=== design 1 ===
Figure 1. Drive-strength map (design 1).
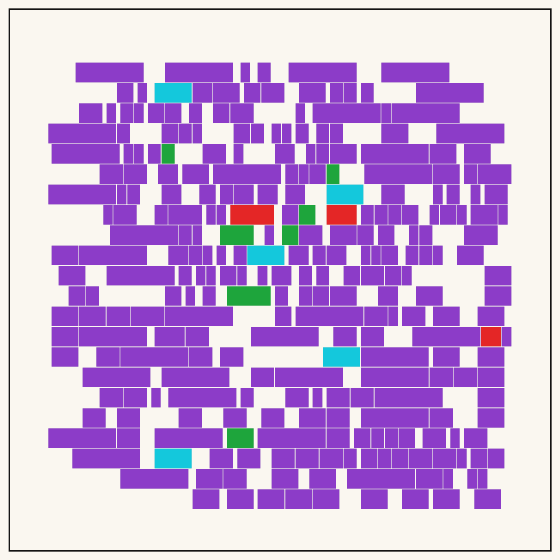

[src/rtl/lock_access_controller.sv]
// lock_access_controller
//   Door-lock access sequencer. Collects keypad digits into a code buffer and
//   checks the buffer against MAIN_CODE or the optional temporary code. It
//   counts consecutive failed checks, enforces a timed lockout, and lets remote
//   lock/unlock commands override the keypad. lock_cmd is registered.
//   Any key value other than E (LOCK) and F (CLEAR) is a code digit. This lets
//   hex codes such as A5C3 be typed.
//   Optional feature: define AUTO_RELOCK_EN to relock automatically after
//   RELOCK_CYCLES in UNLOCKED.
module lock_access_controller #(
  parameter int          CODE_DIGITS    = 4,
  parameter logic [15:0] MAIN_CODE      = 16'hA5C3,
  parameter int          MAX_FAILS      = 3,
  parameter int          LOCKOUT_CYCLES = 1000,
  parameter int          ENTRY_TIMEOUT  = 500,
  parameter int          RELOCK_CYCLES  = 2000
) (
  input  logic        clk,
  input  logic        rst,
  input  logic        key_valid,
  input  logic [3:0]  key_digit,
  input  logic        remote_unlock,
  input  logic        remote_lock,
  input  logic [15:0] temp_code,
  input  logic        temp_code_valid,
  output logic        lock_cmd,
  output logic        lockout,
  output logic        entry_busy,
  output logic [2:0]  fail_count
);

  localparam int CODE_W  = 4 * CODE_DIGITS;
  localparam int CNT_W   = $clog2(CODE_DIGITS + 1);
  localparam int TMR_MAX =
    (LOCKOUT_CYCLES > ENTRY_TIMEOUT)
      ? ((LOCKOUT_CYCLES > RELOCK_CYCLES) ? LOCKOUT_CYCLES : RELOCK_CYCLES)
      : ((ENTRY_TIMEOUT  > RELOCK_CYCLES) ? ENTRY_TIMEOUT  : RELOCK_CYCLES);
  localparam int TMR_W   = $clog2(TMR_MAX + 1);

  // Terminal timer values: the transition fires on the edge where the timer
  // already holds limit-1, so the state lasts exactly "limit" cycles.
  localparam logic [TMR_W-1:0] ENTRY_LAST   = TMR_W'(ENTRY_TIMEOUT - 1);
  localparam logic [TMR_W-1:0] LOCKOUT_LAST = TMR_W'(LOCKOUT_CYCLES - 1);
`ifdef AUTO_RELOCK_EN
  localparam logic [TMR_W-1:0] RELOCK_LAST  = TMR_W'(RELOCK_CYCLES - 1);
`endif
  localparam logic [CNT_W-1:0] LAST_DIGIT   = CNT_W'(CODE_DIGITS - 1);
  localparam logic [2:0]       FAIL_LIMIT   = 3'(MAX_FAILS);
  localparam logic [3:0]       KEY_LOCK     = 4'hE;
  localparam logic [3:0]       KEY_CLEAR    = 4'hF;

  typedef enum logic [2:0] {
    S_IDLE,
    S_ENTRY,
    S_CHECK,
    S_UNLOCKED,
    S_LOCKOUT
  } state_t;

  state_t              state, state_nxt;
  logic [CODE_W-1:0]   code_buf, code_buf_nxt;
  logic [CNT_W-1:0]    digit_cnt, digit_cnt_nxt;
  logic [TMR_W-1:0]    tmr, tmr_nxt;
  logic [2:0]          fail_q, fail_nxt;
  logic                lock_q;

  logic                key_ok;
  logic                is_digit;
  logic                code_match;

  // Saturating failure counter increment, clamped at MAX_FAILS.
  function automatic logic [2:0] fail_sat_inc(input logic [2:0] v);
    if (v >= FAIL_LIMIT) return FAIL_LIMIT;
    return v + 3'd1;
  endfunction

  // A key arriving together with any remote request is dropped.
  assign key_ok     = key_valid && !remote_lock && !remote_unlock;
  assign is_digit   = (key_digit != KEY_LOCK) && (key_digit != KEY_CLEAR);
  assign code_match = (code_buf == MAIN_CODE) ||
                      (temp_code_valid && (code_buf == temp_code));

  // State, buffer, timer and failure counter registers.
  always_ff @(posedge clk or posedge rst) begin
    if (rst) begin
      state     <= S_IDLE;
      code_buf  <= '0;
      digit_cnt <= '0;
      tmr       <= '0;
      fail_q    <= '0;
      lock_q    <= 1'b0;
    end else begin
      state     <= state_nxt;
      code_buf  <= code_buf_nxt;
      digit_cnt <= digit_cnt_nxt;
      tmr       <= tmr_nxt;
      fail_q    <= fail_nxt;
      lock_q    <= (state_nxt == S_UNLOCKED);
    end
  end

  // Next-state logic: keypad sequencing first, then the remote override.
  always_comb begin
    state_nxt     = state;
    code_buf_nxt  = code_buf;
    digit_cnt_nxt = digit_cnt;
    tmr_nxt       = tmr;
    fail_nxt      = fail_q;

    case (state)
      S_IDLE: begin
        if (key_ok && is_digit) begin
          code_buf_nxt  = CODE_W'(key_digit);
          digit_cnt_nxt = CNT_W'(1);
          tmr_nxt       = '0;
          state_nxt     = (CODE_DIGITS == 1) ? S_CHECK : S_ENTRY;
        end
      end

      S_ENTRY: begin
        if (key_ok && is_digit) begin
          code_buf_nxt = (code_buf << 4) | CODE_W'(key_digit);
          tmr_nxt      = '0;
          if (digit_cnt == LAST_DIGIT) begin
            digit_cnt_nxt = '0;
            state_nxt     = S_CHECK;
          end else begin
            digit_cnt_nxt = digit_cnt + CNT_W'(1);
          end
        end else if (key_ok && (key_digit == KEY_CLEAR)) begin
          code_buf_nxt  = '0;
          digit_cnt_nxt = '0;
          tmr_nxt       = '0;
          state_nxt     = S_IDLE;
        end else if (tmr >= ENTRY_LAST) begin
          code_buf_nxt  = '0;
          digit_cnt_nxt = '0;
          tmr_nxt       = '0;
          state_nxt     = S_IDLE;
        end else begin
          tmr_nxt = tmr + TMR_W'(1);
        end
      end

      S_CHECK: begin
        code_buf_nxt  = '0;
        digit_cnt_nxt = '0;
        tmr_nxt       = '0;
        if (code_match) begin
          fail_nxt  = '0;
          state_nxt = S_UNLOCKED;
        end else begin
          fail_nxt  = fail_sat_inc(fail_q);
          state_nxt = (fail_nxt == FAIL_LIMIT) ? S_LOCKOUT : S_IDLE;
        end
      end

      S_UNLOCKED: begin
        if (key_ok && (key_digit == KEY_LOCK)) begin
          tmr_nxt   = '0;
          state_nxt = S_IDLE;
        end
`ifdef AUTO_RELOCK_EN
        else if (tmr >= RELOCK_LAST) begin
          tmr_nxt   = '0;
          state_nxt = S_IDLE;
        end else begin
          tmr_nxt = tmr + TMR_W'(1);
        end
`endif
      end

      S_LOCKOUT: begin
        if (tmr >= LOCKOUT_LAST) begin
          tmr_nxt   = '0;
          fail_nxt  = '0;
          state_nxt = S_IDLE;
        end else begin
          tmr_nxt = tmr + TMR_W'(1);
        end
      end

      default: begin
        code_buf_nxt  = '0;
        digit_cnt_nxt = '0;
        tmr_nxt       = '0;
        state_nxt     = S_IDLE;
      end
    endcase

    // Remote requests outrank the keypad. remote_lock leaves the failure
    // count alone and does not shorten an active lockout. In LOCKOUT the door
    // is already locked and the lockout timer keeps running.
    if (remote_lock) begin
      code_buf_nxt  = '0;
      digit_cnt_nxt = '0;
      if (state != S_LOCKOUT) begin
        state_nxt = S_IDLE;
        tmr_nxt   = '0;
        fail_nxt  = fail_q;
      end
    end else if (remote_unlock) begin
      code_buf_nxt  = '0;
      digit_cnt_nxt = '0;
      tmr_nxt       = '0;
      fail_nxt      = '0;
      state_nxt     = S_UNLOCKED;
    end
  end

  assign lock_cmd   = lock_q;
  assign lockout    = (state == S_LOCKOUT);
  assign entry_busy = (state == S_ENTRY);
  assign fail_count = fail_q;

endmodule

[config.mk]
export PLATFORM = sky130hd
export DESIGN_NAME = lock_access_controller
export DESIGN_NICKNAME = d
export VERILOG_FILES = /design/src/rtl/lock_access_controller.sv
export SDC_FILE = /design/constraint.sdc
export NUM_CORES = 1
export LEC_CHECK = 0
export CORE_MARGIN = 5
export CORE_UTILIZATION = 59
export DETAILED_ROUTE_END_ITERATION = 6
export PLACE_DENSITY_LB_ADDON = 0.15
export SKIP_LAST_GASP = 1
export SYNTH_ARGS = -nofsm -noshare
export SYNTH_HDL_FRONTEND = slang
export SYNTH_SLANG_ARGS = --single-unit
export TNS_END_PERCENT = 20
[constraint.sdc]
create_clock -name clk -period 6.5 [get_ports clk]
set_input_delay 0.975 -clock clk [delete_from_list [all_inputs] [get_ports clk]]
set_output_delay 0.975 -clock clk [all_outputs]
set_load 0.02 [all_outputs]
=== design 2 ===
`src/rtl/count_hex_scan.sv`:
```
`default_nettype none
// ============================================================================
//  Module      : count_hex_scan
//  Description : Keeps the last four distinct values of an upstream 4-bit
//                counter and shows them on a 4-digit, common-anode,
//                multiplexed 7-segment display (digit 0 = newest).
//  Revision    : 1.0 - initial release
// ============================================================================
module count_hex_scan #(
    parameter int REFRESH_DIV = 50000,
    parameter int PW          = 16
) (
    input  logic       clk,
    input  logic       rst,
    input  logic [3:0] count,
    input  logic       freeze,
    output logic [6:0] seg,
    output logic [3:0] an,
    output logic       dp,
    output logic       upd
);

    localparam logic [PW-1:0] c_PRE_MAX  = PW'(REFRESH_DIV - 1);
    localparam logic [6:0]    c_SEG_OFF  = 7'h7F;

    logic [3:0]    r_h [4];
    logic [3:0]    r_v;
    logic [3:0]    r_last;
    logic          r_primed;
    logic [1:0]    r_idx;
    logic [PW-1:0] r_pre;
    logic [6:0]    r_seg;
    logic [3:0]    r_an;
    logic          r_dp;
    logic          r_upd;

    logic          w_write;
    logic          w_wrap;
    logic [3:0]    w_digit;
    logic [6:0]    w_hex;
    logic [6:0]    w_seg_nxt;

    // Write on the first unfrozen cycle after reset, then only on a change.
    always_comb begin
        w_write = !freeze && (!r_primed || (count != r_last));
        w_wrap  = (r_pre == c_PRE_MAX);
    end

    // Hex decode of the digit currently selected by the scan index.
    always_comb begin
        w_digit = r_h[r_idx];
        w_hex   = c_SEG_OFF;
        case (w_digit)
            4'h0: w_hex = 7'h40;
            4'h1: w_hex = 7'h79;
            4'h2: w_hex = 7'h24;
            4'h3: w_hex = 7'h30;
            4'h4: w_hex = 7'h19;
            4'h5: w_hex = 7'h12;
            4'h6: w_hex = 7'h02;
            4'h7: w_hex = 7'h78;
            4'h8: w_hex = 7'h00;
            4'h9: w_hex = 7'h10;
            4'hA: w_hex = 7'h08;
            4'hB: w_hex = 7'h03;
            4'hC: w_hex = 7'h46;
            4'hD: w_hex = 7'h21;
            4'hE: w_hex = 7'h06;
            4'hF: w_hex = 7'h0E;
            default: w_hex = c_SEG_OFF;
        endcase
        // Never-written digits keep their anode but show nothing.
        w_seg_nxt = r_v[r_idx] ? w_hex : c_SEG_OFF;
    end

    // History shift register, valid flags and change tracking.
    always_ff @(posedge clk) begin
        if (rst) begin
            r_h[0]   <= 4'h0;
            r_h[1]   <= 4'h0;
            r_h[2]   <= 4'h0;
            r_h[3]   <= 4'h0;
            r_v      <= 4'h0;
            r_last   <= 4'h0;
            r_primed <= 1'b0;
            r_upd    <= 1'b0;
        end else begin
            r_upd <= w_write;
            if (w_write) begin
                r_h[3]   <= r_h[2];
                r_h[2]   <= r_h[1];
                r_h[1]   <= r_h[0];
                r_h[0]   <= count;
                r_v      <= {r_v[2:0], 1'b1};
                r_last   <= count;
                r_primed <= 1'b1;
            end
        end
    end

    // Refresh prescaler; the digit index advances on each prescaler wrap.
    always_ff @(posedge clk) begin
        if (rst) begin
            r_pre <= '0;
            r_idx <= 2'd0;
        end else if (w_wrap) begin
            r_pre <= '0;
            r_idx <= r_idx + 2'd1;
        end else begin
            r_pre <= r_pre + 1'b1;
        end
    end

    // Registered display drive from the pre-write history and current index.
    always_ff @(posedge clk) begin
        if (rst) begin
            r_seg <= c_SEG_OFF;
            r_an  <= 4'hF;
            r_dp  <= 1'b1;
        end else begin
            r_seg <= w_seg_nxt;
            r_an  <= ~(4'b0001 << r_idx);
            r_dp  <= ~(freeze && (r_idx == 2'd0));
        end
    end

    assign seg = r_seg;
    assign an  = r_an;
    assign dp  = r_dp;
    assign upd = r_upd;

endmodule
`default_nettype wire
```
`config.mk`:
```
export PLATFORM = sky130hd
export DESIGN_NAME = count_hex_scan
export DESIGN_NICKNAME = d
export VERILOG_FILES = /design/src/rtl/count_hex_scan.sv
export SDC_FILE = /design/constraint.sdc
export NUM_CORES = 1
export LEC_CHECK = 0
export CAP_MARGIN = 0
export CORE_ASPECT_RATIO = 1.75
export CORE_MARGIN = 2
export CORE_UTILIZATION = 45
export DETAILED_ROUTE_END_ITERATION = 10
export PLACE_DENSITY_LB_ADDON = 0.25
export SLEW_MARGIN = 40
export SYNTH_ARGS = -nofsm -noshare
export SYNTH_HDL_FRONTEND = slang
export SYNTH_SLANG_ARGS = --single-unit
export TNS_END_PERCENT = 1
```
`constraint.sdc`:
```
create_clock -name clk -period 2 [get_ports clk]
set_input_delay 0.4 -clock clk [delete_from_list [all_inputs] [get_ports clk]]
set_output_delay 0.4 -clock clk [all_outputs]
set_load 0.05 [all_outputs]
```
=== design 3 ===
File: src/rtl/orv64_pc_breakpoint_unit_if.sv
// Signal bundle between the orv64 pipeline / debug CSRs and the PC breakpoint unit.
//
// Handshake semantics: if_valid / wb_valid qualify if_pc / wb_pc in the same
// cycle. There is no ready; the unit never back-pressures a PC. It answers with
// bp_stall, which the pipeline must obey in the same cycle. resume and clr_cnt
// are single-cycle pulses. All configuration inputs are level signals that are
// sampled every cycle.
interface orv64_pc_breakpoint_unit_if #(
  parameter int N_IF    = 4,
  parameter int N_WB    = 4,
  parameter int VADDR_W = 39,
  parameter int DATA_W  = 64,
  parameter int CNT_W   = 16
) ();
  // debug CSR configuration
  logic [N_IF-1:0]            bp_if_en;
  logic [N_IF*VADDR_W-1:0]    bp_if_addr;
  logic [N_IF*VADDR_W-1:0]    bp_if_mask;
  logic [N_IF*CNT_W-1:0]      bp_if_skip;
  logic [N_WB-1:0]            bp_wb_en;
  logic [N_WB*VADDR_W-1:0]    bp_wb_addr;
  logic [N_WB*VADDR_W-1:0]    bp_wb_mask;
  logic [N_WB*CNT_W-1:0]      bp_wb_skip;
  logic                       instret_bp_en;
  logic [DATA_W-1:0]          instret_bp;
  logic                       clr_cnt;
  logic                       resume;
  // pipeline observation
  logic [VADDR_W-1:0]         if_pc;
  logic [VADDR_W-1:0]         wb_pc;
  logic                       if_valid;
  logic                       wb_valid;
  logic [DATA_W-1:0]          minstret;
  // breakpoint results
  logic                       bp_stall;
  logic                       bp_halted;
  logic [N_IF+N_WB:0]         bp_cause;
  logic [VADDR_W-1:0]         bp_hit_pc;

  modport master (
    output bp_if_en, bp_if_addr, bp_if_mask, bp_if_skip,
    output bp_wb_en, bp_wb_addr, bp_wb_mask, bp_wb_skip,
    output instret_bp_en, instret_bp, clr_cnt, resume,
    output if_pc, wb_pc, if_valid, wb_valid, minstret,
    input  bp_stall, bp_halted, bp_cause, bp_hit_pc
  );

  modport slave (
    input  bp_if_en, bp_if_addr, bp_if_mask, bp_if_skip,
    input  bp_wb_en, bp_wb_addr, bp_wb_mask, bp_wb_skip,
    input  instret_bp_en, instret_bp, clr_cnt, resume,
    input  if_pc, wb_pc, if_valid, wb_valid, minstret,
    output bp_stall, bp_halted, bp_cause, bp_hit_pc
  );
endinterface

File: src/rtl/orv64_pc_breakpoint_unit.sv
// orv64 hardware PC breakpoint unit: N_IF IF-stage slots, N_WB WB-stage slots
// and one instret target, each slot with a hit-skip counter. Any firing source
// stalls the pipeline and parks it in HALT until a debug resume. bp_halted is
// the FSM state bit, so the state is directly observable.
module orv64_pc_breakpoint_unit #(
  parameter int N_IF    = 4,
  parameter int N_WB    = 4,
  parameter int VADDR_W = 39,
  parameter int DATA_W  = 64,
  parameter int CNT_W   = 16
) (
  input  logic                      clk,
  input  logic                      rst_n,
  orv64_pc_breakpoint_unit_if.slave bp
);

  localparam int CAUSE_W = N_IF + N_WB + 1;

  typedef enum logic {
    S_RUN  = 1'b0,
    S_HALT = 1'b1
  } state_t;

  state_t               state_q;
  state_t               state_d;
  logic                 run;

  logic                 v_if;
  logic                 v_wb;
  logic [VADDR_W-1:0]   pc_if;
  logic [VADDR_W-1:0]   pc_wb;
  logic                 instret_m;

  logic [CNT_W-1:0]     cnt_if [N_IF];
  logic [CNT_W-1:0]     cnt_wb [N_WB];

  logic [N_IF-1:0]      m_if;
  logic [N_IF-1:0]      fire_if;
  logic [N_WB-1:0]      m_wb;
  logic [N_WB-1:0]      fire_wb;
  logic                 fire;

  logic [CAUSE_W-1:0]   cause_q;
  logic [VADDR_W-1:0]   hit_pc_q;

  assign run = (state_q == S_RUN);

  // Register stage valids every cycle; PCs load only when they can matter
  // (valid and at least one slot of that stage armed).
  always_ff @(posedge clk or negedge rst_n) begin
    if (!rst_n) begin
      v_if      <= 1'b0;
      v_wb      <= 1'b0;
      pc_if     <= '0;
      pc_wb     <= '0;
      instret_m <= 1'b0;
    end else begin
      v_if      <= bp.if_valid;
      v_wb      <= bp.wb_valid;
      instret_m <= bp.instret_bp_en && (bp.minstret == bp.instret_bp);
      if (bp.if_valid && (|bp.bp_if_en)) begin
        pc_if <= bp.if_pc;
      end
      if (bp.wb_valid && (|bp.bp_wb_en)) begin
        pc_wb <= bp.wb_pc;
      end
    end
  end

  // Masked address compare per slot; a slot fires when it matches in RUN and
  // its skip counter has reached the programmed skip value.
  always_comb begin
    m_if    = '0;
    fire_if = '0;
    m_wb    = '0;
    fire_wb = '0;
    for (int i = 0; i < N_IF; i++) begin
      m_if[i]    = v_if && bp.bp_if_en[i] &&
                   (((pc_if ^ bp.bp_if_addr[i*VADDR_W +: VADDR_W]) &
                     ~bp.bp_if_mask[i*VADDR_W +: VADDR_W]) == '0);
      fire_if[i] = run && m_if[i] && (cnt_if[i] == bp.bp_if_skip[i*CNT_W +: CNT_W]);
    end
    for (int i = 0; i < N_WB; i++) begin
      m_wb[i]    = v_wb && bp.bp_wb_en[i] &&
                   (((pc_wb ^ bp.bp_wb_addr[i*VADDR_W +: VADDR_W]) &
                     ~bp.bp_wb_mask[i*VADDR_W +: VADDR_W]) == '0);
      fire_wb[i] = run && m_wb[i] && (cnt_wb[i] == bp.bp_wb_skip[i*CNT_W +: CNT_W]);
    end
    fire = (|fire_if) || (|fire_wb) || (run && instret_m);
  end

  // Skip counters: count matches in RUN, clear on fire; clr_cnt wins over
  // everything. Frozen in HALT.
  always_ff @(posedge clk or negedge rst_n) begin
    if (!rst_n) begin
      for (int i = 0; i < N_IF; i++) cnt_if[i] <= '0;
      for (int i = 0; i < N_WB; i++) cnt_wb[i] <= '0;
    end else if (bp.clr_cnt) begin
      for (int i = 0; i < N_IF; i++) cnt_if[i] <= '0;
      for (int i = 0; i < N_WB; i++) cnt_wb[i] <= '0;
    end else if (run) begin
      for (int i = 0; i < N_IF; i++) begin
        if (m_if[i]) cnt_if[i] <= fire_if[i] ? '0 : cnt_if[i] + CNT_W'(1);
      end
      for (int i = 0; i < N_WB; i++) begin
        if (m_wb[i]) cnt_wb[i] <= fire_wb[i] ? '0 : cnt_wb[i] + CNT_W'(1);
      end
    end
  end

  // FSM state register.
  always_ff @(posedge clk or negedge rst_n) begin
    if (!rst_n) state_q <= S_RUN;
    else        state_q <= state_d;
  end

  // FSM next state: any fire halts, only resume leaves HALT.
  always_comb begin
    state_d = state_q;
    case (state_q)
      S_RUN:   if (fire)      state_d = S_HALT;
      S_HALT:  if (bp.resume) state_d = S_RUN;
      default: state_d = S_RUN;
    endcase
  end

  // Capture cause and hit PC on the RUN->HALT transition; they survive resume.
  always_ff @(posedge clk or negedge rst_n) begin
    if (!rst_n) begin
      cause_q  <= '0;
      hit_pc_q <= '0;
    end else if (run && fire) begin
      cause_q  <= {instret_m, fire_wb, fire_if};
      hit_pc_q <= (|fire_if) ? pc_if : pc_wb;
    end
  end

  assign bp.bp_stall  = (run && fire) || (state_q == S_HALT);
  assign bp.bp_halted = (state_q == S_HALT);
  assign bp.bp_cause  = cause_q;
  assign bp.bp_hit_pc = hit_pc_q;

endmodule

File: src/flat_wrapper.sv
// flat-port wrapper written by rule: the top's interface ports become plain ports
module orv64_pc_breakpoint_unit_flat 
#(
  parameter int N_IF    = 4,
  parameter int N_WB    = 4,
  parameter int VADDR_W = 39,
  parameter int DATA_W  = 64,
  parameter int CNT_W   = 16
)
  (clk, rst_n, bp_bp_if_en, bp_bp_if_addr, bp_bp_if_mask, bp_bp_if_skip, bp_bp_wb_en, bp_bp_wb_addr, bp_bp_wb_mask, bp_bp_wb_skip, bp_instret_bp_en, bp_instret_bp, bp_clr_cnt, bp_resume, bp_if_pc, bp_wb_pc, bp_if_valid, bp_wb_valid, bp_minstret, bp_bp_stall, bp_bp_halted, bp_bp_cause, bp_bp_hit_pc);
  orv64_pc_breakpoint_unit_if #(.N_IF(N_IF), .N_WB(N_WB), .VADDR_W(VADDR_W), .DATA_W(DATA_W), .CNT_W(CNT_W)) bp_i ();
  input  logic clk;
  input  logic rst_n;
  input wire logic [$bits(bp_i.bp_if_en)-1:0] bp_bp_if_en;
  input wire logic [$bits(bp_i.bp_if_addr)-1:0] bp_bp_if_addr;
  input wire logic [$bits(bp_i.bp_if_mask)-1:0] bp_bp_if_mask;
  input wire logic [$bits(bp_i.bp_if_skip)-1:0] bp_bp_if_skip;
  input wire logic [$bits(bp_i.bp_wb_en)-1:0] bp_bp_wb_en;
  input wire logic [$bits(bp_i.bp_wb_addr)-1:0] bp_bp_wb_addr;
  input wire logic [$bits(bp_i.bp_wb_mask)-1:0] bp_bp_wb_mask;
  input wire logic [$bits(bp_i.bp_wb_skip)-1:0] bp_bp_wb_skip;
  input wire logic [$bits(bp_i.instret_bp_en)-1:0] bp_instret_bp_en;
  input wire logic [$bits(bp_i.instret_bp)-1:0] bp_instret_bp;
  input wire logic [$bits(bp_i.clr_cnt)-1:0] bp_clr_cnt;
  input wire logic [$bits(bp_i.resume)-1:0] bp_resume;
  input wire logic [$bits(bp_i.if_pc)-1:0] bp_if_pc;
  input wire logic [$bits(bp_i.wb_pc)-1:0] bp_wb_pc;
  input wire logic [$bits(bp_i.if_valid)-1:0] bp_if_valid;
  input wire logic [$bits(bp_i.wb_valid)-1:0] bp_wb_valid;
  input wire logic [$bits(bp_i.minstret)-1:0] bp_minstret;
  output wire logic [$bits(bp_i.bp_stall)-1:0] bp_bp_stall;
  output wire logic [$bits(bp_i.bp_halted)-1:0] bp_bp_halted;
  output wire logic [$bits(bp_i.bp_cause)-1:0] bp_bp_cause;
  output wire logic [$bits(bp_i.bp_hit_pc)-1:0] bp_bp_hit_pc;
  assign bp_i.bp_if_en = bp_bp_if_en;
  assign bp_i.bp_if_addr = bp_bp_if_addr;
  assign bp_i.bp_if_mask = bp_bp_if_mask;
  assign bp_i.bp_if_skip = bp_bp_if_skip;
  assign bp_i.bp_wb_en = bp_bp_wb_en;
  assign bp_i.bp_wb_addr = bp_bp_wb_addr;
  assign bp_i.bp_wb_mask = bp_bp_wb_mask;
  assign bp_i.bp_wb_skip = bp_bp_wb_skip;
  assign bp_i.instret_bp_en = bp_instret_bp_en;
  assign bp_i.instret_bp = bp_instret_bp;
  assign bp_i.clr_cnt = bp_clr_cnt;
  assign bp_i.resume = bp_resume;
  assign bp_i.if_pc = bp_if_pc;
  assign bp_i.wb_pc = bp_wb_pc;
  assign bp_i.if_valid = bp_if_valid;
  assign bp_i.wb_valid = bp_wb_valid;
  assign bp_i.minstret = bp_minstret;
  assign bp_bp_stall = bp_i.bp_stall;
  assign bp_bp_halted = bp_i.bp_halted;
  assign bp_bp_cause = bp_i.bp_cause;
  assign bp_bp_hit_pc = bp_i.bp_hit_pc;
  orv64_pc_breakpoint_unit #(.N_IF(N_IF), .N_WB(N_WB), .VADDR_W(VADDR_W), .DATA_W(DATA_W), .CNT_W(CNT_W)) u_core (.clk(clk), .rst_n(rst_n), .bp(bp_i));
endmodule
File: config.mk
export PLATFORM = sky130hd
export DESIGN_NAME = orv64_pc_breakpoint_unit_flat
export DESIGN_NICKNAME = d
export VERILOG_FILES = /design/src/rtl/orv64_pc_breakpoint_unit_if.sv /design/src/rtl/orv64_pc_breakpoint_unit.sv /design/src/flat_wrapper.sv
export SDC_FILE = /design/constraint.sdc
export NUM_CORES = 1
export LEC_CHECK = 0
export CAP_MARGIN = 15
export CORE_AREA = 2 2 403 405
export DETAILED_ROUTE_END_ITERATION = 6
export DIE_AREA = 0 0 405 407
export HOLD_SLACK_MARGIN = 0.02
export PLACE_DENSITY_LB_ADDON = 0.12
export SYNTH_ARGS = -nofsm -noshare
export SYNTH_HDL_FRONTEND = slang
export SYNTH_SLANG_ARGS = --single-unit
File: constraint.sdc
create_clock -name clk -period 2.5 [get_ports clk]
set_clock_uncertainty 0.1 [all_clocks]
set_input_delay 0.5 -clock clk [delete_from_list [all_inputs] [get_ports clk]]
set_output_delay 0.5 -clock clk [all_outputs]
set_load 0.03 [all_outputs]
Figure 2. Nets reached from selected ports (design 3).
The bar under the picture is 100 um long.
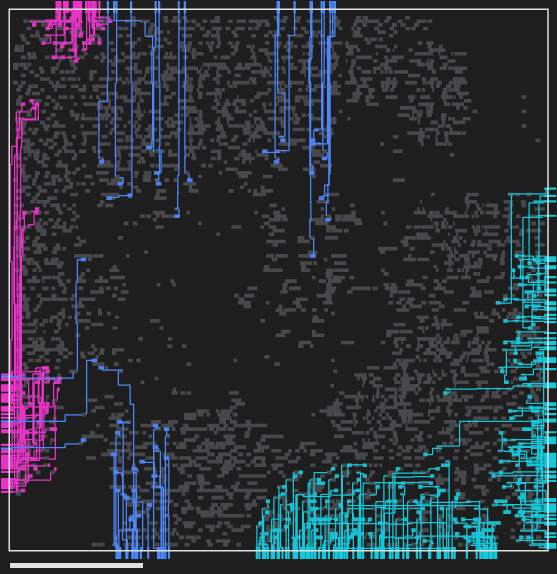
- magenta: bp_minstret (bits 64; direction input; edge 41 left, 23 top; end cells 69; buffers 64; wire 3,690 um)
- cyan: bp_bp_if_addr (bits 156; direction input; edge 83 bottom, 73 right; end cells 156; buffers 156; wire 6,600 um)
- blue: bp_wb_pc (bits 39; direction input; edge 18 bottom, 18 top, 3 left; end cells 39; buffers 39; wire 4,070 um)
I/O Buffers: 1,022
IO Pins: 1,023

==> flow_summary.toml, design 3 <==
# implementation run metrics
[status]
status = "finished, violations left"
violations = "setup timing"

[power_and_ir_drop]
vdd_drop_max_uv = 322
combPwrFrac = 0.381
comb_cell_power_mw = 6.35
p_sw_mw = 5.33
seq-power_mw = 4.60
internal-power_mw = 11.4
swShare = 0.320

[logic_synthesis]
synthesis.instances = 1898
ys_cells = 1898
ys_ff = 258
ys_area_mm2 = 0.0187
yosys-top-cells-area = "dfrtp_1 (34%), xnor2_1 (19%), xor2_1 (8.0%), mux2_2 (6.4%), o22ai_1 (5.3%)"
synth_area_per_cell_um2 = 9.87
synth_seq_share = 0.345

[final_timing]
hold_violations = 0
holdWs_ns = 0.240
layout_setup_ws_ns = -1.20
fin_crit_ns = 3.70
setup_tns_ns = -62.33
drv_slew = 0
rsz0062_at_grt = "yes"
setup_viol = 169

[finish]
lay_top_cells = "clkdlybuf4s50_1 (1,011), buf_4 (408), xnor2_1 (359), dfrtp_1 (231), xor2_1 (170)"
layout.nets = 4382
lay_top_count = "clkdlybuf4s50_1"
layout-drive-gt1-share = 0.307
final.fill_count = 17300

[cts]
cts_tree = "done"
holdBufCountCts = 1
cts_buffers = 38

[global_route]
antenna_found_initial = 103
grtUsageMet1 = 0.210
grt_max_degree = 58
track_usage = 0.191
grt_use_met3 = 0.0487

[drt]
routed_wl_um = 163000
wire_per_inst_um = 29.1
vias = 20800
first_pass_iters = 4

[floorplanning]
core_area_mm2 = 0.160
num_rows = 147

[setup_path]
rrSetupSlack_ns = -1.11
crit_buf_inv = 5
-- design 3: kinds of logic after synthesis --
kind of cell / share of synthesized area
and+or+nand+nor: 0.141
buffers and inverters: 0.0407
adders and majority gates: 0.00535
muxes: 0.106
DFF: 0.345
AOI/OAI and AO/OA: 0.0879
xor gates and xnor gates: 0.274
-- design 3: final cells by class --
cell class,instances,area [um^2],area share
Tap cell,2160,2700,0.0679
Sequential cell,258,6490,0.163
Antenna cell,18,45.0,0.00113
Multi-Input combinational cell,1481,13200,0.333
Clock buffer,51,1090,0.0274
Clock inverter,14,161,0.00405
Timing Repair Buffer,1589,16000,0.401
Inverter,33,134,0.00336
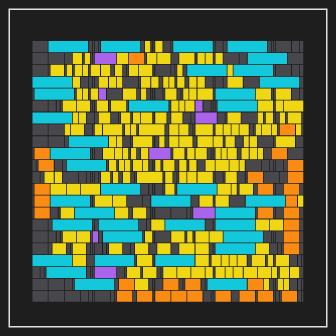
Figure 3: design 1, placement by cell class.
Fill, decap, tap and diode cells in grey.
- cyan: flops (cells 37; share of their area 35%)
- orange: other buffers and delay cells (cells 32; share of their area 12%)
- purple: clock drivers and dummy loads (cells 8; share of their area 3.1%)
- yellow: all other logic (cells 197; share of their area 50%)
sequential cell area share: 0.344
post-layout util: 0.725
final instance area: 0.00269 mm^2

About Figure 1:
- purple: drive 1 or less (cells 259; share 95%; most used dfrtp_1)
- cyan: drive 6 and up (cells 5; share 1.8%; most used clkbuf_8)
- green: drive 2 (cells 7; share 2.6%)
- red: drive 3 to 4 (cells 3; share 1.1%)
worst setup margin: 3.48 ns
synthesis-to-layout area growth: 17.6%

==> flow_summary.toml, design 1 <==
# implementation run metrics
[status]
status = "finished, final reports clean"

[placed_design]
gp_congestion = 0.878
pre_cts_ws_ns = 3.23
dpl-instance-area_mm2 = 0.00261

[cts]
cts_setup_buffers = 0

[setup_path]
cp_cell_sequence = "or3b_1 -> inv_1 -> clkdlybuf4s50_1"
crit_path_max_fanout = 14
worstSetupStartpointType = "register"

[floorplanning]
io_pins = 32

[logic_synthesis]
synthFlopType = "dfrtp_1"
yosysMostFrequentCell = "dfrtp_1"
synth_seq_share = 0.404
ys_warn_count = 0
ys_cells = 243

[global_route]
gr-total-overflow = 0

[drt]
drtIter0Drc = 209
wire_per_inst_um = 16.8
topRoutingLayerUsed = "met4"

[final_timing]
worst_pin_slew_ns = 1.01
hold_violations = 0
setup_tns_ns = 0

[worst_hold_path]
min_to = "digit_cnt[2]$_DFFE_PP0P_"

[finish]
layout.nets = 303
==> design 1: cell type report <==
class	instances	area, um^2
fill	292	1020
inverter	10	37.5
tap	48	60.1
multi-input combinational	187	1270
clock buffer	6	72.6
timing repair buffer	32	318
sequential	37	926
clock inverter	2	10.0
==> design 1: flip-flops by register name (all words and copies together) (netlist names) <==
name and count:
digit_cnt 3, fail_count 3, state 3, lock_cmd 1, tmr 11, code_buf 16
==> design 1: report_power, final <==
part	total, mW	switching (mW)	internal (mW)
registers	0.243	0.00862	0.235
logic	0.0829	0.0460	0.0369
clock network	0.154	0.0799	0.0742
total	0.480	0.135	0.346
Figure 4. Nets reached from selected ports (design 2).
The bar under the picture is 20 um long.
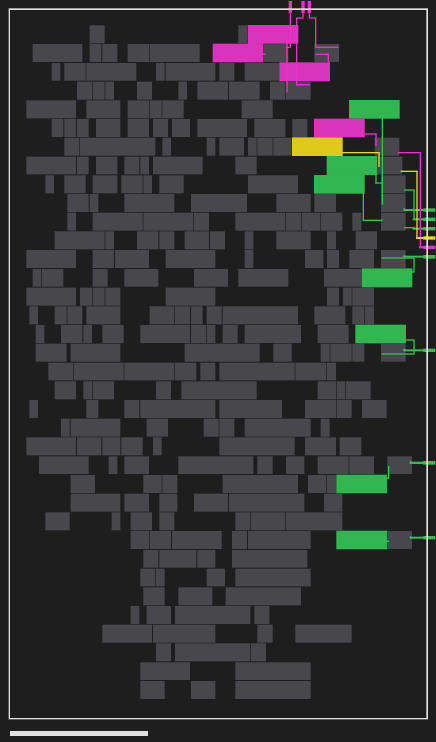
- green: seg (bits 7; direction output; edge right; end cells 7; buffers 7; wire 67.8 um)
- magenta: an (bits 4; direction output; edge 3 top, 1 right; end cells 4; buffers 4; wire 62.4 um)
- yellow: dp (bits 1; direction output; edge right; end cells 1; buffers 1; wire 20.7 um)
IO Pins: 20
I/O Buffers: 19

Figure 5. Drive-strength map (design 2).
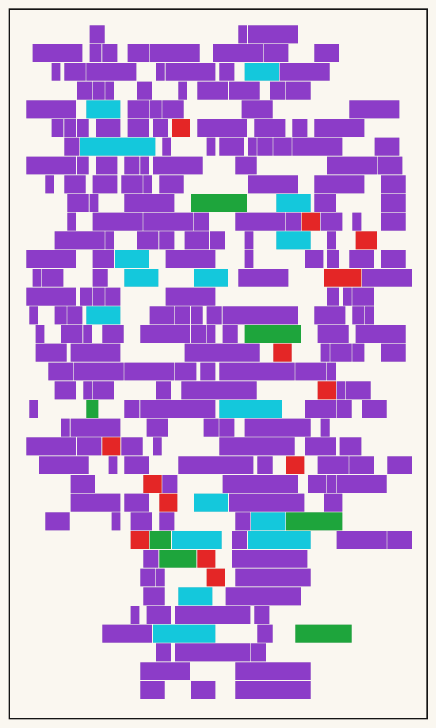
- purple: drive 1 or less (cells 223; share 86%; most used dfxtp_1)
- red: drive 3 to 4 (cells 13; share 5.0%; most used buf_4)
- green: drive 2 (cells 7; share 2.7%; most used mux4_2)
- cyan: drive 6 and up (cells 16; share 6.2%; most used clkbuf_8)
synthesis-to-layout area growth: 23.5%
Non-clk bufs: 31
final instance area: 0.00310 mm^2

==> flow_summary.toml, design 2 <==
# implementation run metrics
[final_timing]
rsz0062_at_grt = "no"
max_freq_mhz = 529

[drt]
detail_route.vias_per_cell = 5.02
met3_wirelength_um = 136

[placed_design]
dpl-instance-area_mm2 = 0.00284
dp_cells = 319

[power_and_ir_drop]
vdd_drop_max_uv = 630

[finish]
lay_top_cells = "dfxtp_1 (41), nor2_1 (23), clkdlybuf4s50_1 (19), and2_1 (16), edfxtp_1 (16)"
flop_area_mm2 = 0.00130
largestClassByArea = "flip-flops and latches"
comb_area_mm2 = 0.00112
inverters = 9
layout.nets = 272
sh_seq_area = 0.420
fin_util = 0.564

[floorplanning]
die_area_mm2 = 0.00622
core_area_mm2 = 0.00550

[logic_synthesis]
ys_warn_count = 0
netlist.area_leader.share = 0.327
ys_ff = 57
yosysTopAreaCell = "dfxtp_1"

[status]
status = "finished, final reports clean"

[cts]
ctsRootBufferMaster = "clkbuf_8"
cts_setup_buffers = 0
holdBufCountCts = 0

[setup_path]
r2r_end = "seg[3]$_SDFF_PP1_"
cp.required_ns = 2.23

[global_route]
gr-total-overflow = 0
grt_pass1_wl_um = 7540
design 2: report_power, final:
| group | leakage (nW) | switching (mW) | internal (mW) |
|---|---|---|---|
| combinational | 0.586 | 0.142 | 0.112 |
| clock | 0.134 | 0.446 | 0.868 |
| sequential | 0.511 | 0.0223 | 1.24 |
design 2: critical path, cell delays in order, from the launching register on:
cell     delay [ns]
dfxtp_1        0.40
mux4_1         0.67
ha_1           0.26
mux2_4         0.26
mux2i_1        0.13
nand2_1        0.07

## Gallery

Placement view.
(a)
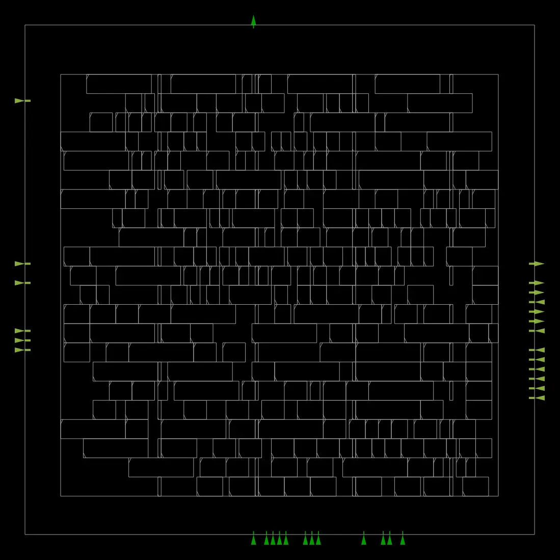
(b)
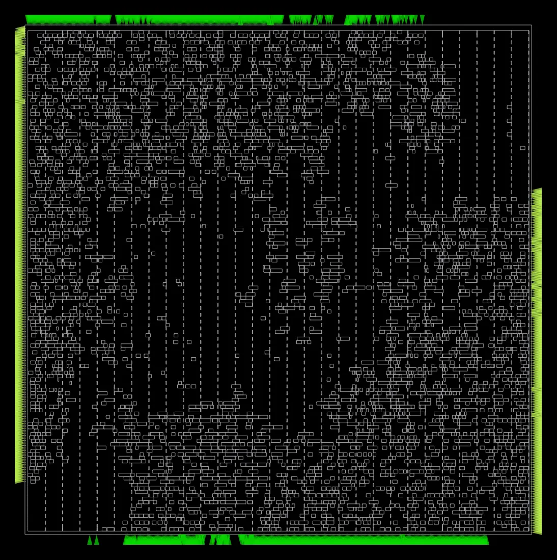
(c)
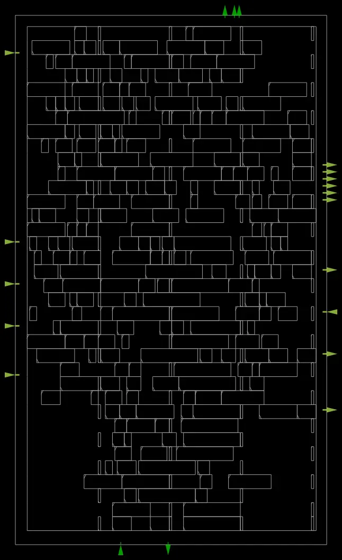
design 1 -> (a)
design 2 -> (c)
design 3 -> (b)
- most sequential cells: (b)
- lowest utilization: (b)


=== design 4 ===
Figure 6. Drive-strength map (design 4).
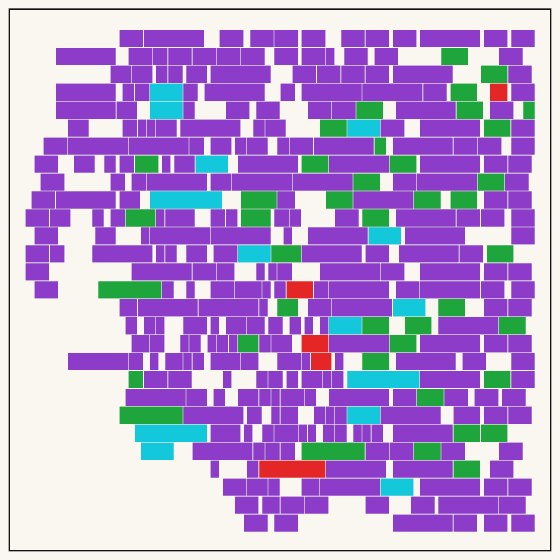

`config.mk`:
```
export PLATFORM = sky130hd
export DESIGN_NAME = sem_cmd_responder_flat
export DESIGN_NICKNAME = d
export VERILOG_FILES = /design/src/rtl/sem_cmd_responder_if.sv /design/src/rtl/sem_cmd_responder.sv /design/src/flat_wrapper.sv
export SDC_FILE = /design/constraint.sdc
export NUM_CORES = 1
export LEC_CHECK = 0
export CAP_MARGIN = 20
export CORE_MARGIN = 2
export CORE_UTILIZATION = 49
export DETAILED_ROUTE_END_ITERATION = 6
export GPL_ROUTABILITY_DRIVEN = 1
export PLACE_DENSITY = 0.92
export SYNTH_ARGS = -nofsm -noshare
export SYNTH_HDL_FRONTEND = slang
export SYNTH_SLANG_ARGS = --single-unit
```
`constraint.sdc`:
```
create_clock -name clk -period 4.9 [get_ports clk]
set_input_delay 0.98 -clock clk [delete_from_list [all_inputs] [get_ports clk]]
set_output_delay 0.98 -clock clk [all_outputs]
set_load 0.05 [all_outputs]
```
`src/rtl/sem_cmd_responder_if.sv`:
```
// Command/status bundle between a SEM-style command source and sem_cmd_responder.
interface sem_cmd_responder_if;
    logic        command_strobe;
    logic [43:0] command_code;
    logic        command_busy;
    logic        status_observation;
    logic        status_idle;
    logic        status_detect;
    logic        status_injection;
    logic        inject_valid;
    logic [17:0] inject_frame;
    logic [6:0]  inject_word;
    logic [4:0]  inject_bit;
    logic        cmd_error;
    logic        cmd_overrun;
    logic [15:0] cmd_count;

    modport master (
        output command_strobe, command_code,
        input  command_busy, status_observation, status_idle, status_detect,
               status_injection, inject_valid, inject_frame, inject_word,
               inject_bit, cmd_error, cmd_overrun, cmd_count
    );

    modport slave (
        input  command_strobe, command_code,
        output command_busy, status_observation, status_idle, status_detect,
               status_injection, inject_valid, inject_frame, inject_word,
               inject_bit, cmd_error, cmd_overrun, cmd_count
    );
endinterface

```
`src/rtl/sem_cmd_responder.sv`:
```
// Command responder: decodes mode/inject/soft-reset commands, times busy windows
// with one shared down-counter, and reports status, errors and overruns.
module sem_cmd_responder #(
    parameter int unsigned INIT_CYCLES   = 16,
    parameter int unsigned INJECT_CYCLES = 8,
    parameter int unsigned RESET_CYCLES  = 32
) (
    input logic                  clk,
    input logic                  resetn,
    sem_cmd_responder_if.slave   bus
);
    typedef enum logic [2:0] {
        S_INIT, S_OBSERVE, S_IDLE, S_DETECT, S_INJECT, S_SRESET, S_MODECHG
    } state_t;

    localparam logic [7:0] INIT_LOAD   = INIT_CYCLES[7:0];
    localparam logic [7:0] INJECT_LOAD = INJECT_CYCLES[7:0];
    localparam logic [7:0] RESET_LOAD  = RESET_CYCLES[7:0];
    localparam logic [7:0] MODE_LOAD   = 8'd2;

    state_t      state_q, state_d, target_q, target_d;
    logic [7:0]  cnt_q, cnt_d;
    logic        busy_q, busy_d;
    logic        inject_valid_q, inject_valid_d;
    logic        cmd_error_q, cmd_error_d;
    logic        cmd_overrun_q, cmd_overrun_d;
    logic [17:0] frame_q, frame_d;
    logic [6:0]  word_q, word_d;
    logic [4:0]  bit_q, bit_d;
    logic [15:0] cmd_count_q, cmd_count_d;
    logic        accept;

    logic [3:0]  op;
    logic        rsv_zero;

    assign op       = bus.command_code[43:40];
    assign rsv_zero = (bus.command_code[39:32] == '0) && (bus.command_code[31:30] == '0);

    always_ff @(posedge clk or negedge resetn) begin
        if (!resetn) begin
            state_q        <= S_INIT;
            target_q       <= S_OBSERVE;
            cnt_q          <= INIT_LOAD;
            busy_q         <= 1'b1;
            inject_valid_q <= 1'b0;
            cmd_error_q    <= 1'b0;
            cmd_overrun_q  <= 1'b0;
            frame_q        <= '0;
            word_q         <= '0;
            bit_q          <= '0;
            cmd_count_q    <= '0;
        end else begin
            state_q        <= state_d;
            target_q       <= target_d;
            cnt_q          <= cnt_d;
            busy_q         <= busy_d;
            inject_valid_q <= inject_valid_d;
            cmd_error_q    <= cmd_error_d;
            cmd_overrun_q  <= cmd_overrun_d;
            frame_q        <= frame_d;
            word_q         <= word_d;
            bit_q          <= bit_d;
            cmd_count_q    <= cmd_count_d;
        end
    end

    always_comb begin
        state_d        = state_q;
        target_d       = target_q;
        cnt_d          = cnt_q;
        busy_d         = busy_q;
        inject_valid_d = 1'b0;
        cmd_error_d    = 1'b0;
        cmd_overrun_d  = 1'b0;
        frame_d        = frame_q;
        word_d         = word_q;
        bit_d          = bit_q;
        cmd_count_d    = cmd_count_q;
        accept         = 1'b0;

        if (busy_q) begin
            // Counter is loaded with the full duration; busy drops on the edge it reads 1.
            cmd_overrun_d = bus.command_strobe;
            if (cnt_q == 8'd1) begin
                busy_d = 1'b0;
                unique case (state_q)
                    S_INJECT:  state_d = S_IDLE;
                    S_MODECHG: state_d = target_q;
                    default:   state_d = S_OBSERVE;
                endcase
            end else begin
                cnt_d = cnt_q - 8'd1;
            end
        end else if (bus.command_strobe) begin
            if (rsv_zero) begin
                case (op)
                    4'hE, 4'hA, 4'hD: begin
                        accept  = 1'b1;
                        state_d = S_MODECHG;
                        cnt_d   = MODE_LOAD;
                        case (op)
                            4'hE:    target_d = S_IDLE;
                            4'hD:    target_d = S_DETECT;
                            default: target_d = S_OBSERVE;
                        endcase
                    end
                    4'hC: begin
                        if (state_q == S_IDLE) begin
                            accept         = 1'b1;
                            state_d        = S_INJECT;
                            cnt_d          = INJECT_LOAD;
                            inject_valid_d = 1'b1;
                            frame_d        = bus.command_code[29:12];
                            word_d         = bus.command_code[11:5];
                            bit_d          = bus.command_code[4:0];
                        end
                    end
                    4'hB: begin
                        accept  = 1'b1;
                        state_d = S_SRESET;
                        cnt_d   = RESET_LOAD;
                    end
                    default: ;
                endcase
            end
            if (accept) begin
                busy_d      = 1'b1;
                cmd_count_d = cmd_count_q + 16'd1;
            end else begin
                cmd_error_d = 1'b1;
            end
        end
    end

    assign bus.command_busy       = busy_q;
    assign bus.status_observation = (state_q == S_OBSERVE);
    assign bus.status_idle        = (state_q == S_IDLE);
    assign bus.status_detect      = (state_q == S_DETECT);
    assign bus.status_injection   = (state_q == S_INJECT);
    assign bus.inject_valid       = inject_valid_q;
    assign bus.inject_frame       = frame_q;
    assign bus.inject_word        = word_q;
    assign bus.inject_bit         = bit_q;
    assign bus.cmd_error          = cmd_error_q;
    assign bus.cmd_overrun        = cmd_overrun_q;
    assign bus.cmd_count          = cmd_count_q;
endmodule

```
`src/flat_wrapper.sv`:
```
// flat-port wrapper written by rule: the top's interface ports become plain ports
module sem_cmd_responder_flat 
#(
    parameter int unsigned INIT_CYCLES   = 16,
    parameter int unsigned INJECT_CYCLES = 8,
    parameter int unsigned RESET_CYCLES  = 32
)
  (clk, resetn, bus_command_strobe, bus_command_code, bus_command_busy, bus_status_observation, bus_status_idle, bus_status_detect, bus_status_injection, bus_inject_valid, bus_inject_frame, bus_inject_word, bus_inject_bit, bus_cmd_error, bus_cmd_overrun, bus_cmd_count);
  sem_cmd_responder_if bus_i ();
  input logic clk;
  input logic resetn;
  input wire logic [$bits(bus_i.command_strobe)-1:0] bus_command_strobe;
  input wire logic [$bits(bus_i.command_code)-1:0] bus_command_code;
  output wire logic [$bits(bus_i.command_busy)-1:0] bus_command_busy;
  output wire logic [$bits(bus_i.status_observation)-1:0] bus_status_observation;
  output wire logic [$bits(bus_i.status_idle)-1:0] bus_status_idle;
  output wire logic [$bits(bus_i.status_detect)-1:0] bus_status_detect;
  output wire logic [$bits(bus_i.status_injection)-1:0] bus_status_injection;
  output wire logic [$bits(bus_i.inject_valid)-1:0] bus_inject_valid;
  output wire logic [$bits(bus_i.inject_frame)-1:0] bus_inject_frame;
  output wire logic [$bits(bus_i.inject_word)-1:0] bus_inject_word;
  output wire logic [$bits(bus_i.inject_bit)-1:0] bus_inject_bit;
  output wire logic [$bits(bus_i.cmd_error)-1:0] bus_cmd_error;
  output wire logic [$bits(bus_i.cmd_overrun)-1:0] bus_cmd_overrun;
  output wire logic [$bits(bus_i.cmd_count)-1:0] bus_cmd_count;
  assign bus_i.command_strobe = bus_command_strobe;
  assign bus_i.command_code = bus_command_code;
  assign bus_command_busy = bus_i.command_busy;
  assign bus_status_observation = bus_i.status_observation;
  assign bus_status_idle = bus_i.status_idle;
  assign bus_status_detect = bus_i.status_detect;
  assign bus_status_injection = bus_i.status_injection;
  assign bus_inject_valid = bus_i.inject_valid;
  assign bus_inject_frame = bus_i.inject_frame;
  assign bus_inject_word = bus_i.inject_word;
  assign bus_inject_bit = bus_i.inject_bit;
  assign bus_cmd_error = bus_i.cmd_error;
  assign bus_cmd_overrun = bus_i.cmd_overrun;
  assign bus_cmd_count = bus_i.cmd_count;
  sem_cmd_responder #(.INIT_CYCLES(INIT_CYCLES), .INJECT_CYCLES(INJECT_CYCLES), .RESET_CYCLES(RESET_CYCLES)) u_core (.clk(clk), .resetn(resetn), .bus(bus_i));
endmodule
```
=== design 5 ===
==> src/rtl/axi_lite_master_pkg.sv <==
// Shared AXI-Lite constants for the axi_lite_master slice: response codes,
// bus widths and the fixed full-word write strobe.
package axi_lite_master_pkg;

    localparam int AXI_DATA_W = 32;
    localparam int AXI_STRB_W = 4;

    typedef logic [1:0] axi_resp_t;

    localparam axi_resp_t AXI_RESP_OKAY   = 2'b00;
    localparam axi_resp_t AXI_RESP_EXOKAY = 2'b01;
    localparam axi_resp_t AXI_RESP_SLVERR = 2'b10;
    localparam axi_resp_t AXI_RESP_DECERR = 2'b11;

    localparam logic [AXI_STRB_W-1:0] AXI_WSTRB_FULL = '1;

endpackage

==> src/rtl/axi_lite_master_if.sv <==
// AXI4-Lite bus bundle; signal prefixes are from the master's point of view
// so the master modport keeps the i_/o_ direction naming.
interface axi_lite_master_if
    import axi_lite_master_pkg::*;
#(
    parameter int ADDR_WIDTH = 16
) ();

    logic                  o_awvalid;
    logic [ADDR_WIDTH-1:0] o_awaddr;
    logic                  i_awready;

    logic                  o_wvalid;
    logic [AXI_DATA_W-1:0] o_wdata;
    logic [AXI_STRB_W-1:0] o_wstrb;
    logic                  i_wready;

    logic                  i_bvalid;
    logic                  o_bready;
    axi_resp_t             i_bresp;

    logic                  o_arvalid;
    logic [ADDR_WIDTH-1:0] o_araddr;
    logic                  i_arready;

    logic                  i_rvalid;
    logic                  o_rready;
    axi_resp_t             i_rresp;
    logic [AXI_DATA_W-1:0] i_rdata;

    modport master (
        output o_awvalid, o_awaddr, o_wvalid, o_wdata, o_wstrb, o_bready,
               o_arvalid, o_araddr, o_rready,
        input  i_awready, i_wready, i_bvalid, i_bresp, i_arready,
               i_rvalid, i_rresp, i_rdata
    );

    modport slave (
        input  o_awvalid, o_awaddr, o_wvalid, o_wdata, o_wstrb, o_bready,
               o_arvalid, o_araddr, o_rready,
        output i_awready, i_wready, i_bvalid, i_bresp, i_arready,
               i_rvalid, i_rresp, i_rdata
    );

endinterface

==> src/rtl/axi_lite_master.sv <==
// Single-outstanding AXI4-Lite master driven by a one-shot command port.
// Define AXI_LITE_MASTER_TIMEOUT_EN to build the hung-slave watchdog.
module axi_lite_master
    import axi_lite_master_pkg::*;
#(
    parameter int ADDR_WIDTH     = 16,
    parameter int TIMEOUT_CYCLES = 1024
) (
    input  logic                  clk,
    input  logic                  rst,
    axi_lite_master_if.master     bus,
    input  logic                  i_cmd_en,
    input  logic                  i_cmd_wr,
    input  logic [ADDR_WIDTH-1:0] i_cmd_address,
    input  logic [AXI_DATA_W-1:0] i_cmd_data,
    output logic                  o_cmd_busy,
    output logic                  o_cmd_done,
    output logic [AXI_DATA_W-1:0] o_cmd_data,
    output axi_resp_t             o_cmd_resp,
    output logic                  o_cmd_timeout
);

    typedef enum logic [2:0] {
        IDLE,
        WRITE_REQ,
        WRITE_RESP,
        READ_REQ,
        READ_RESP
    } state_t;

    state_t r_state;
    logic   w_awAccepted;
    logic   w_wAccepted;
    logic   w_timeoutHit;

    // A channel whose valid is already low was accepted on an earlier edge.
    assign w_awAccepted = !bus.o_awvalid || bus.i_awready;
    assign w_wAccepted  = !bus.o_wvalid  || bus.i_wready;

    assign bus.o_wstrb = AXI_WSTRB_FULL;

`ifdef AXI_LITE_MASTER_TIMEOUT_EN
    localparam int TIMER_W = $clog2(TIMEOUT_CYCLES + 1);

    logic [TIMER_W-1:0] r_timer;

    always_ff @(posedge clk) begin
        if (rst || r_state == IDLE) begin
            r_timer <= '0;
        end else begin
            r_timer <= r_timer + TIMER_W'(1);
        end
    end

    assign w_timeoutHit = (r_state != IDLE) && (r_timer == TIMER_W'(TIMEOUT_CYCLES - 1));
`else
    assign w_timeoutHit = 1'b0;
`endif

    always_ff @(posedge clk) begin
        if (rst) begin
            r_state       <= IDLE;
            bus.o_awvalid <= 1'b0;
            bus.o_awaddr  <= '0;
            bus.o_wvalid  <= 1'b0;
            bus.o_wdata   <= '0;
            bus.o_bready  <= 1'b0;
            bus.o_arvalid <= 1'b0;
            bus.o_araddr  <= '0;
            bus.o_rready  <= 1'b0;
            o_cmd_busy    <= 1'b0;
            o_cmd_done    <= 1'b0;
            o_cmd_data    <= '0;
            o_cmd_resp    <= AXI_RESP_OKAY;
            o_cmd_timeout <= 1'b0;
        end else begin
            o_cmd_done    <= 1'b0;
            o_cmd_timeout <= 1'b0;
            if (w_timeoutHit) begin
                // Abandon the hung transaction even mid-handshake.
                bus.o_awvalid <= 1'b0;
                bus.o_wvalid  <= 1'b0;
                bus.o_bready  <= 1'b0;
                bus.o_arvalid <= 1'b0;
                bus.o_rready  <= 1'b0;
                o_cmd_resp    <= AXI_RESP_SLVERR;
                o_cmd_done    <= 1'b1;
                o_cmd_timeout <= 1'b1;
                o_cmd_busy    <= 1'b0;
                r_state       <= IDLE;
            end else begin
                case (r_state)
                    IDLE: begin
                        if (i_cmd_en) begin
                            o_cmd_busy <= 1'b1;
                            if (i_cmd_wr) begin
                                bus.o_awaddr  <= i_cmd_address;
                                bus.o_wdata   <= i_cmd_data;
                                bus.o_awvalid <= 1'b1;
                                bus.o_wvalid  <= 1'b1;
                                r_state       <= WRITE_REQ;
                            end else begin
                                bus.o_araddr  <= i_cmd_address;
                                bus.o_arvalid <= 1'b1;
                                r_state       <= READ_REQ;
                            end
                        end
                    end
                    WRITE_REQ: begin
                        if (bus.i_awready) begin
                            bus.o_awvalid <= 1'b0;
                        end
                        if (bus.i_wready) begin
                            bus.o_wvalid <= 1'b0;
                        end
                        if (w_awAccepted && w_wAccepted) begin
                            bus.o_bready <= 1'b1;
                            r_state      <= WRITE_RESP;
                        end
                    end
                    WRITE_RESP: begin
                        if (bus.i_bvalid) begin
                            o_cmd_resp   <= bus.i_bresp;
                            o_cmd_done   <= 1'b1;
                            o_cmd_busy   <= 1'b0;
                            bus.o_bready <= 1'b0;
                            r_state      <= IDLE;
                        end
                    end
                    READ_REQ: begin
                        if (bus.i_arready) begin
                            bus.o_arvalid <= 1'b0;
                            bus.o_rready  <= 1'b1;
                            r_state       <= READ_RESP;
                        end
                    end
                    READ_RESP: begin
                        if (bus.i_rvalid) begin
                            o_cmd_data   <= bus.i_rdata;
                            o_cmd_resp   <= bus.i_rresp;
                            o_cmd_done   <= 1'b1;
                            o_cmd_busy   <= 1'b0;
                            bus.o_rready <= 1'b0;
                            r_state      <= IDLE;
                        end
                    end
                    default: r_state <= IDLE;
                endcase
            end
        end
    end

endmodule

==> src/flat_wrapper.sv <==
// flat-port wrapper written by rule: the top's interface ports become plain ports
module axi_lite_master_flat import axi_lite_master_pkg::*;
#(
    parameter int ADDR_WIDTH     = 16,
    parameter int TIMEOUT_CYCLES = 1024
)
  (clk, rst, i_cmd_en, i_cmd_wr, i_cmd_address, i_cmd_data, o_cmd_busy, o_cmd_done, o_cmd_data, o_cmd_resp, o_cmd_timeout, bus_o_awvalid, bus_o_awaddr, bus_o_wvalid, bus_o_wdata, bus_o_wstrb, bus_o_bready, bus_o_arvalid, bus_o_araddr, bus_o_rready, bus_i_awready, bus_i_wready, bus_i_bvalid, bus_i_bresp, bus_i_arready, bus_i_rvalid, bus_i_rresp, bus_i_rdata);
  axi_lite_master_if #(.ADDR_WIDTH(ADDR_WIDTH)) bus_i ();
  input  logic clk;
  input  logic rst;
  input  logic i_cmd_en;
  input  logic i_cmd_wr;
  input  logic [ADDR_WIDTH-1:0] i_cmd_address;
  input  logic [AXI_DATA_W-1:0] i_cmd_data;
  output logic o_cmd_busy;
  output logic o_cmd_done;
  output logic [AXI_DATA_W-1:0] o_cmd_data;
  output axi_resp_t o_cmd_resp;
  output logic o_cmd_timeout;
  output wire logic [$bits(bus_i.o_awvalid)-1:0] bus_o_awvalid;
  output wire logic [$bits(bus_i.o_awaddr)-1:0] bus_o_awaddr;
  output wire logic [$bits(bus_i.o_wvalid)-1:0] bus_o_wvalid;
  output wire logic [$bits(bus_i.o_wdata)-1:0] bus_o_wdata;
  output wire logic [$bits(bus_i.o_wstrb)-1:0] bus_o_wstrb;
  output wire logic [$bits(bus_i.o_bready)-1:0] bus_o_bready;
  output wire logic [$bits(bus_i.o_arvalid)-1:0] bus_o_arvalid;
  output wire logic [$bits(bus_i.o_araddr)-1:0] bus_o_araddr;
  output wire logic [$bits(bus_i.o_rready)-1:0] bus_o_rready;
  input wire logic [$bits(bus_i.i_awready)-1:0] bus_i_awready;
  input wire logic [$bits(bus_i.i_wready)-1:0] bus_i_wready;
  input wire logic [$bits(bus_i.i_bvalid)-1:0] bus_i_bvalid;
  input wire logic [$bits(bus_i.i_bresp)-1:0] bus_i_bresp;
  input wire logic [$bits(bus_i.i_arready)-1:0] bus_i_arready;
  input wire logic [$bits(bus_i.i_rvalid)-1:0] bus_i_rvalid;
  input wire logic [$bits(bus_i.i_rresp)-1:0] bus_i_rresp;
  input wire logic [$bits(bus_i.i_rdata)-1:0] bus_i_rdata;
  assign bus_o_awvalid = bus_i.o_awvalid;
  assign bus_o_awaddr = bus_i.o_awaddr;
  assign bus_o_wvalid = bus_i.o_wvalid;
  assign bus_o_wdata = bus_i.o_wdata;
  assign bus_o_wstrb = bus_i.o_wstrb;
  assign bus_o_bready = bus_i.o_bready;
  assign bus_o_arvalid = bus_i.o_arvalid;
  assign bus_o_araddr = bus_i.o_araddr;
  assign bus_o_rready = bus_i.o_rready;
  assign bus_i.i_awready = bus_i_awready;
  assign bus_i.i_wready = bus_i_wready;
  assign bus_i.i_bvalid = bus_i_bvalid;
  assign bus_i.i_bresp = bus_i_bresp;
  assign bus_i.i_arready = bus_i_arready;
  assign bus_i.i_rvalid = bus_i_rvalid;
  assign bus_i.i_rresp = bus_i_rresp;
  assign bus_i.i_rdata = bus_i_rdata;
  axi_lite_master #(.ADDR_WIDTH(ADDR_WIDTH), .TIMEOUT_CYCLES(TIMEOUT_CYCLES)) u_core (.clk(clk), .rst(rst), .bus(bus_i), .i_cmd_en(i_cmd_en), .i_cmd_wr(i_cmd_wr), .i_cmd_address(i_cmd_address), .i_cmd_data(i_cmd_data), .o_cmd_busy(o_cmd_busy), .o_cmd_done(o_cmd_done), .o_cmd_data(o_cmd_data), .o_cmd_resp(o_cmd_resp), .o_cmd_timeout(o_cmd_timeout));
endmodule
==> config.mk <==
export PLATFORM = sky130hd
export DESIGN_NAME = axi_lite_master_flat
export DESIGN_NICKNAME = d
export VERILOG_FILES = /design/src/rtl/axi_lite_master_pkg.sv /design/src/rtl/axi_lite_master_if.sv /design/src/rtl/axi_lite_master.sv /design/src/flat_wrapper.sv
export SDC_FILE = /design/constraint.sdc
export NUM_CORES = 1
export LEC_CHECK = 0
export ABC_AREA = 1
export CAP_MARGIN = 20
export CORE_MARGIN = 3
export CORE_UTILIZATION = 43
export DETAILED_ROUTE_END_ITERATION = 8
export PLACE_DENSITY = 0.95
export SYNTH_ARGS = -nofsm -noshare
export SYNTH_HDL_FRONTEND = slang
export SYNTH_SLANG_ARGS = --single-unit
==> constraint.sdc <==
create_clock -name clk -period 2.4 [get_ports clk]
set_input_delay 0.48 -clock clk [delete_from_list [all_inputs] [get_ports clk]]
set_output_delay 0.48 -clock clk [all_outputs]
set_load 0.01 [all_outputs]
=== design 6 ===
--- config.mk ---
export PLATFORM = sky130hd
export DESIGN_NAME = module_bin2bcd_seq
export DESIGN_NICKNAME = d
export VERILOG_FILES = /design/src/rtl/module_bin2bcd_seq.sv
export SDC_FILE = /design/constraint.sdc
export NUM_CORES = 1
export LEC_CHECK = 0
export CAP_MARGIN = 20
export CORE_ASPECT_RATIO = 1.25
export CORE_MARGIN = 2
export CORE_UTILIZATION = 59
export CTS_CLUSTER_DIAMETER = 150
export DETAILED_ROUTE_END_ITERATION = 16
export PLACE_DENSITY = 0.82
export SLEW_MARGIN = 20
export SYNTH_ARGS = -nofsm -noshare
export SYNTH_HDL_FRONTEND = slang
export SYNTH_SLANG_ARGS = --single-unit
--- constraint.sdc ---
create_clock -name clk -period 3.65 [get_ports clk]
set_clock_uncertainty 0.1 [all_clocks]
set_input_delay 0.73 -clock clk [delete_from_list [all_inputs] [get_ports clk]]
set_output_delay 0.73 -clock clk [all_outputs]
set_load 0.01 [all_outputs]
--- src/rtl/module_bin2bcd_seq.sv ---
// Sequential binary-to-BCD converter using shift-add-3 (double dabble).
// One iteration per clock; the result is presented for one cycle with a
// write strobe for the downstream 7-segment display driver. Inputs above
// the largest representable BCD value saturate to all nines and set ovf.
module module_bin2bcd_seq #(
    parameter int unsigned BIN_W  = 14,
    parameter int unsigned DIGITS = 4
) (
    input  logic                  clk,
    input  logic                  rst_n,
    input  logic [BIN_W-1:0]      bin_in,
    input  logic                  start,
    output logic                  busy,
    output logic [4*DIGITS-1:0]   bcd_out,
    output logic                  we,
    output logic                  ovf
);

    localparam int unsigned BCD_W = 4 * DIGITS;
    localparam int unsigned CNT_W = $clog2(BIN_W + 1);

    function automatic int unsigned pow10(input int unsigned n);
        int unsigned r;
        r = 1;
        for (int unsigned i = 0; i < n; i++) begin
            r = r * 10;
        end
        return r;
    endfunction

    localparam int unsigned          MAX_BCD   = pow10(DIGITS) - 1;
    localparam logic [BIN_W:0]       THRESH    = (BIN_W + 1)'(MAX_BCD);
    localparam logic [CNT_W-1:0]     LAST_ITER = CNT_W'(BIN_W - 1);
    localparam logic [BCD_W-1:0]     ALL_NINES = {DIGITS{4'h9}};

    typedef enum logic [1:0] {
        StIdle,
        StShift,
        StDone
    } state_t;

    state_t               state;
    logic [BIN_W-1:0]     shreg;
    logic [BCD_W-1:0]     scratch;
    logic [CNT_W-1:0]     cnt;
    logic                 ovf_pend;

    logic [BCD_W-1:0]     scratch_nxt;
    logic [BIN_W-1:0]     shreg_nxt;

    // One double-dabble iteration: add 3 to nibbles >= 5, then shift left.
    // The carry chains nibble to nibble; the carry out of the top nibble is
    // dropped since it only occurs on overflow, which is saturated anyway.
    always_comb begin
        logic [3:0] dig;
        logic       carry;
        scratch_nxt = '0;
        dig         = '0;
        carry       = shreg[BIN_W-1];
        for (int unsigned i = 0; i < DIGITS; i++) begin
            dig = scratch[4*i +: 4];
            if (dig >= 4'd5) begin
                dig = dig + 4'd3;
            end
            scratch_nxt[4*i +: 4] = {dig[2:0], carry};
            carry = dig[3];
        end
        shreg_nxt = {shreg[BIN_W-2:0], 1'b0};
    end

    // Control FSM with registered outputs; bcd_out and ovf only change with we.
    always_ff @(posedge clk or negedge rst_n) begin
        if (!rst_n) begin
            state    <= StIdle;
            shreg    <= '0;
            scratch  <= '0;
            cnt      <= '0;
            ovf_pend <= 1'b0;
            busy     <= 1'b0;
            bcd_out  <= '0;
            we       <= 1'b0;
            ovf      <= 1'b0;
        end else begin
            case (state)
                StIdle: begin
                    if (start) begin
                        shreg    <= bin_in;
                        scratch  <= '0;
                        cnt      <= '0;
                        ovf_pend <= {1'b0, bin_in} > THRESH;
                        busy     <= 1'b1;
                        state    <= StShift;
                    end
                end
                StShift: begin
                    shreg   <= shreg_nxt;
                    scratch <= scratch_nxt;
                    cnt     <= cnt + CNT_W'(1);
                    if (cnt == LAST_ITER) begin
                        bcd_out <= ovf_pend ? ALL_NINES : scratch_nxt;
                        ovf     <= ovf_pend;
                        we      <= 1'b1;
                        state   <= StDone;
                    end
                end
                StDone: begin
                    we    <= 1'b0;
                    busy  <= 1'b0;
                    state <= StIdle;
                end
                default: begin
                    state <= StIdle;
                end
            endcase
        end
    end

endmodule

=== design 7 ===
==> config.mk <==
export PLATFORM = sky130hd
export DESIGN_NAME = alu_arbiter
export DESIGN_NICKNAME = d
export VERILOG_FILES = /design/src/rtl/alu_arbiter.sv
export SDC_FILE = /design/constraint.sdc
export NUM_CORES = 1
export LEC_CHECK = 0
export ABC_AREA = 1
export CAP_MARGIN = 25
export CORE_MARGIN = 5
export CORE_UTILIZATION = 45
export CTS_CLUSTER_DIAMETER = 50
export CTS_CLUSTER_SIZE = 25
export DETAILED_ROUTE_END_ITERATION = 7
export PLACE_DENSITY = 0.76
export SLEW_MARGIN = 10
export SYNTH_ARGS = -nofsm -noshare
export SYNTH_HDL_FRONTEND = slang
export SYNTH_SLANG_ARGS = --single-unit
==> constraint.sdc <==
create_clock -name clk -period 4.9 [get_ports clk]
set_input_delay 0.98 -clock clk [delete_from_list [all_inputs] [get_ports clk]]
set_output_delay 0.98 -clock clk [all_outputs]
set_load 0.01 [all_outputs]
==> src/rtl/alu_arbiter.sv <==
// rtl/alu_arbiter.sv - two-requester arbiter sharing one W-bit ALU (IDLE/EXEC/DONE)
// Optional round-robin arbitration when ALU_ARBITER_RR_EN is defined; fixed priority otherwise.
module alu_arbiter #(
    parameter int W = 8
) (
    input  logic         clk,
    input  logic         rst,
    input  logic         req0,
    input  logic [1:0]   op0,
    input  logic [W-1:0] a0,
    input  logic [W-1:0] b0,
    output logic         gnt0,
    input  logic         req1,
    input  logic [1:0]   op1,
    input  logic [W-1:0] a1,
    input  logic [W-1:0] b1,
    output logic         gnt1,
    output logic [W-1:0] res,
    output logic         res_valid,
    output logic         res_id,
    input  logic         res_ready,
    output logic         busy
);

    typedef enum logic [1:0] {IDLE, EXEC, DONE} state_t;

    state_t       state;
    state_t       state_nxt;
    logic [1:0]   op_q;
    logic [W-1:0] a_q;
    logic [W-1:0] b_q;
    logic         id_q;
    logic         sel;
    logic         xfer;
    logic [W-1:0] alu_out;

`ifdef ALU_ARBITER_RR_EN
    logic last_gnt;

    // Under contention the requester that did not win last time goes next.
    always_comb begin
        sel = 1'b0;
        if (req0 && req1) begin
            sel = ~last_gnt;
        end else begin
            sel = ~req0;
        end
    end

    always_ff @(posedge clk or posedge rst) begin
        if (rst) begin
            last_gnt <= 1'b1;
        end else if (xfer) begin
            last_gnt <= sel;
        end
    end
`else
    always_comb begin
        sel = ~req0;
    end
`endif

    always_comb begin
        case (op_q)
            2'b00:   alu_out = a_q + b_q;
            2'b01:   alu_out = {a_q[W-2:0], 1'b0};
            2'b10:   alu_out = {1'b0, a_q[W-1:1]};
            default: alu_out = ~(a_q & b_q);
        endcase
    end

    always_ff @(posedge clk or posedge rst) begin
        if (rst) begin
            state <= IDLE;
        end else begin
            state <= state_nxt;
        end
    end

    always_comb begin
        state_nxt = state;
        gnt0      = 1'b0;
        gnt1      = 1'b0;
        busy      = 1'b1;
        case (state)
            IDLE: begin
                busy = 1'b0;
                gnt0 = req0 && !sel;
                gnt1 = req1 && sel;
                if (gnt0 || gnt1) begin
                    state_nxt = EXEC;
                end
            end
            EXEC: state_nxt = DONE;
            DONE: begin
                if (res_ready) begin
                    state_nxt = IDLE;
                end
            end
            default: state_nxt = IDLE;
        endcase
    end

    assign xfer = gnt0 || gnt1;

    // Operands are latched at the transfer edge so later input changes cannot leak in.
    always_ff @(posedge clk or posedge rst) begin
        if (rst) begin
            op_q      <= 2'b00;
            a_q       <= '0;
            b_q       <= '0;
            id_q      <= 1'b0;
            res       <= '0;
            res_valid <= 1'b0;
            res_id    <= 1'b0;
        end else begin
            if (xfer) begin
                op_q <= sel ? op1 : op0;
                a_q  <= sel ? a1 : a0;
                b_q  <= sel ? b1 : b0;
                id_q <= sel;
            end
            if (state == EXEC) begin
                res       <= alu_out;
                res_id    <= id_q;
                res_valid <= 1'b1;
            end else if (state == DONE && res_ready) begin
                res_valid <= 1'b0;
            end
        end
    end

endmodule


## Gallery

Nets reached from selected ports.
The bar under the picture is 20 um long.
picture 1
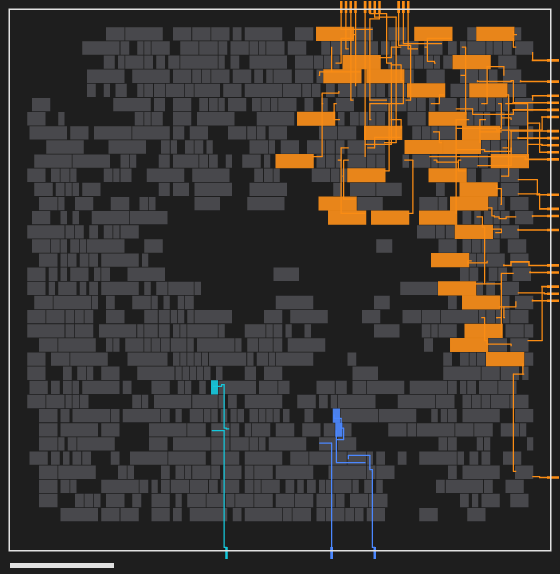
picture 2
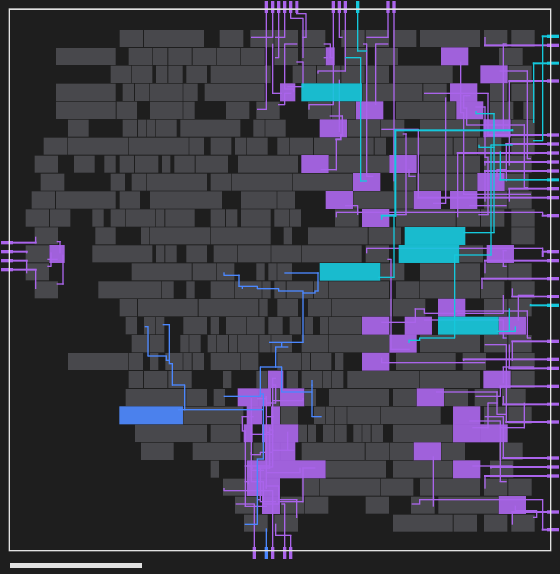
picture 3
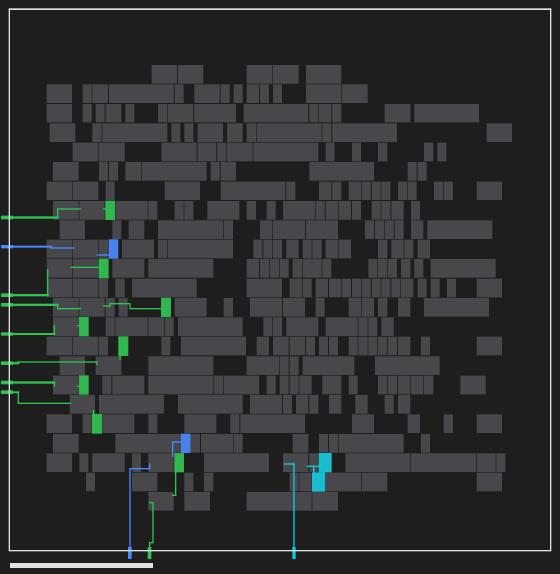
picture 4
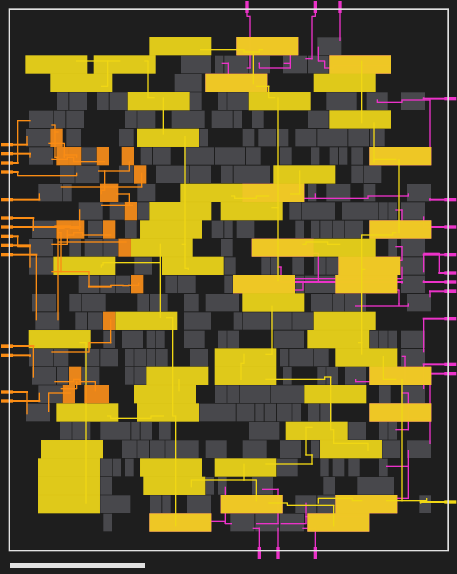
- picture 1 = design 5
- picture 3 = design 7
- picture 2 = design 4
- picture 4 = design 6
Of these, most cells: picture 1
Of these, largest die: picture 1

Key to picture 3:
- green: a0 (bits 8; direction input; edge 7 left, 1 bottom; end cells 8; buffers 8; wire 95.0 um)
- cyan: res_ready (bits 1; direction input; edge bottom; end cells 2; buffers 1; wire 17.0 um)
- blue: op0 (bits 2; direction input; edge 1 left, 1 bottom; end cells 2; buffers 2; wire 29.4 um)

Figure 7. Placement by cell class (design 6).
Fill, decap, tap and diode cells in grey.
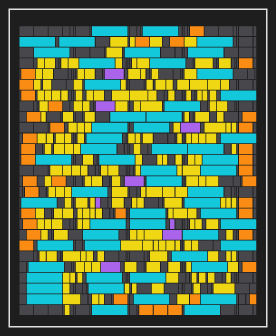
- purple: clock drivers and dummy loads (cells 8; share of their area 2.9%)
- yellow: all other logic (cells 198; share of their area 40%)
- orange: other buffers and delay cells (cells 37; share of their area 12%)
- cyan: flops (cells 56; share of their area 45%)
num rows: 27
sequential cell area share: 0.440

==> flow_summary.toml, design 6 <==
# implementation run metrics
[logic_synthesis]
ys_top_cells_by_count = "dfrtp_1 (56), a21oi_1 (25), o21ai_0 (24), nand2_1 (20), a22o_1 (15)"
yosysTopAreaCell = "dfrtp_1"
netlist.area_leader.share = 0.512
floorplan.nets = 294
syn_area_mm2 = 0.00274
synth_seq_share = 0.512
synth_area_per_cell_um2 = 10.3

[setup_path]
worstReg2RegStart = "state[0]$_DFFE_PN0P_"
rrSetupSlack_ns = 1.67
crit_path_end = "cnt[3]$_DFFE_PN0P_"

[cts]
clk_latency_ns = 0.31
cts_buffer_depth = 2
ctsResizeCount = 0
holdBufCountCts = 0
clkSinkCount = 56

[global_route]
busiest_layer = "met2"
antenna_found_initial = 0
grtUsageMet1 = 0.297
grtUsageMet2 = 0.397

[drt]
met3_wirelength_um = 216
routed_wl_um = 5570

[flow_run]
cap_violations = 0
warning_count = 31

[floorplanning]
core_area_mm2 = 0.00443
io_pins = 36
die_w_um = 64.9
tap-cell-count = 58

[final_timing]
drv_slew = 0
max_freq_mhz = 408
hold_violations = 0

[finish]
final_area_mm2 = 0.00318
syn2layout_area_growth_pct = 16.3
fin_util = 0.719
largestClassByArea = "flip-flops and latches"

[power_and_ir_drop]
finalPower_mw = 2.67
vdd_drop_max_uv = 373
internal-power_mw = 1.62
clkPwrFrac = 0.130
combPwrFrac = 0.431
clock_power_mw = 0.348
comb_cell_power_mw = 1.15
p_sw_mw = 1.04
share_seq_of_total_power = 0.439

[status]
status = "finished, final reports clean"

[placed_design]
pre_cts_ws_ns = 0.886
design 6: registers in the layout (all words and copies together) (netlist names):
name and flops:
cnt 4, state 2, scratch 16, busy 1, shreg 14, bcd_out 16
ovf_pend 1, ovf 1, we 1
design 6: critical path, delay by kind of cell:
family	cells	cell delay [ns]
buffers and inverters	1	0.80
AND/OR/NAND/NOR	3	0.93
AND-OR/OR-AND	1	0.08
design 6: kinds of logic after synthesis:
| kind of cell | Yosys count |
|---|---|
| buf+inv | 25 |
| xor+xnor | 4 |
| fa+ha+maj | 10 |
| flops | 56 |
| mux | 4 |
| compound gates | 93 |
| simple gates | 75 |
Figure 8. Placement by cell class (design 4).
Fill, decap, tap and diode cells in grey.
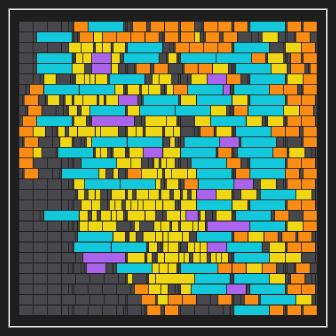
- yellow: all other logic (cells 178; share of their area 32%)
- orange: other buffers and delay cells (cells 101; share of their area 24%)
- cyan: flops (cells 63; share of their area 38%)
- purple: clock drivers and dummy loads (cells 16; share of their area 6.1%)
sequential cell area share: 0.371
num rows: 28
final instance area: 0.00425 mm^2
core area: 0.00589 mm^2

Notes on Figure 6 above:
- green: drive 2 (cells 41; share 11%; most used mux2_2)
- cyan: drive 6 and up (cells 14; share 3.9%; most used clkbuf_8)
- purple: drive 1 or less (cells 298; share 83%; most used clkdlybuf4s50_1)
- red: drive 3 to 4 (cells 5; share 1.4%)
Non-clk bufs: 101
worst setup margin: 1.45 ns

==> flow_summary.toml, design 4 <==
# implementation run metrics
[status]
status = "finished, final reports clean"

[placed_design]
dp_cells = 417
pre_cts_ws_ns = 1.08
port_buffers = 100

[global_route]
grtUsageMet1 = 0.262
grt_max_degree = 64
busiest_layer = "met2"
grt_use_met3 = 0.0692

[power_and_ir_drop]
power_leader = "the clock network"
seq-power_mw = 0.537
p_sw_mw = 0.247
powerDensity_mw_per_mm2 = 279

[drt]
topRoutingLayerUsed = "met4"
vias = 2382
routed_wl_um = 7150

[setup_path]
crit_path_end = "u_core.bus.inject_frame[14]$_DFFE_PN0P_"
path_depth = 5

[logic_synthesis]
synth_area_per_cell_um2 = 11.9
yosysTopAreaCell = "dfrtp_1"

[final_timing]
max_freq_mhz = 290
setup_viol = 0
-- design 4: area by class of cell --
| class | instances | area share |
|---|---|---|
| clock buffer | 11 | 0.0356 |
| multi-input combinational | 168 | 0.302 |
| clock inverter | 5 | 0.0244 |
| inverter | 10 | 0.00882 |
| sequential | 63 | 0.371 |
| tap | 75 | 0.0221 |
| timing repair buffer | 101 | 0.236 |
-- design 4: cells by family after synthesis --
logic type | share of synthesized area
compound gates | 0.0914
xor+xnor | 0.0442
fa+ha+maj | 0.0126
buf+inv | 0.0354
flops | 0.532
mux | 0.127
simple gates | 0.157
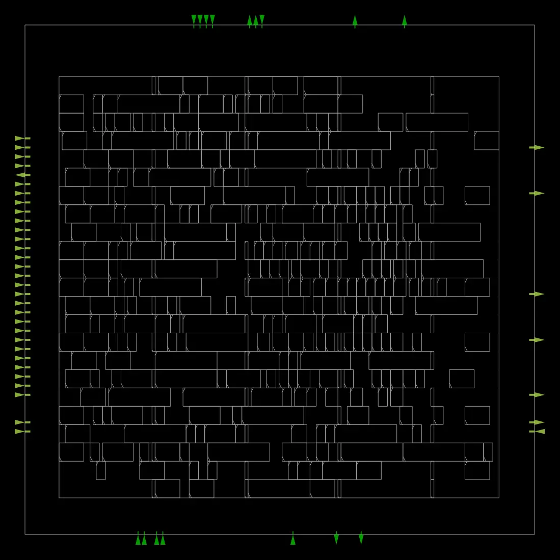
Figure 9: design 7, placement view.
core area: 0.00409 mm^2
post-layout util: 0.633
FF+latch count: 31
Tapcells: 50

Figure 10. Drive-strength map (design 7).
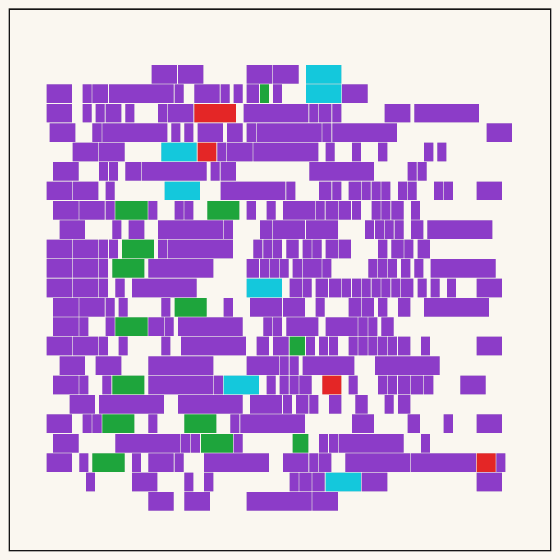
- green: drive 2 (cells 14; share 4.5%; most used a31oi_2)
- cyan: drive 6 and up (cells 7; share 2.2%; most used clkbuf_8)
- red: drive 3 to 4 (cells 4; share 1.3%; most used buf_4)
- purple: drive 1 or less (cells 287; share 92%; most used nand2_1)
worst setup margin: 1.15 ns
final instance area: 0.00258 mm^2
synthesis-to-layout area growth: 33.3%

==> flow_summary.toml, design 7 <==
# implementation run metrics
[status]
status = "finished, final reports clean"

[logic_synthesis]
synthArstFlopShare = 1.00
synth-simple-area-share = 0.286
synthesis.instances = 259
synth_seq_share = 0.400
mux_area_frac = 0
yosysTopAreaCell = "dfrtp_1"
floorplan.nets = 309
ys_cells = 259
ys_top_logic_family = "simple AND/OR/NAND/NOR gates"
synth-xor-area-share = 0

[cts]
ctsResizeCount = 0
cts_buffers = 5
holdBufCountCts = 0
cts_setup_buffers = 0

[floorplanning]
die_w_um = 75.7
fp-utilization = 0.475
num_rows = 23
die_area_mm2 = 0.00572

[final_timing]
fin_crit_ns = 3.75
hold_violations = 0
drv_slew = 0
setup_tns_ns = 0
setup_viol = 0
relSlewSlack = 0.364

[finish]
n_antenna_cell = 0
final_cells = 362
comb_area_mm2 = 0.00100
lay_top_count = "nand2_1"
layout.nets = 361

[setup_path]
cpPeakStageDelay_ns = 0.56
crit_buf_inv = 4
crit_path_max_fanout = 20
worstSetupStartpointType = "input pin"
r2r_cells = 5

[global_route]
busiest_layer = "met2"
gr-total-overflow = 0

[drt]
topRoutingLayerUsed = "met4"
wire_per_inst_um = 12.5

[power_and_ir_drop]
vdd_drop_max_uv = 245
share_seq_of_total_power = 0.298

[placed_design]
gp_congestion = 0.900

[worst_hold_path]
whs_path_depth = 2
## design 7: cell type report
cell class | count | share of cell area
clock buffers | 7 | 0.0373
inverters | 25 | 0.0363
multi-input cells | 193 | 0.388
repair buffers | 55 | 0.211
flip-flops and latches | 31 | 0.300
clock inverters | 1 | 0.00290
well taps | 50 | 0.0242
## design 7: registers in the layout (all words and copies together) (netlist names)
register	count
res	8
res_id	1
id_q	1
op_q	2
state	2
a_q	8
b_q	8
res_valid	1
## design 7: cells by family after synthesis
logic type      Yosys count
fa+ha+maj                 9
flops                    31
compound gates           43
simple gates            141
buf+inv                  35
Figure 11. Metal layers overlaid (design 5).
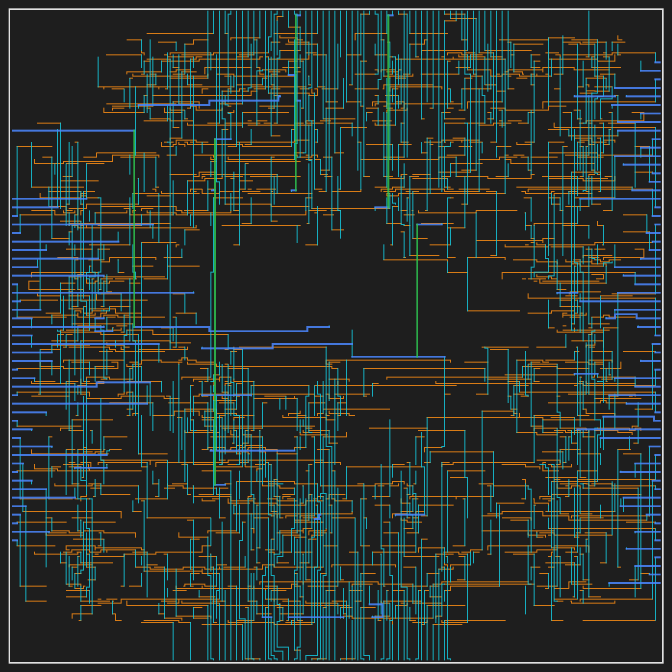
- orange: met1 (wire length 4,810 um)
- blue: met3 (wire length 759 um)
- green: met4 (wire length 166 um)
- cyan: met2 (wire length 5,670 um)
WL/cell: 13.8 um
Tot GR Track Use: 0.203

==> flow_summary.toml, design 5 <==
# implementation run metrics
[status]
status = "finished, final reports clean"

[setup_path]
cp.required_ns = 1.92
path_depth = 1
r2r_end = "u_core.bus.o_wdata[27]$_SDFFE_PP0P_"

[logic_synthesis]
netlist.area_leader.share = 0.525
yosysTopAreaCell = "dfxtp_1"
synth_seq_share = 0.525
yosysMostFrequentCell = "dfxtp_1"

[final_timing]
max_freq_mhz = 562
worst_pin_slew_ns = 0.681
setup_viol = 0

[cts]
holdBufCountCts = 0

[drt]
vias = 3896
drcViolationCount = 0
routed_wl_um = 11400

[placed_design]
port_buffers = 197

[finish]
final_cells = 825

[floorplanning]
die_w_um = 104
fp-utilization = 0.444

[global_route]
antenna_found_initial = 0
## design 5: where the power goes
group / leakage [nW] / internal [mW] / switching (mW)
combinational: 1.37 / 0.782 / 0.758
clock: 0.0969 / 0.449 / 0.632
sequential: 0.881 / 2.07 / 0.186
total: 2.35 / 3.30 / 1.58
## design 5: metrics by stage
| step | utilization | hold slack [ns] |
|---|---|---|
| 5_1_grt | 0.678 | 0.467 |
| 4_1_cts | 0.678 | 0.451 |
| 6_report | 0.678 | 0.449 |
| 2_1_floorplan | - | 0.468 |
| 3_3_place_gp | 0.658 | 0.430 |
| 3_5_place_dp | 0.658 | 0.434 |


==> gallery <==
Metal layers overlaid.
panel A
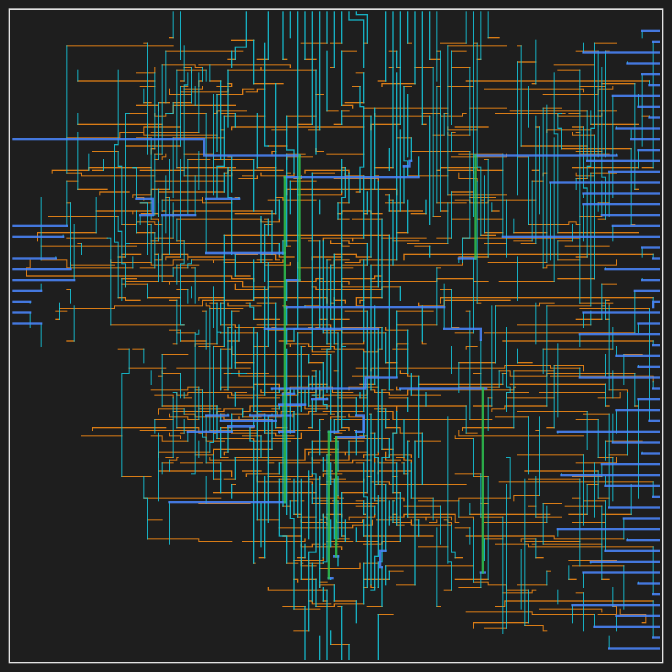
panel B
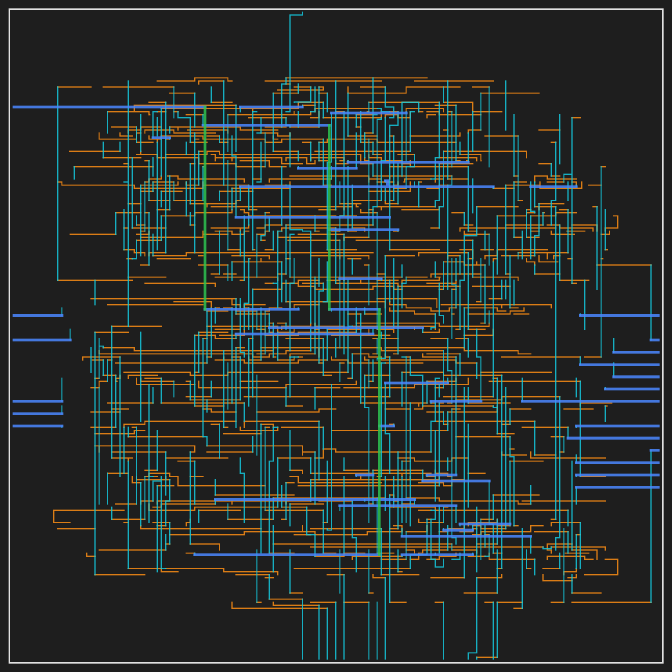
panel C
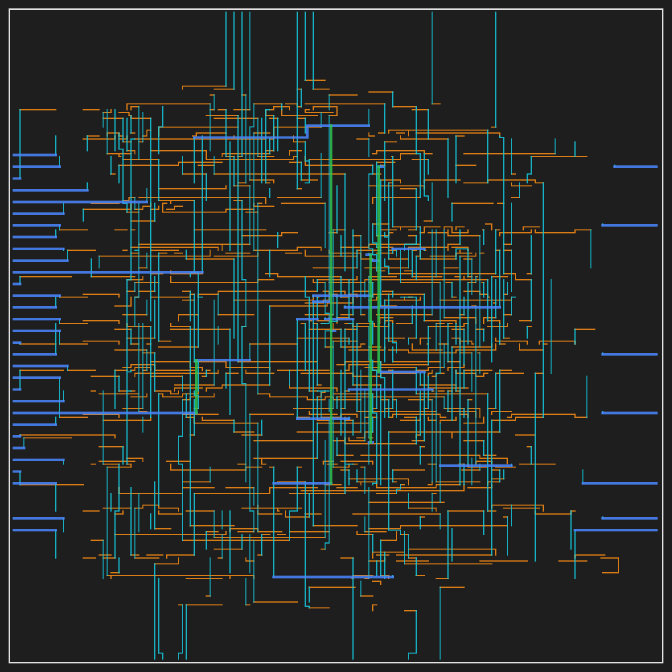
panel D
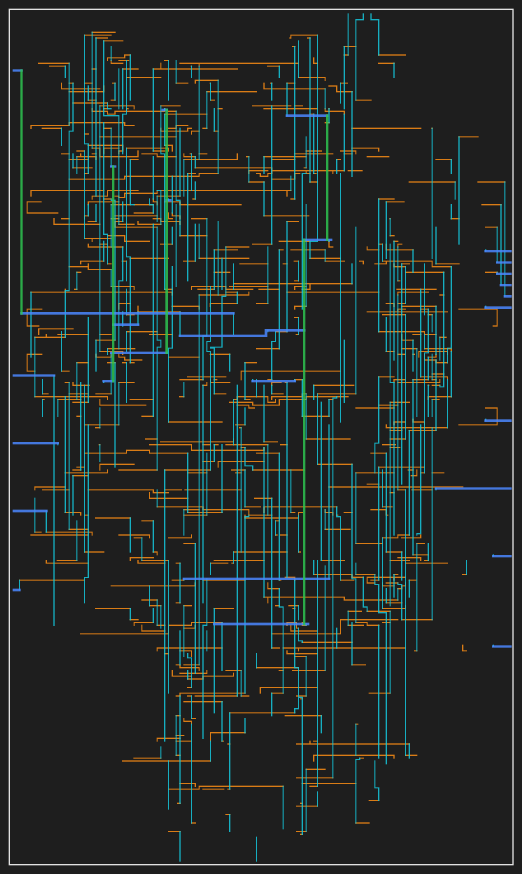
panel E
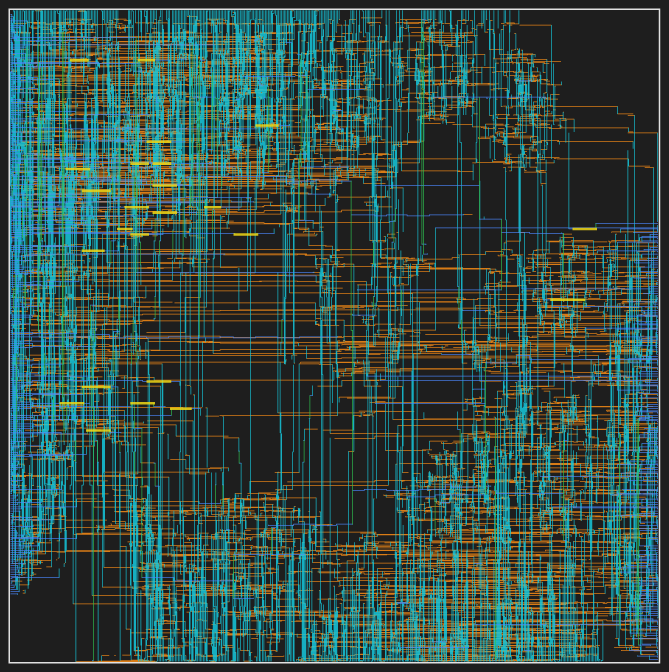
panel F
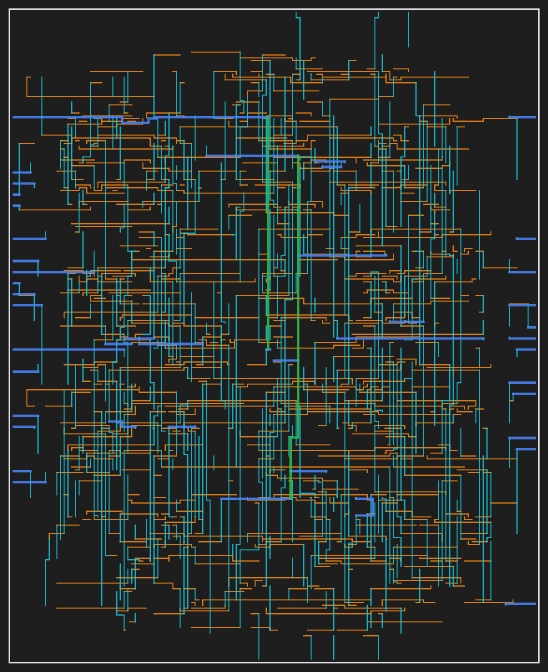
- most wire: panel E
- design 3 = panel E
- design 1 = panel B
- design 7 = panel C
- design 4 = panel A
- design 2 = panel D
- design 6 = panel F


## Gallery

Placement by cell class.
Fill, decap, tap and diode cells in grey.
image #1
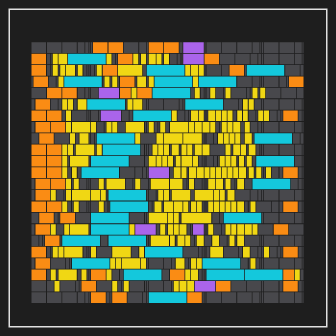
image #2
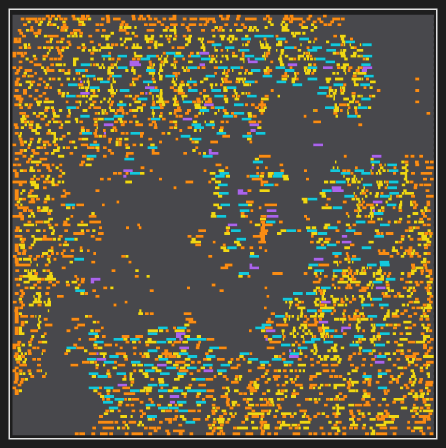
image #3
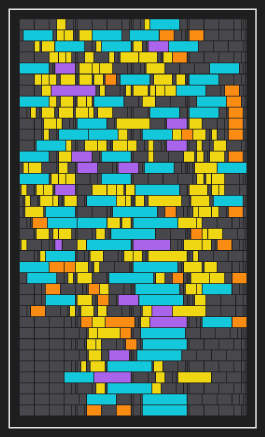
image #4
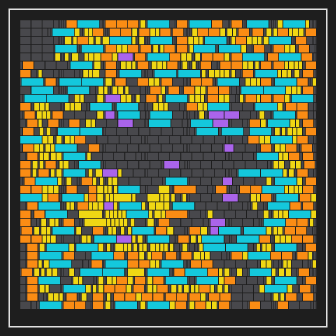
Design 7 is image #1.
Design 5 is image #4.
Design 2 is image #3.
Design 3 is image #2.
The one with the lowest utilization is image #2.

Power figures rest on the tool's default switching activity, not on a simulated workload.
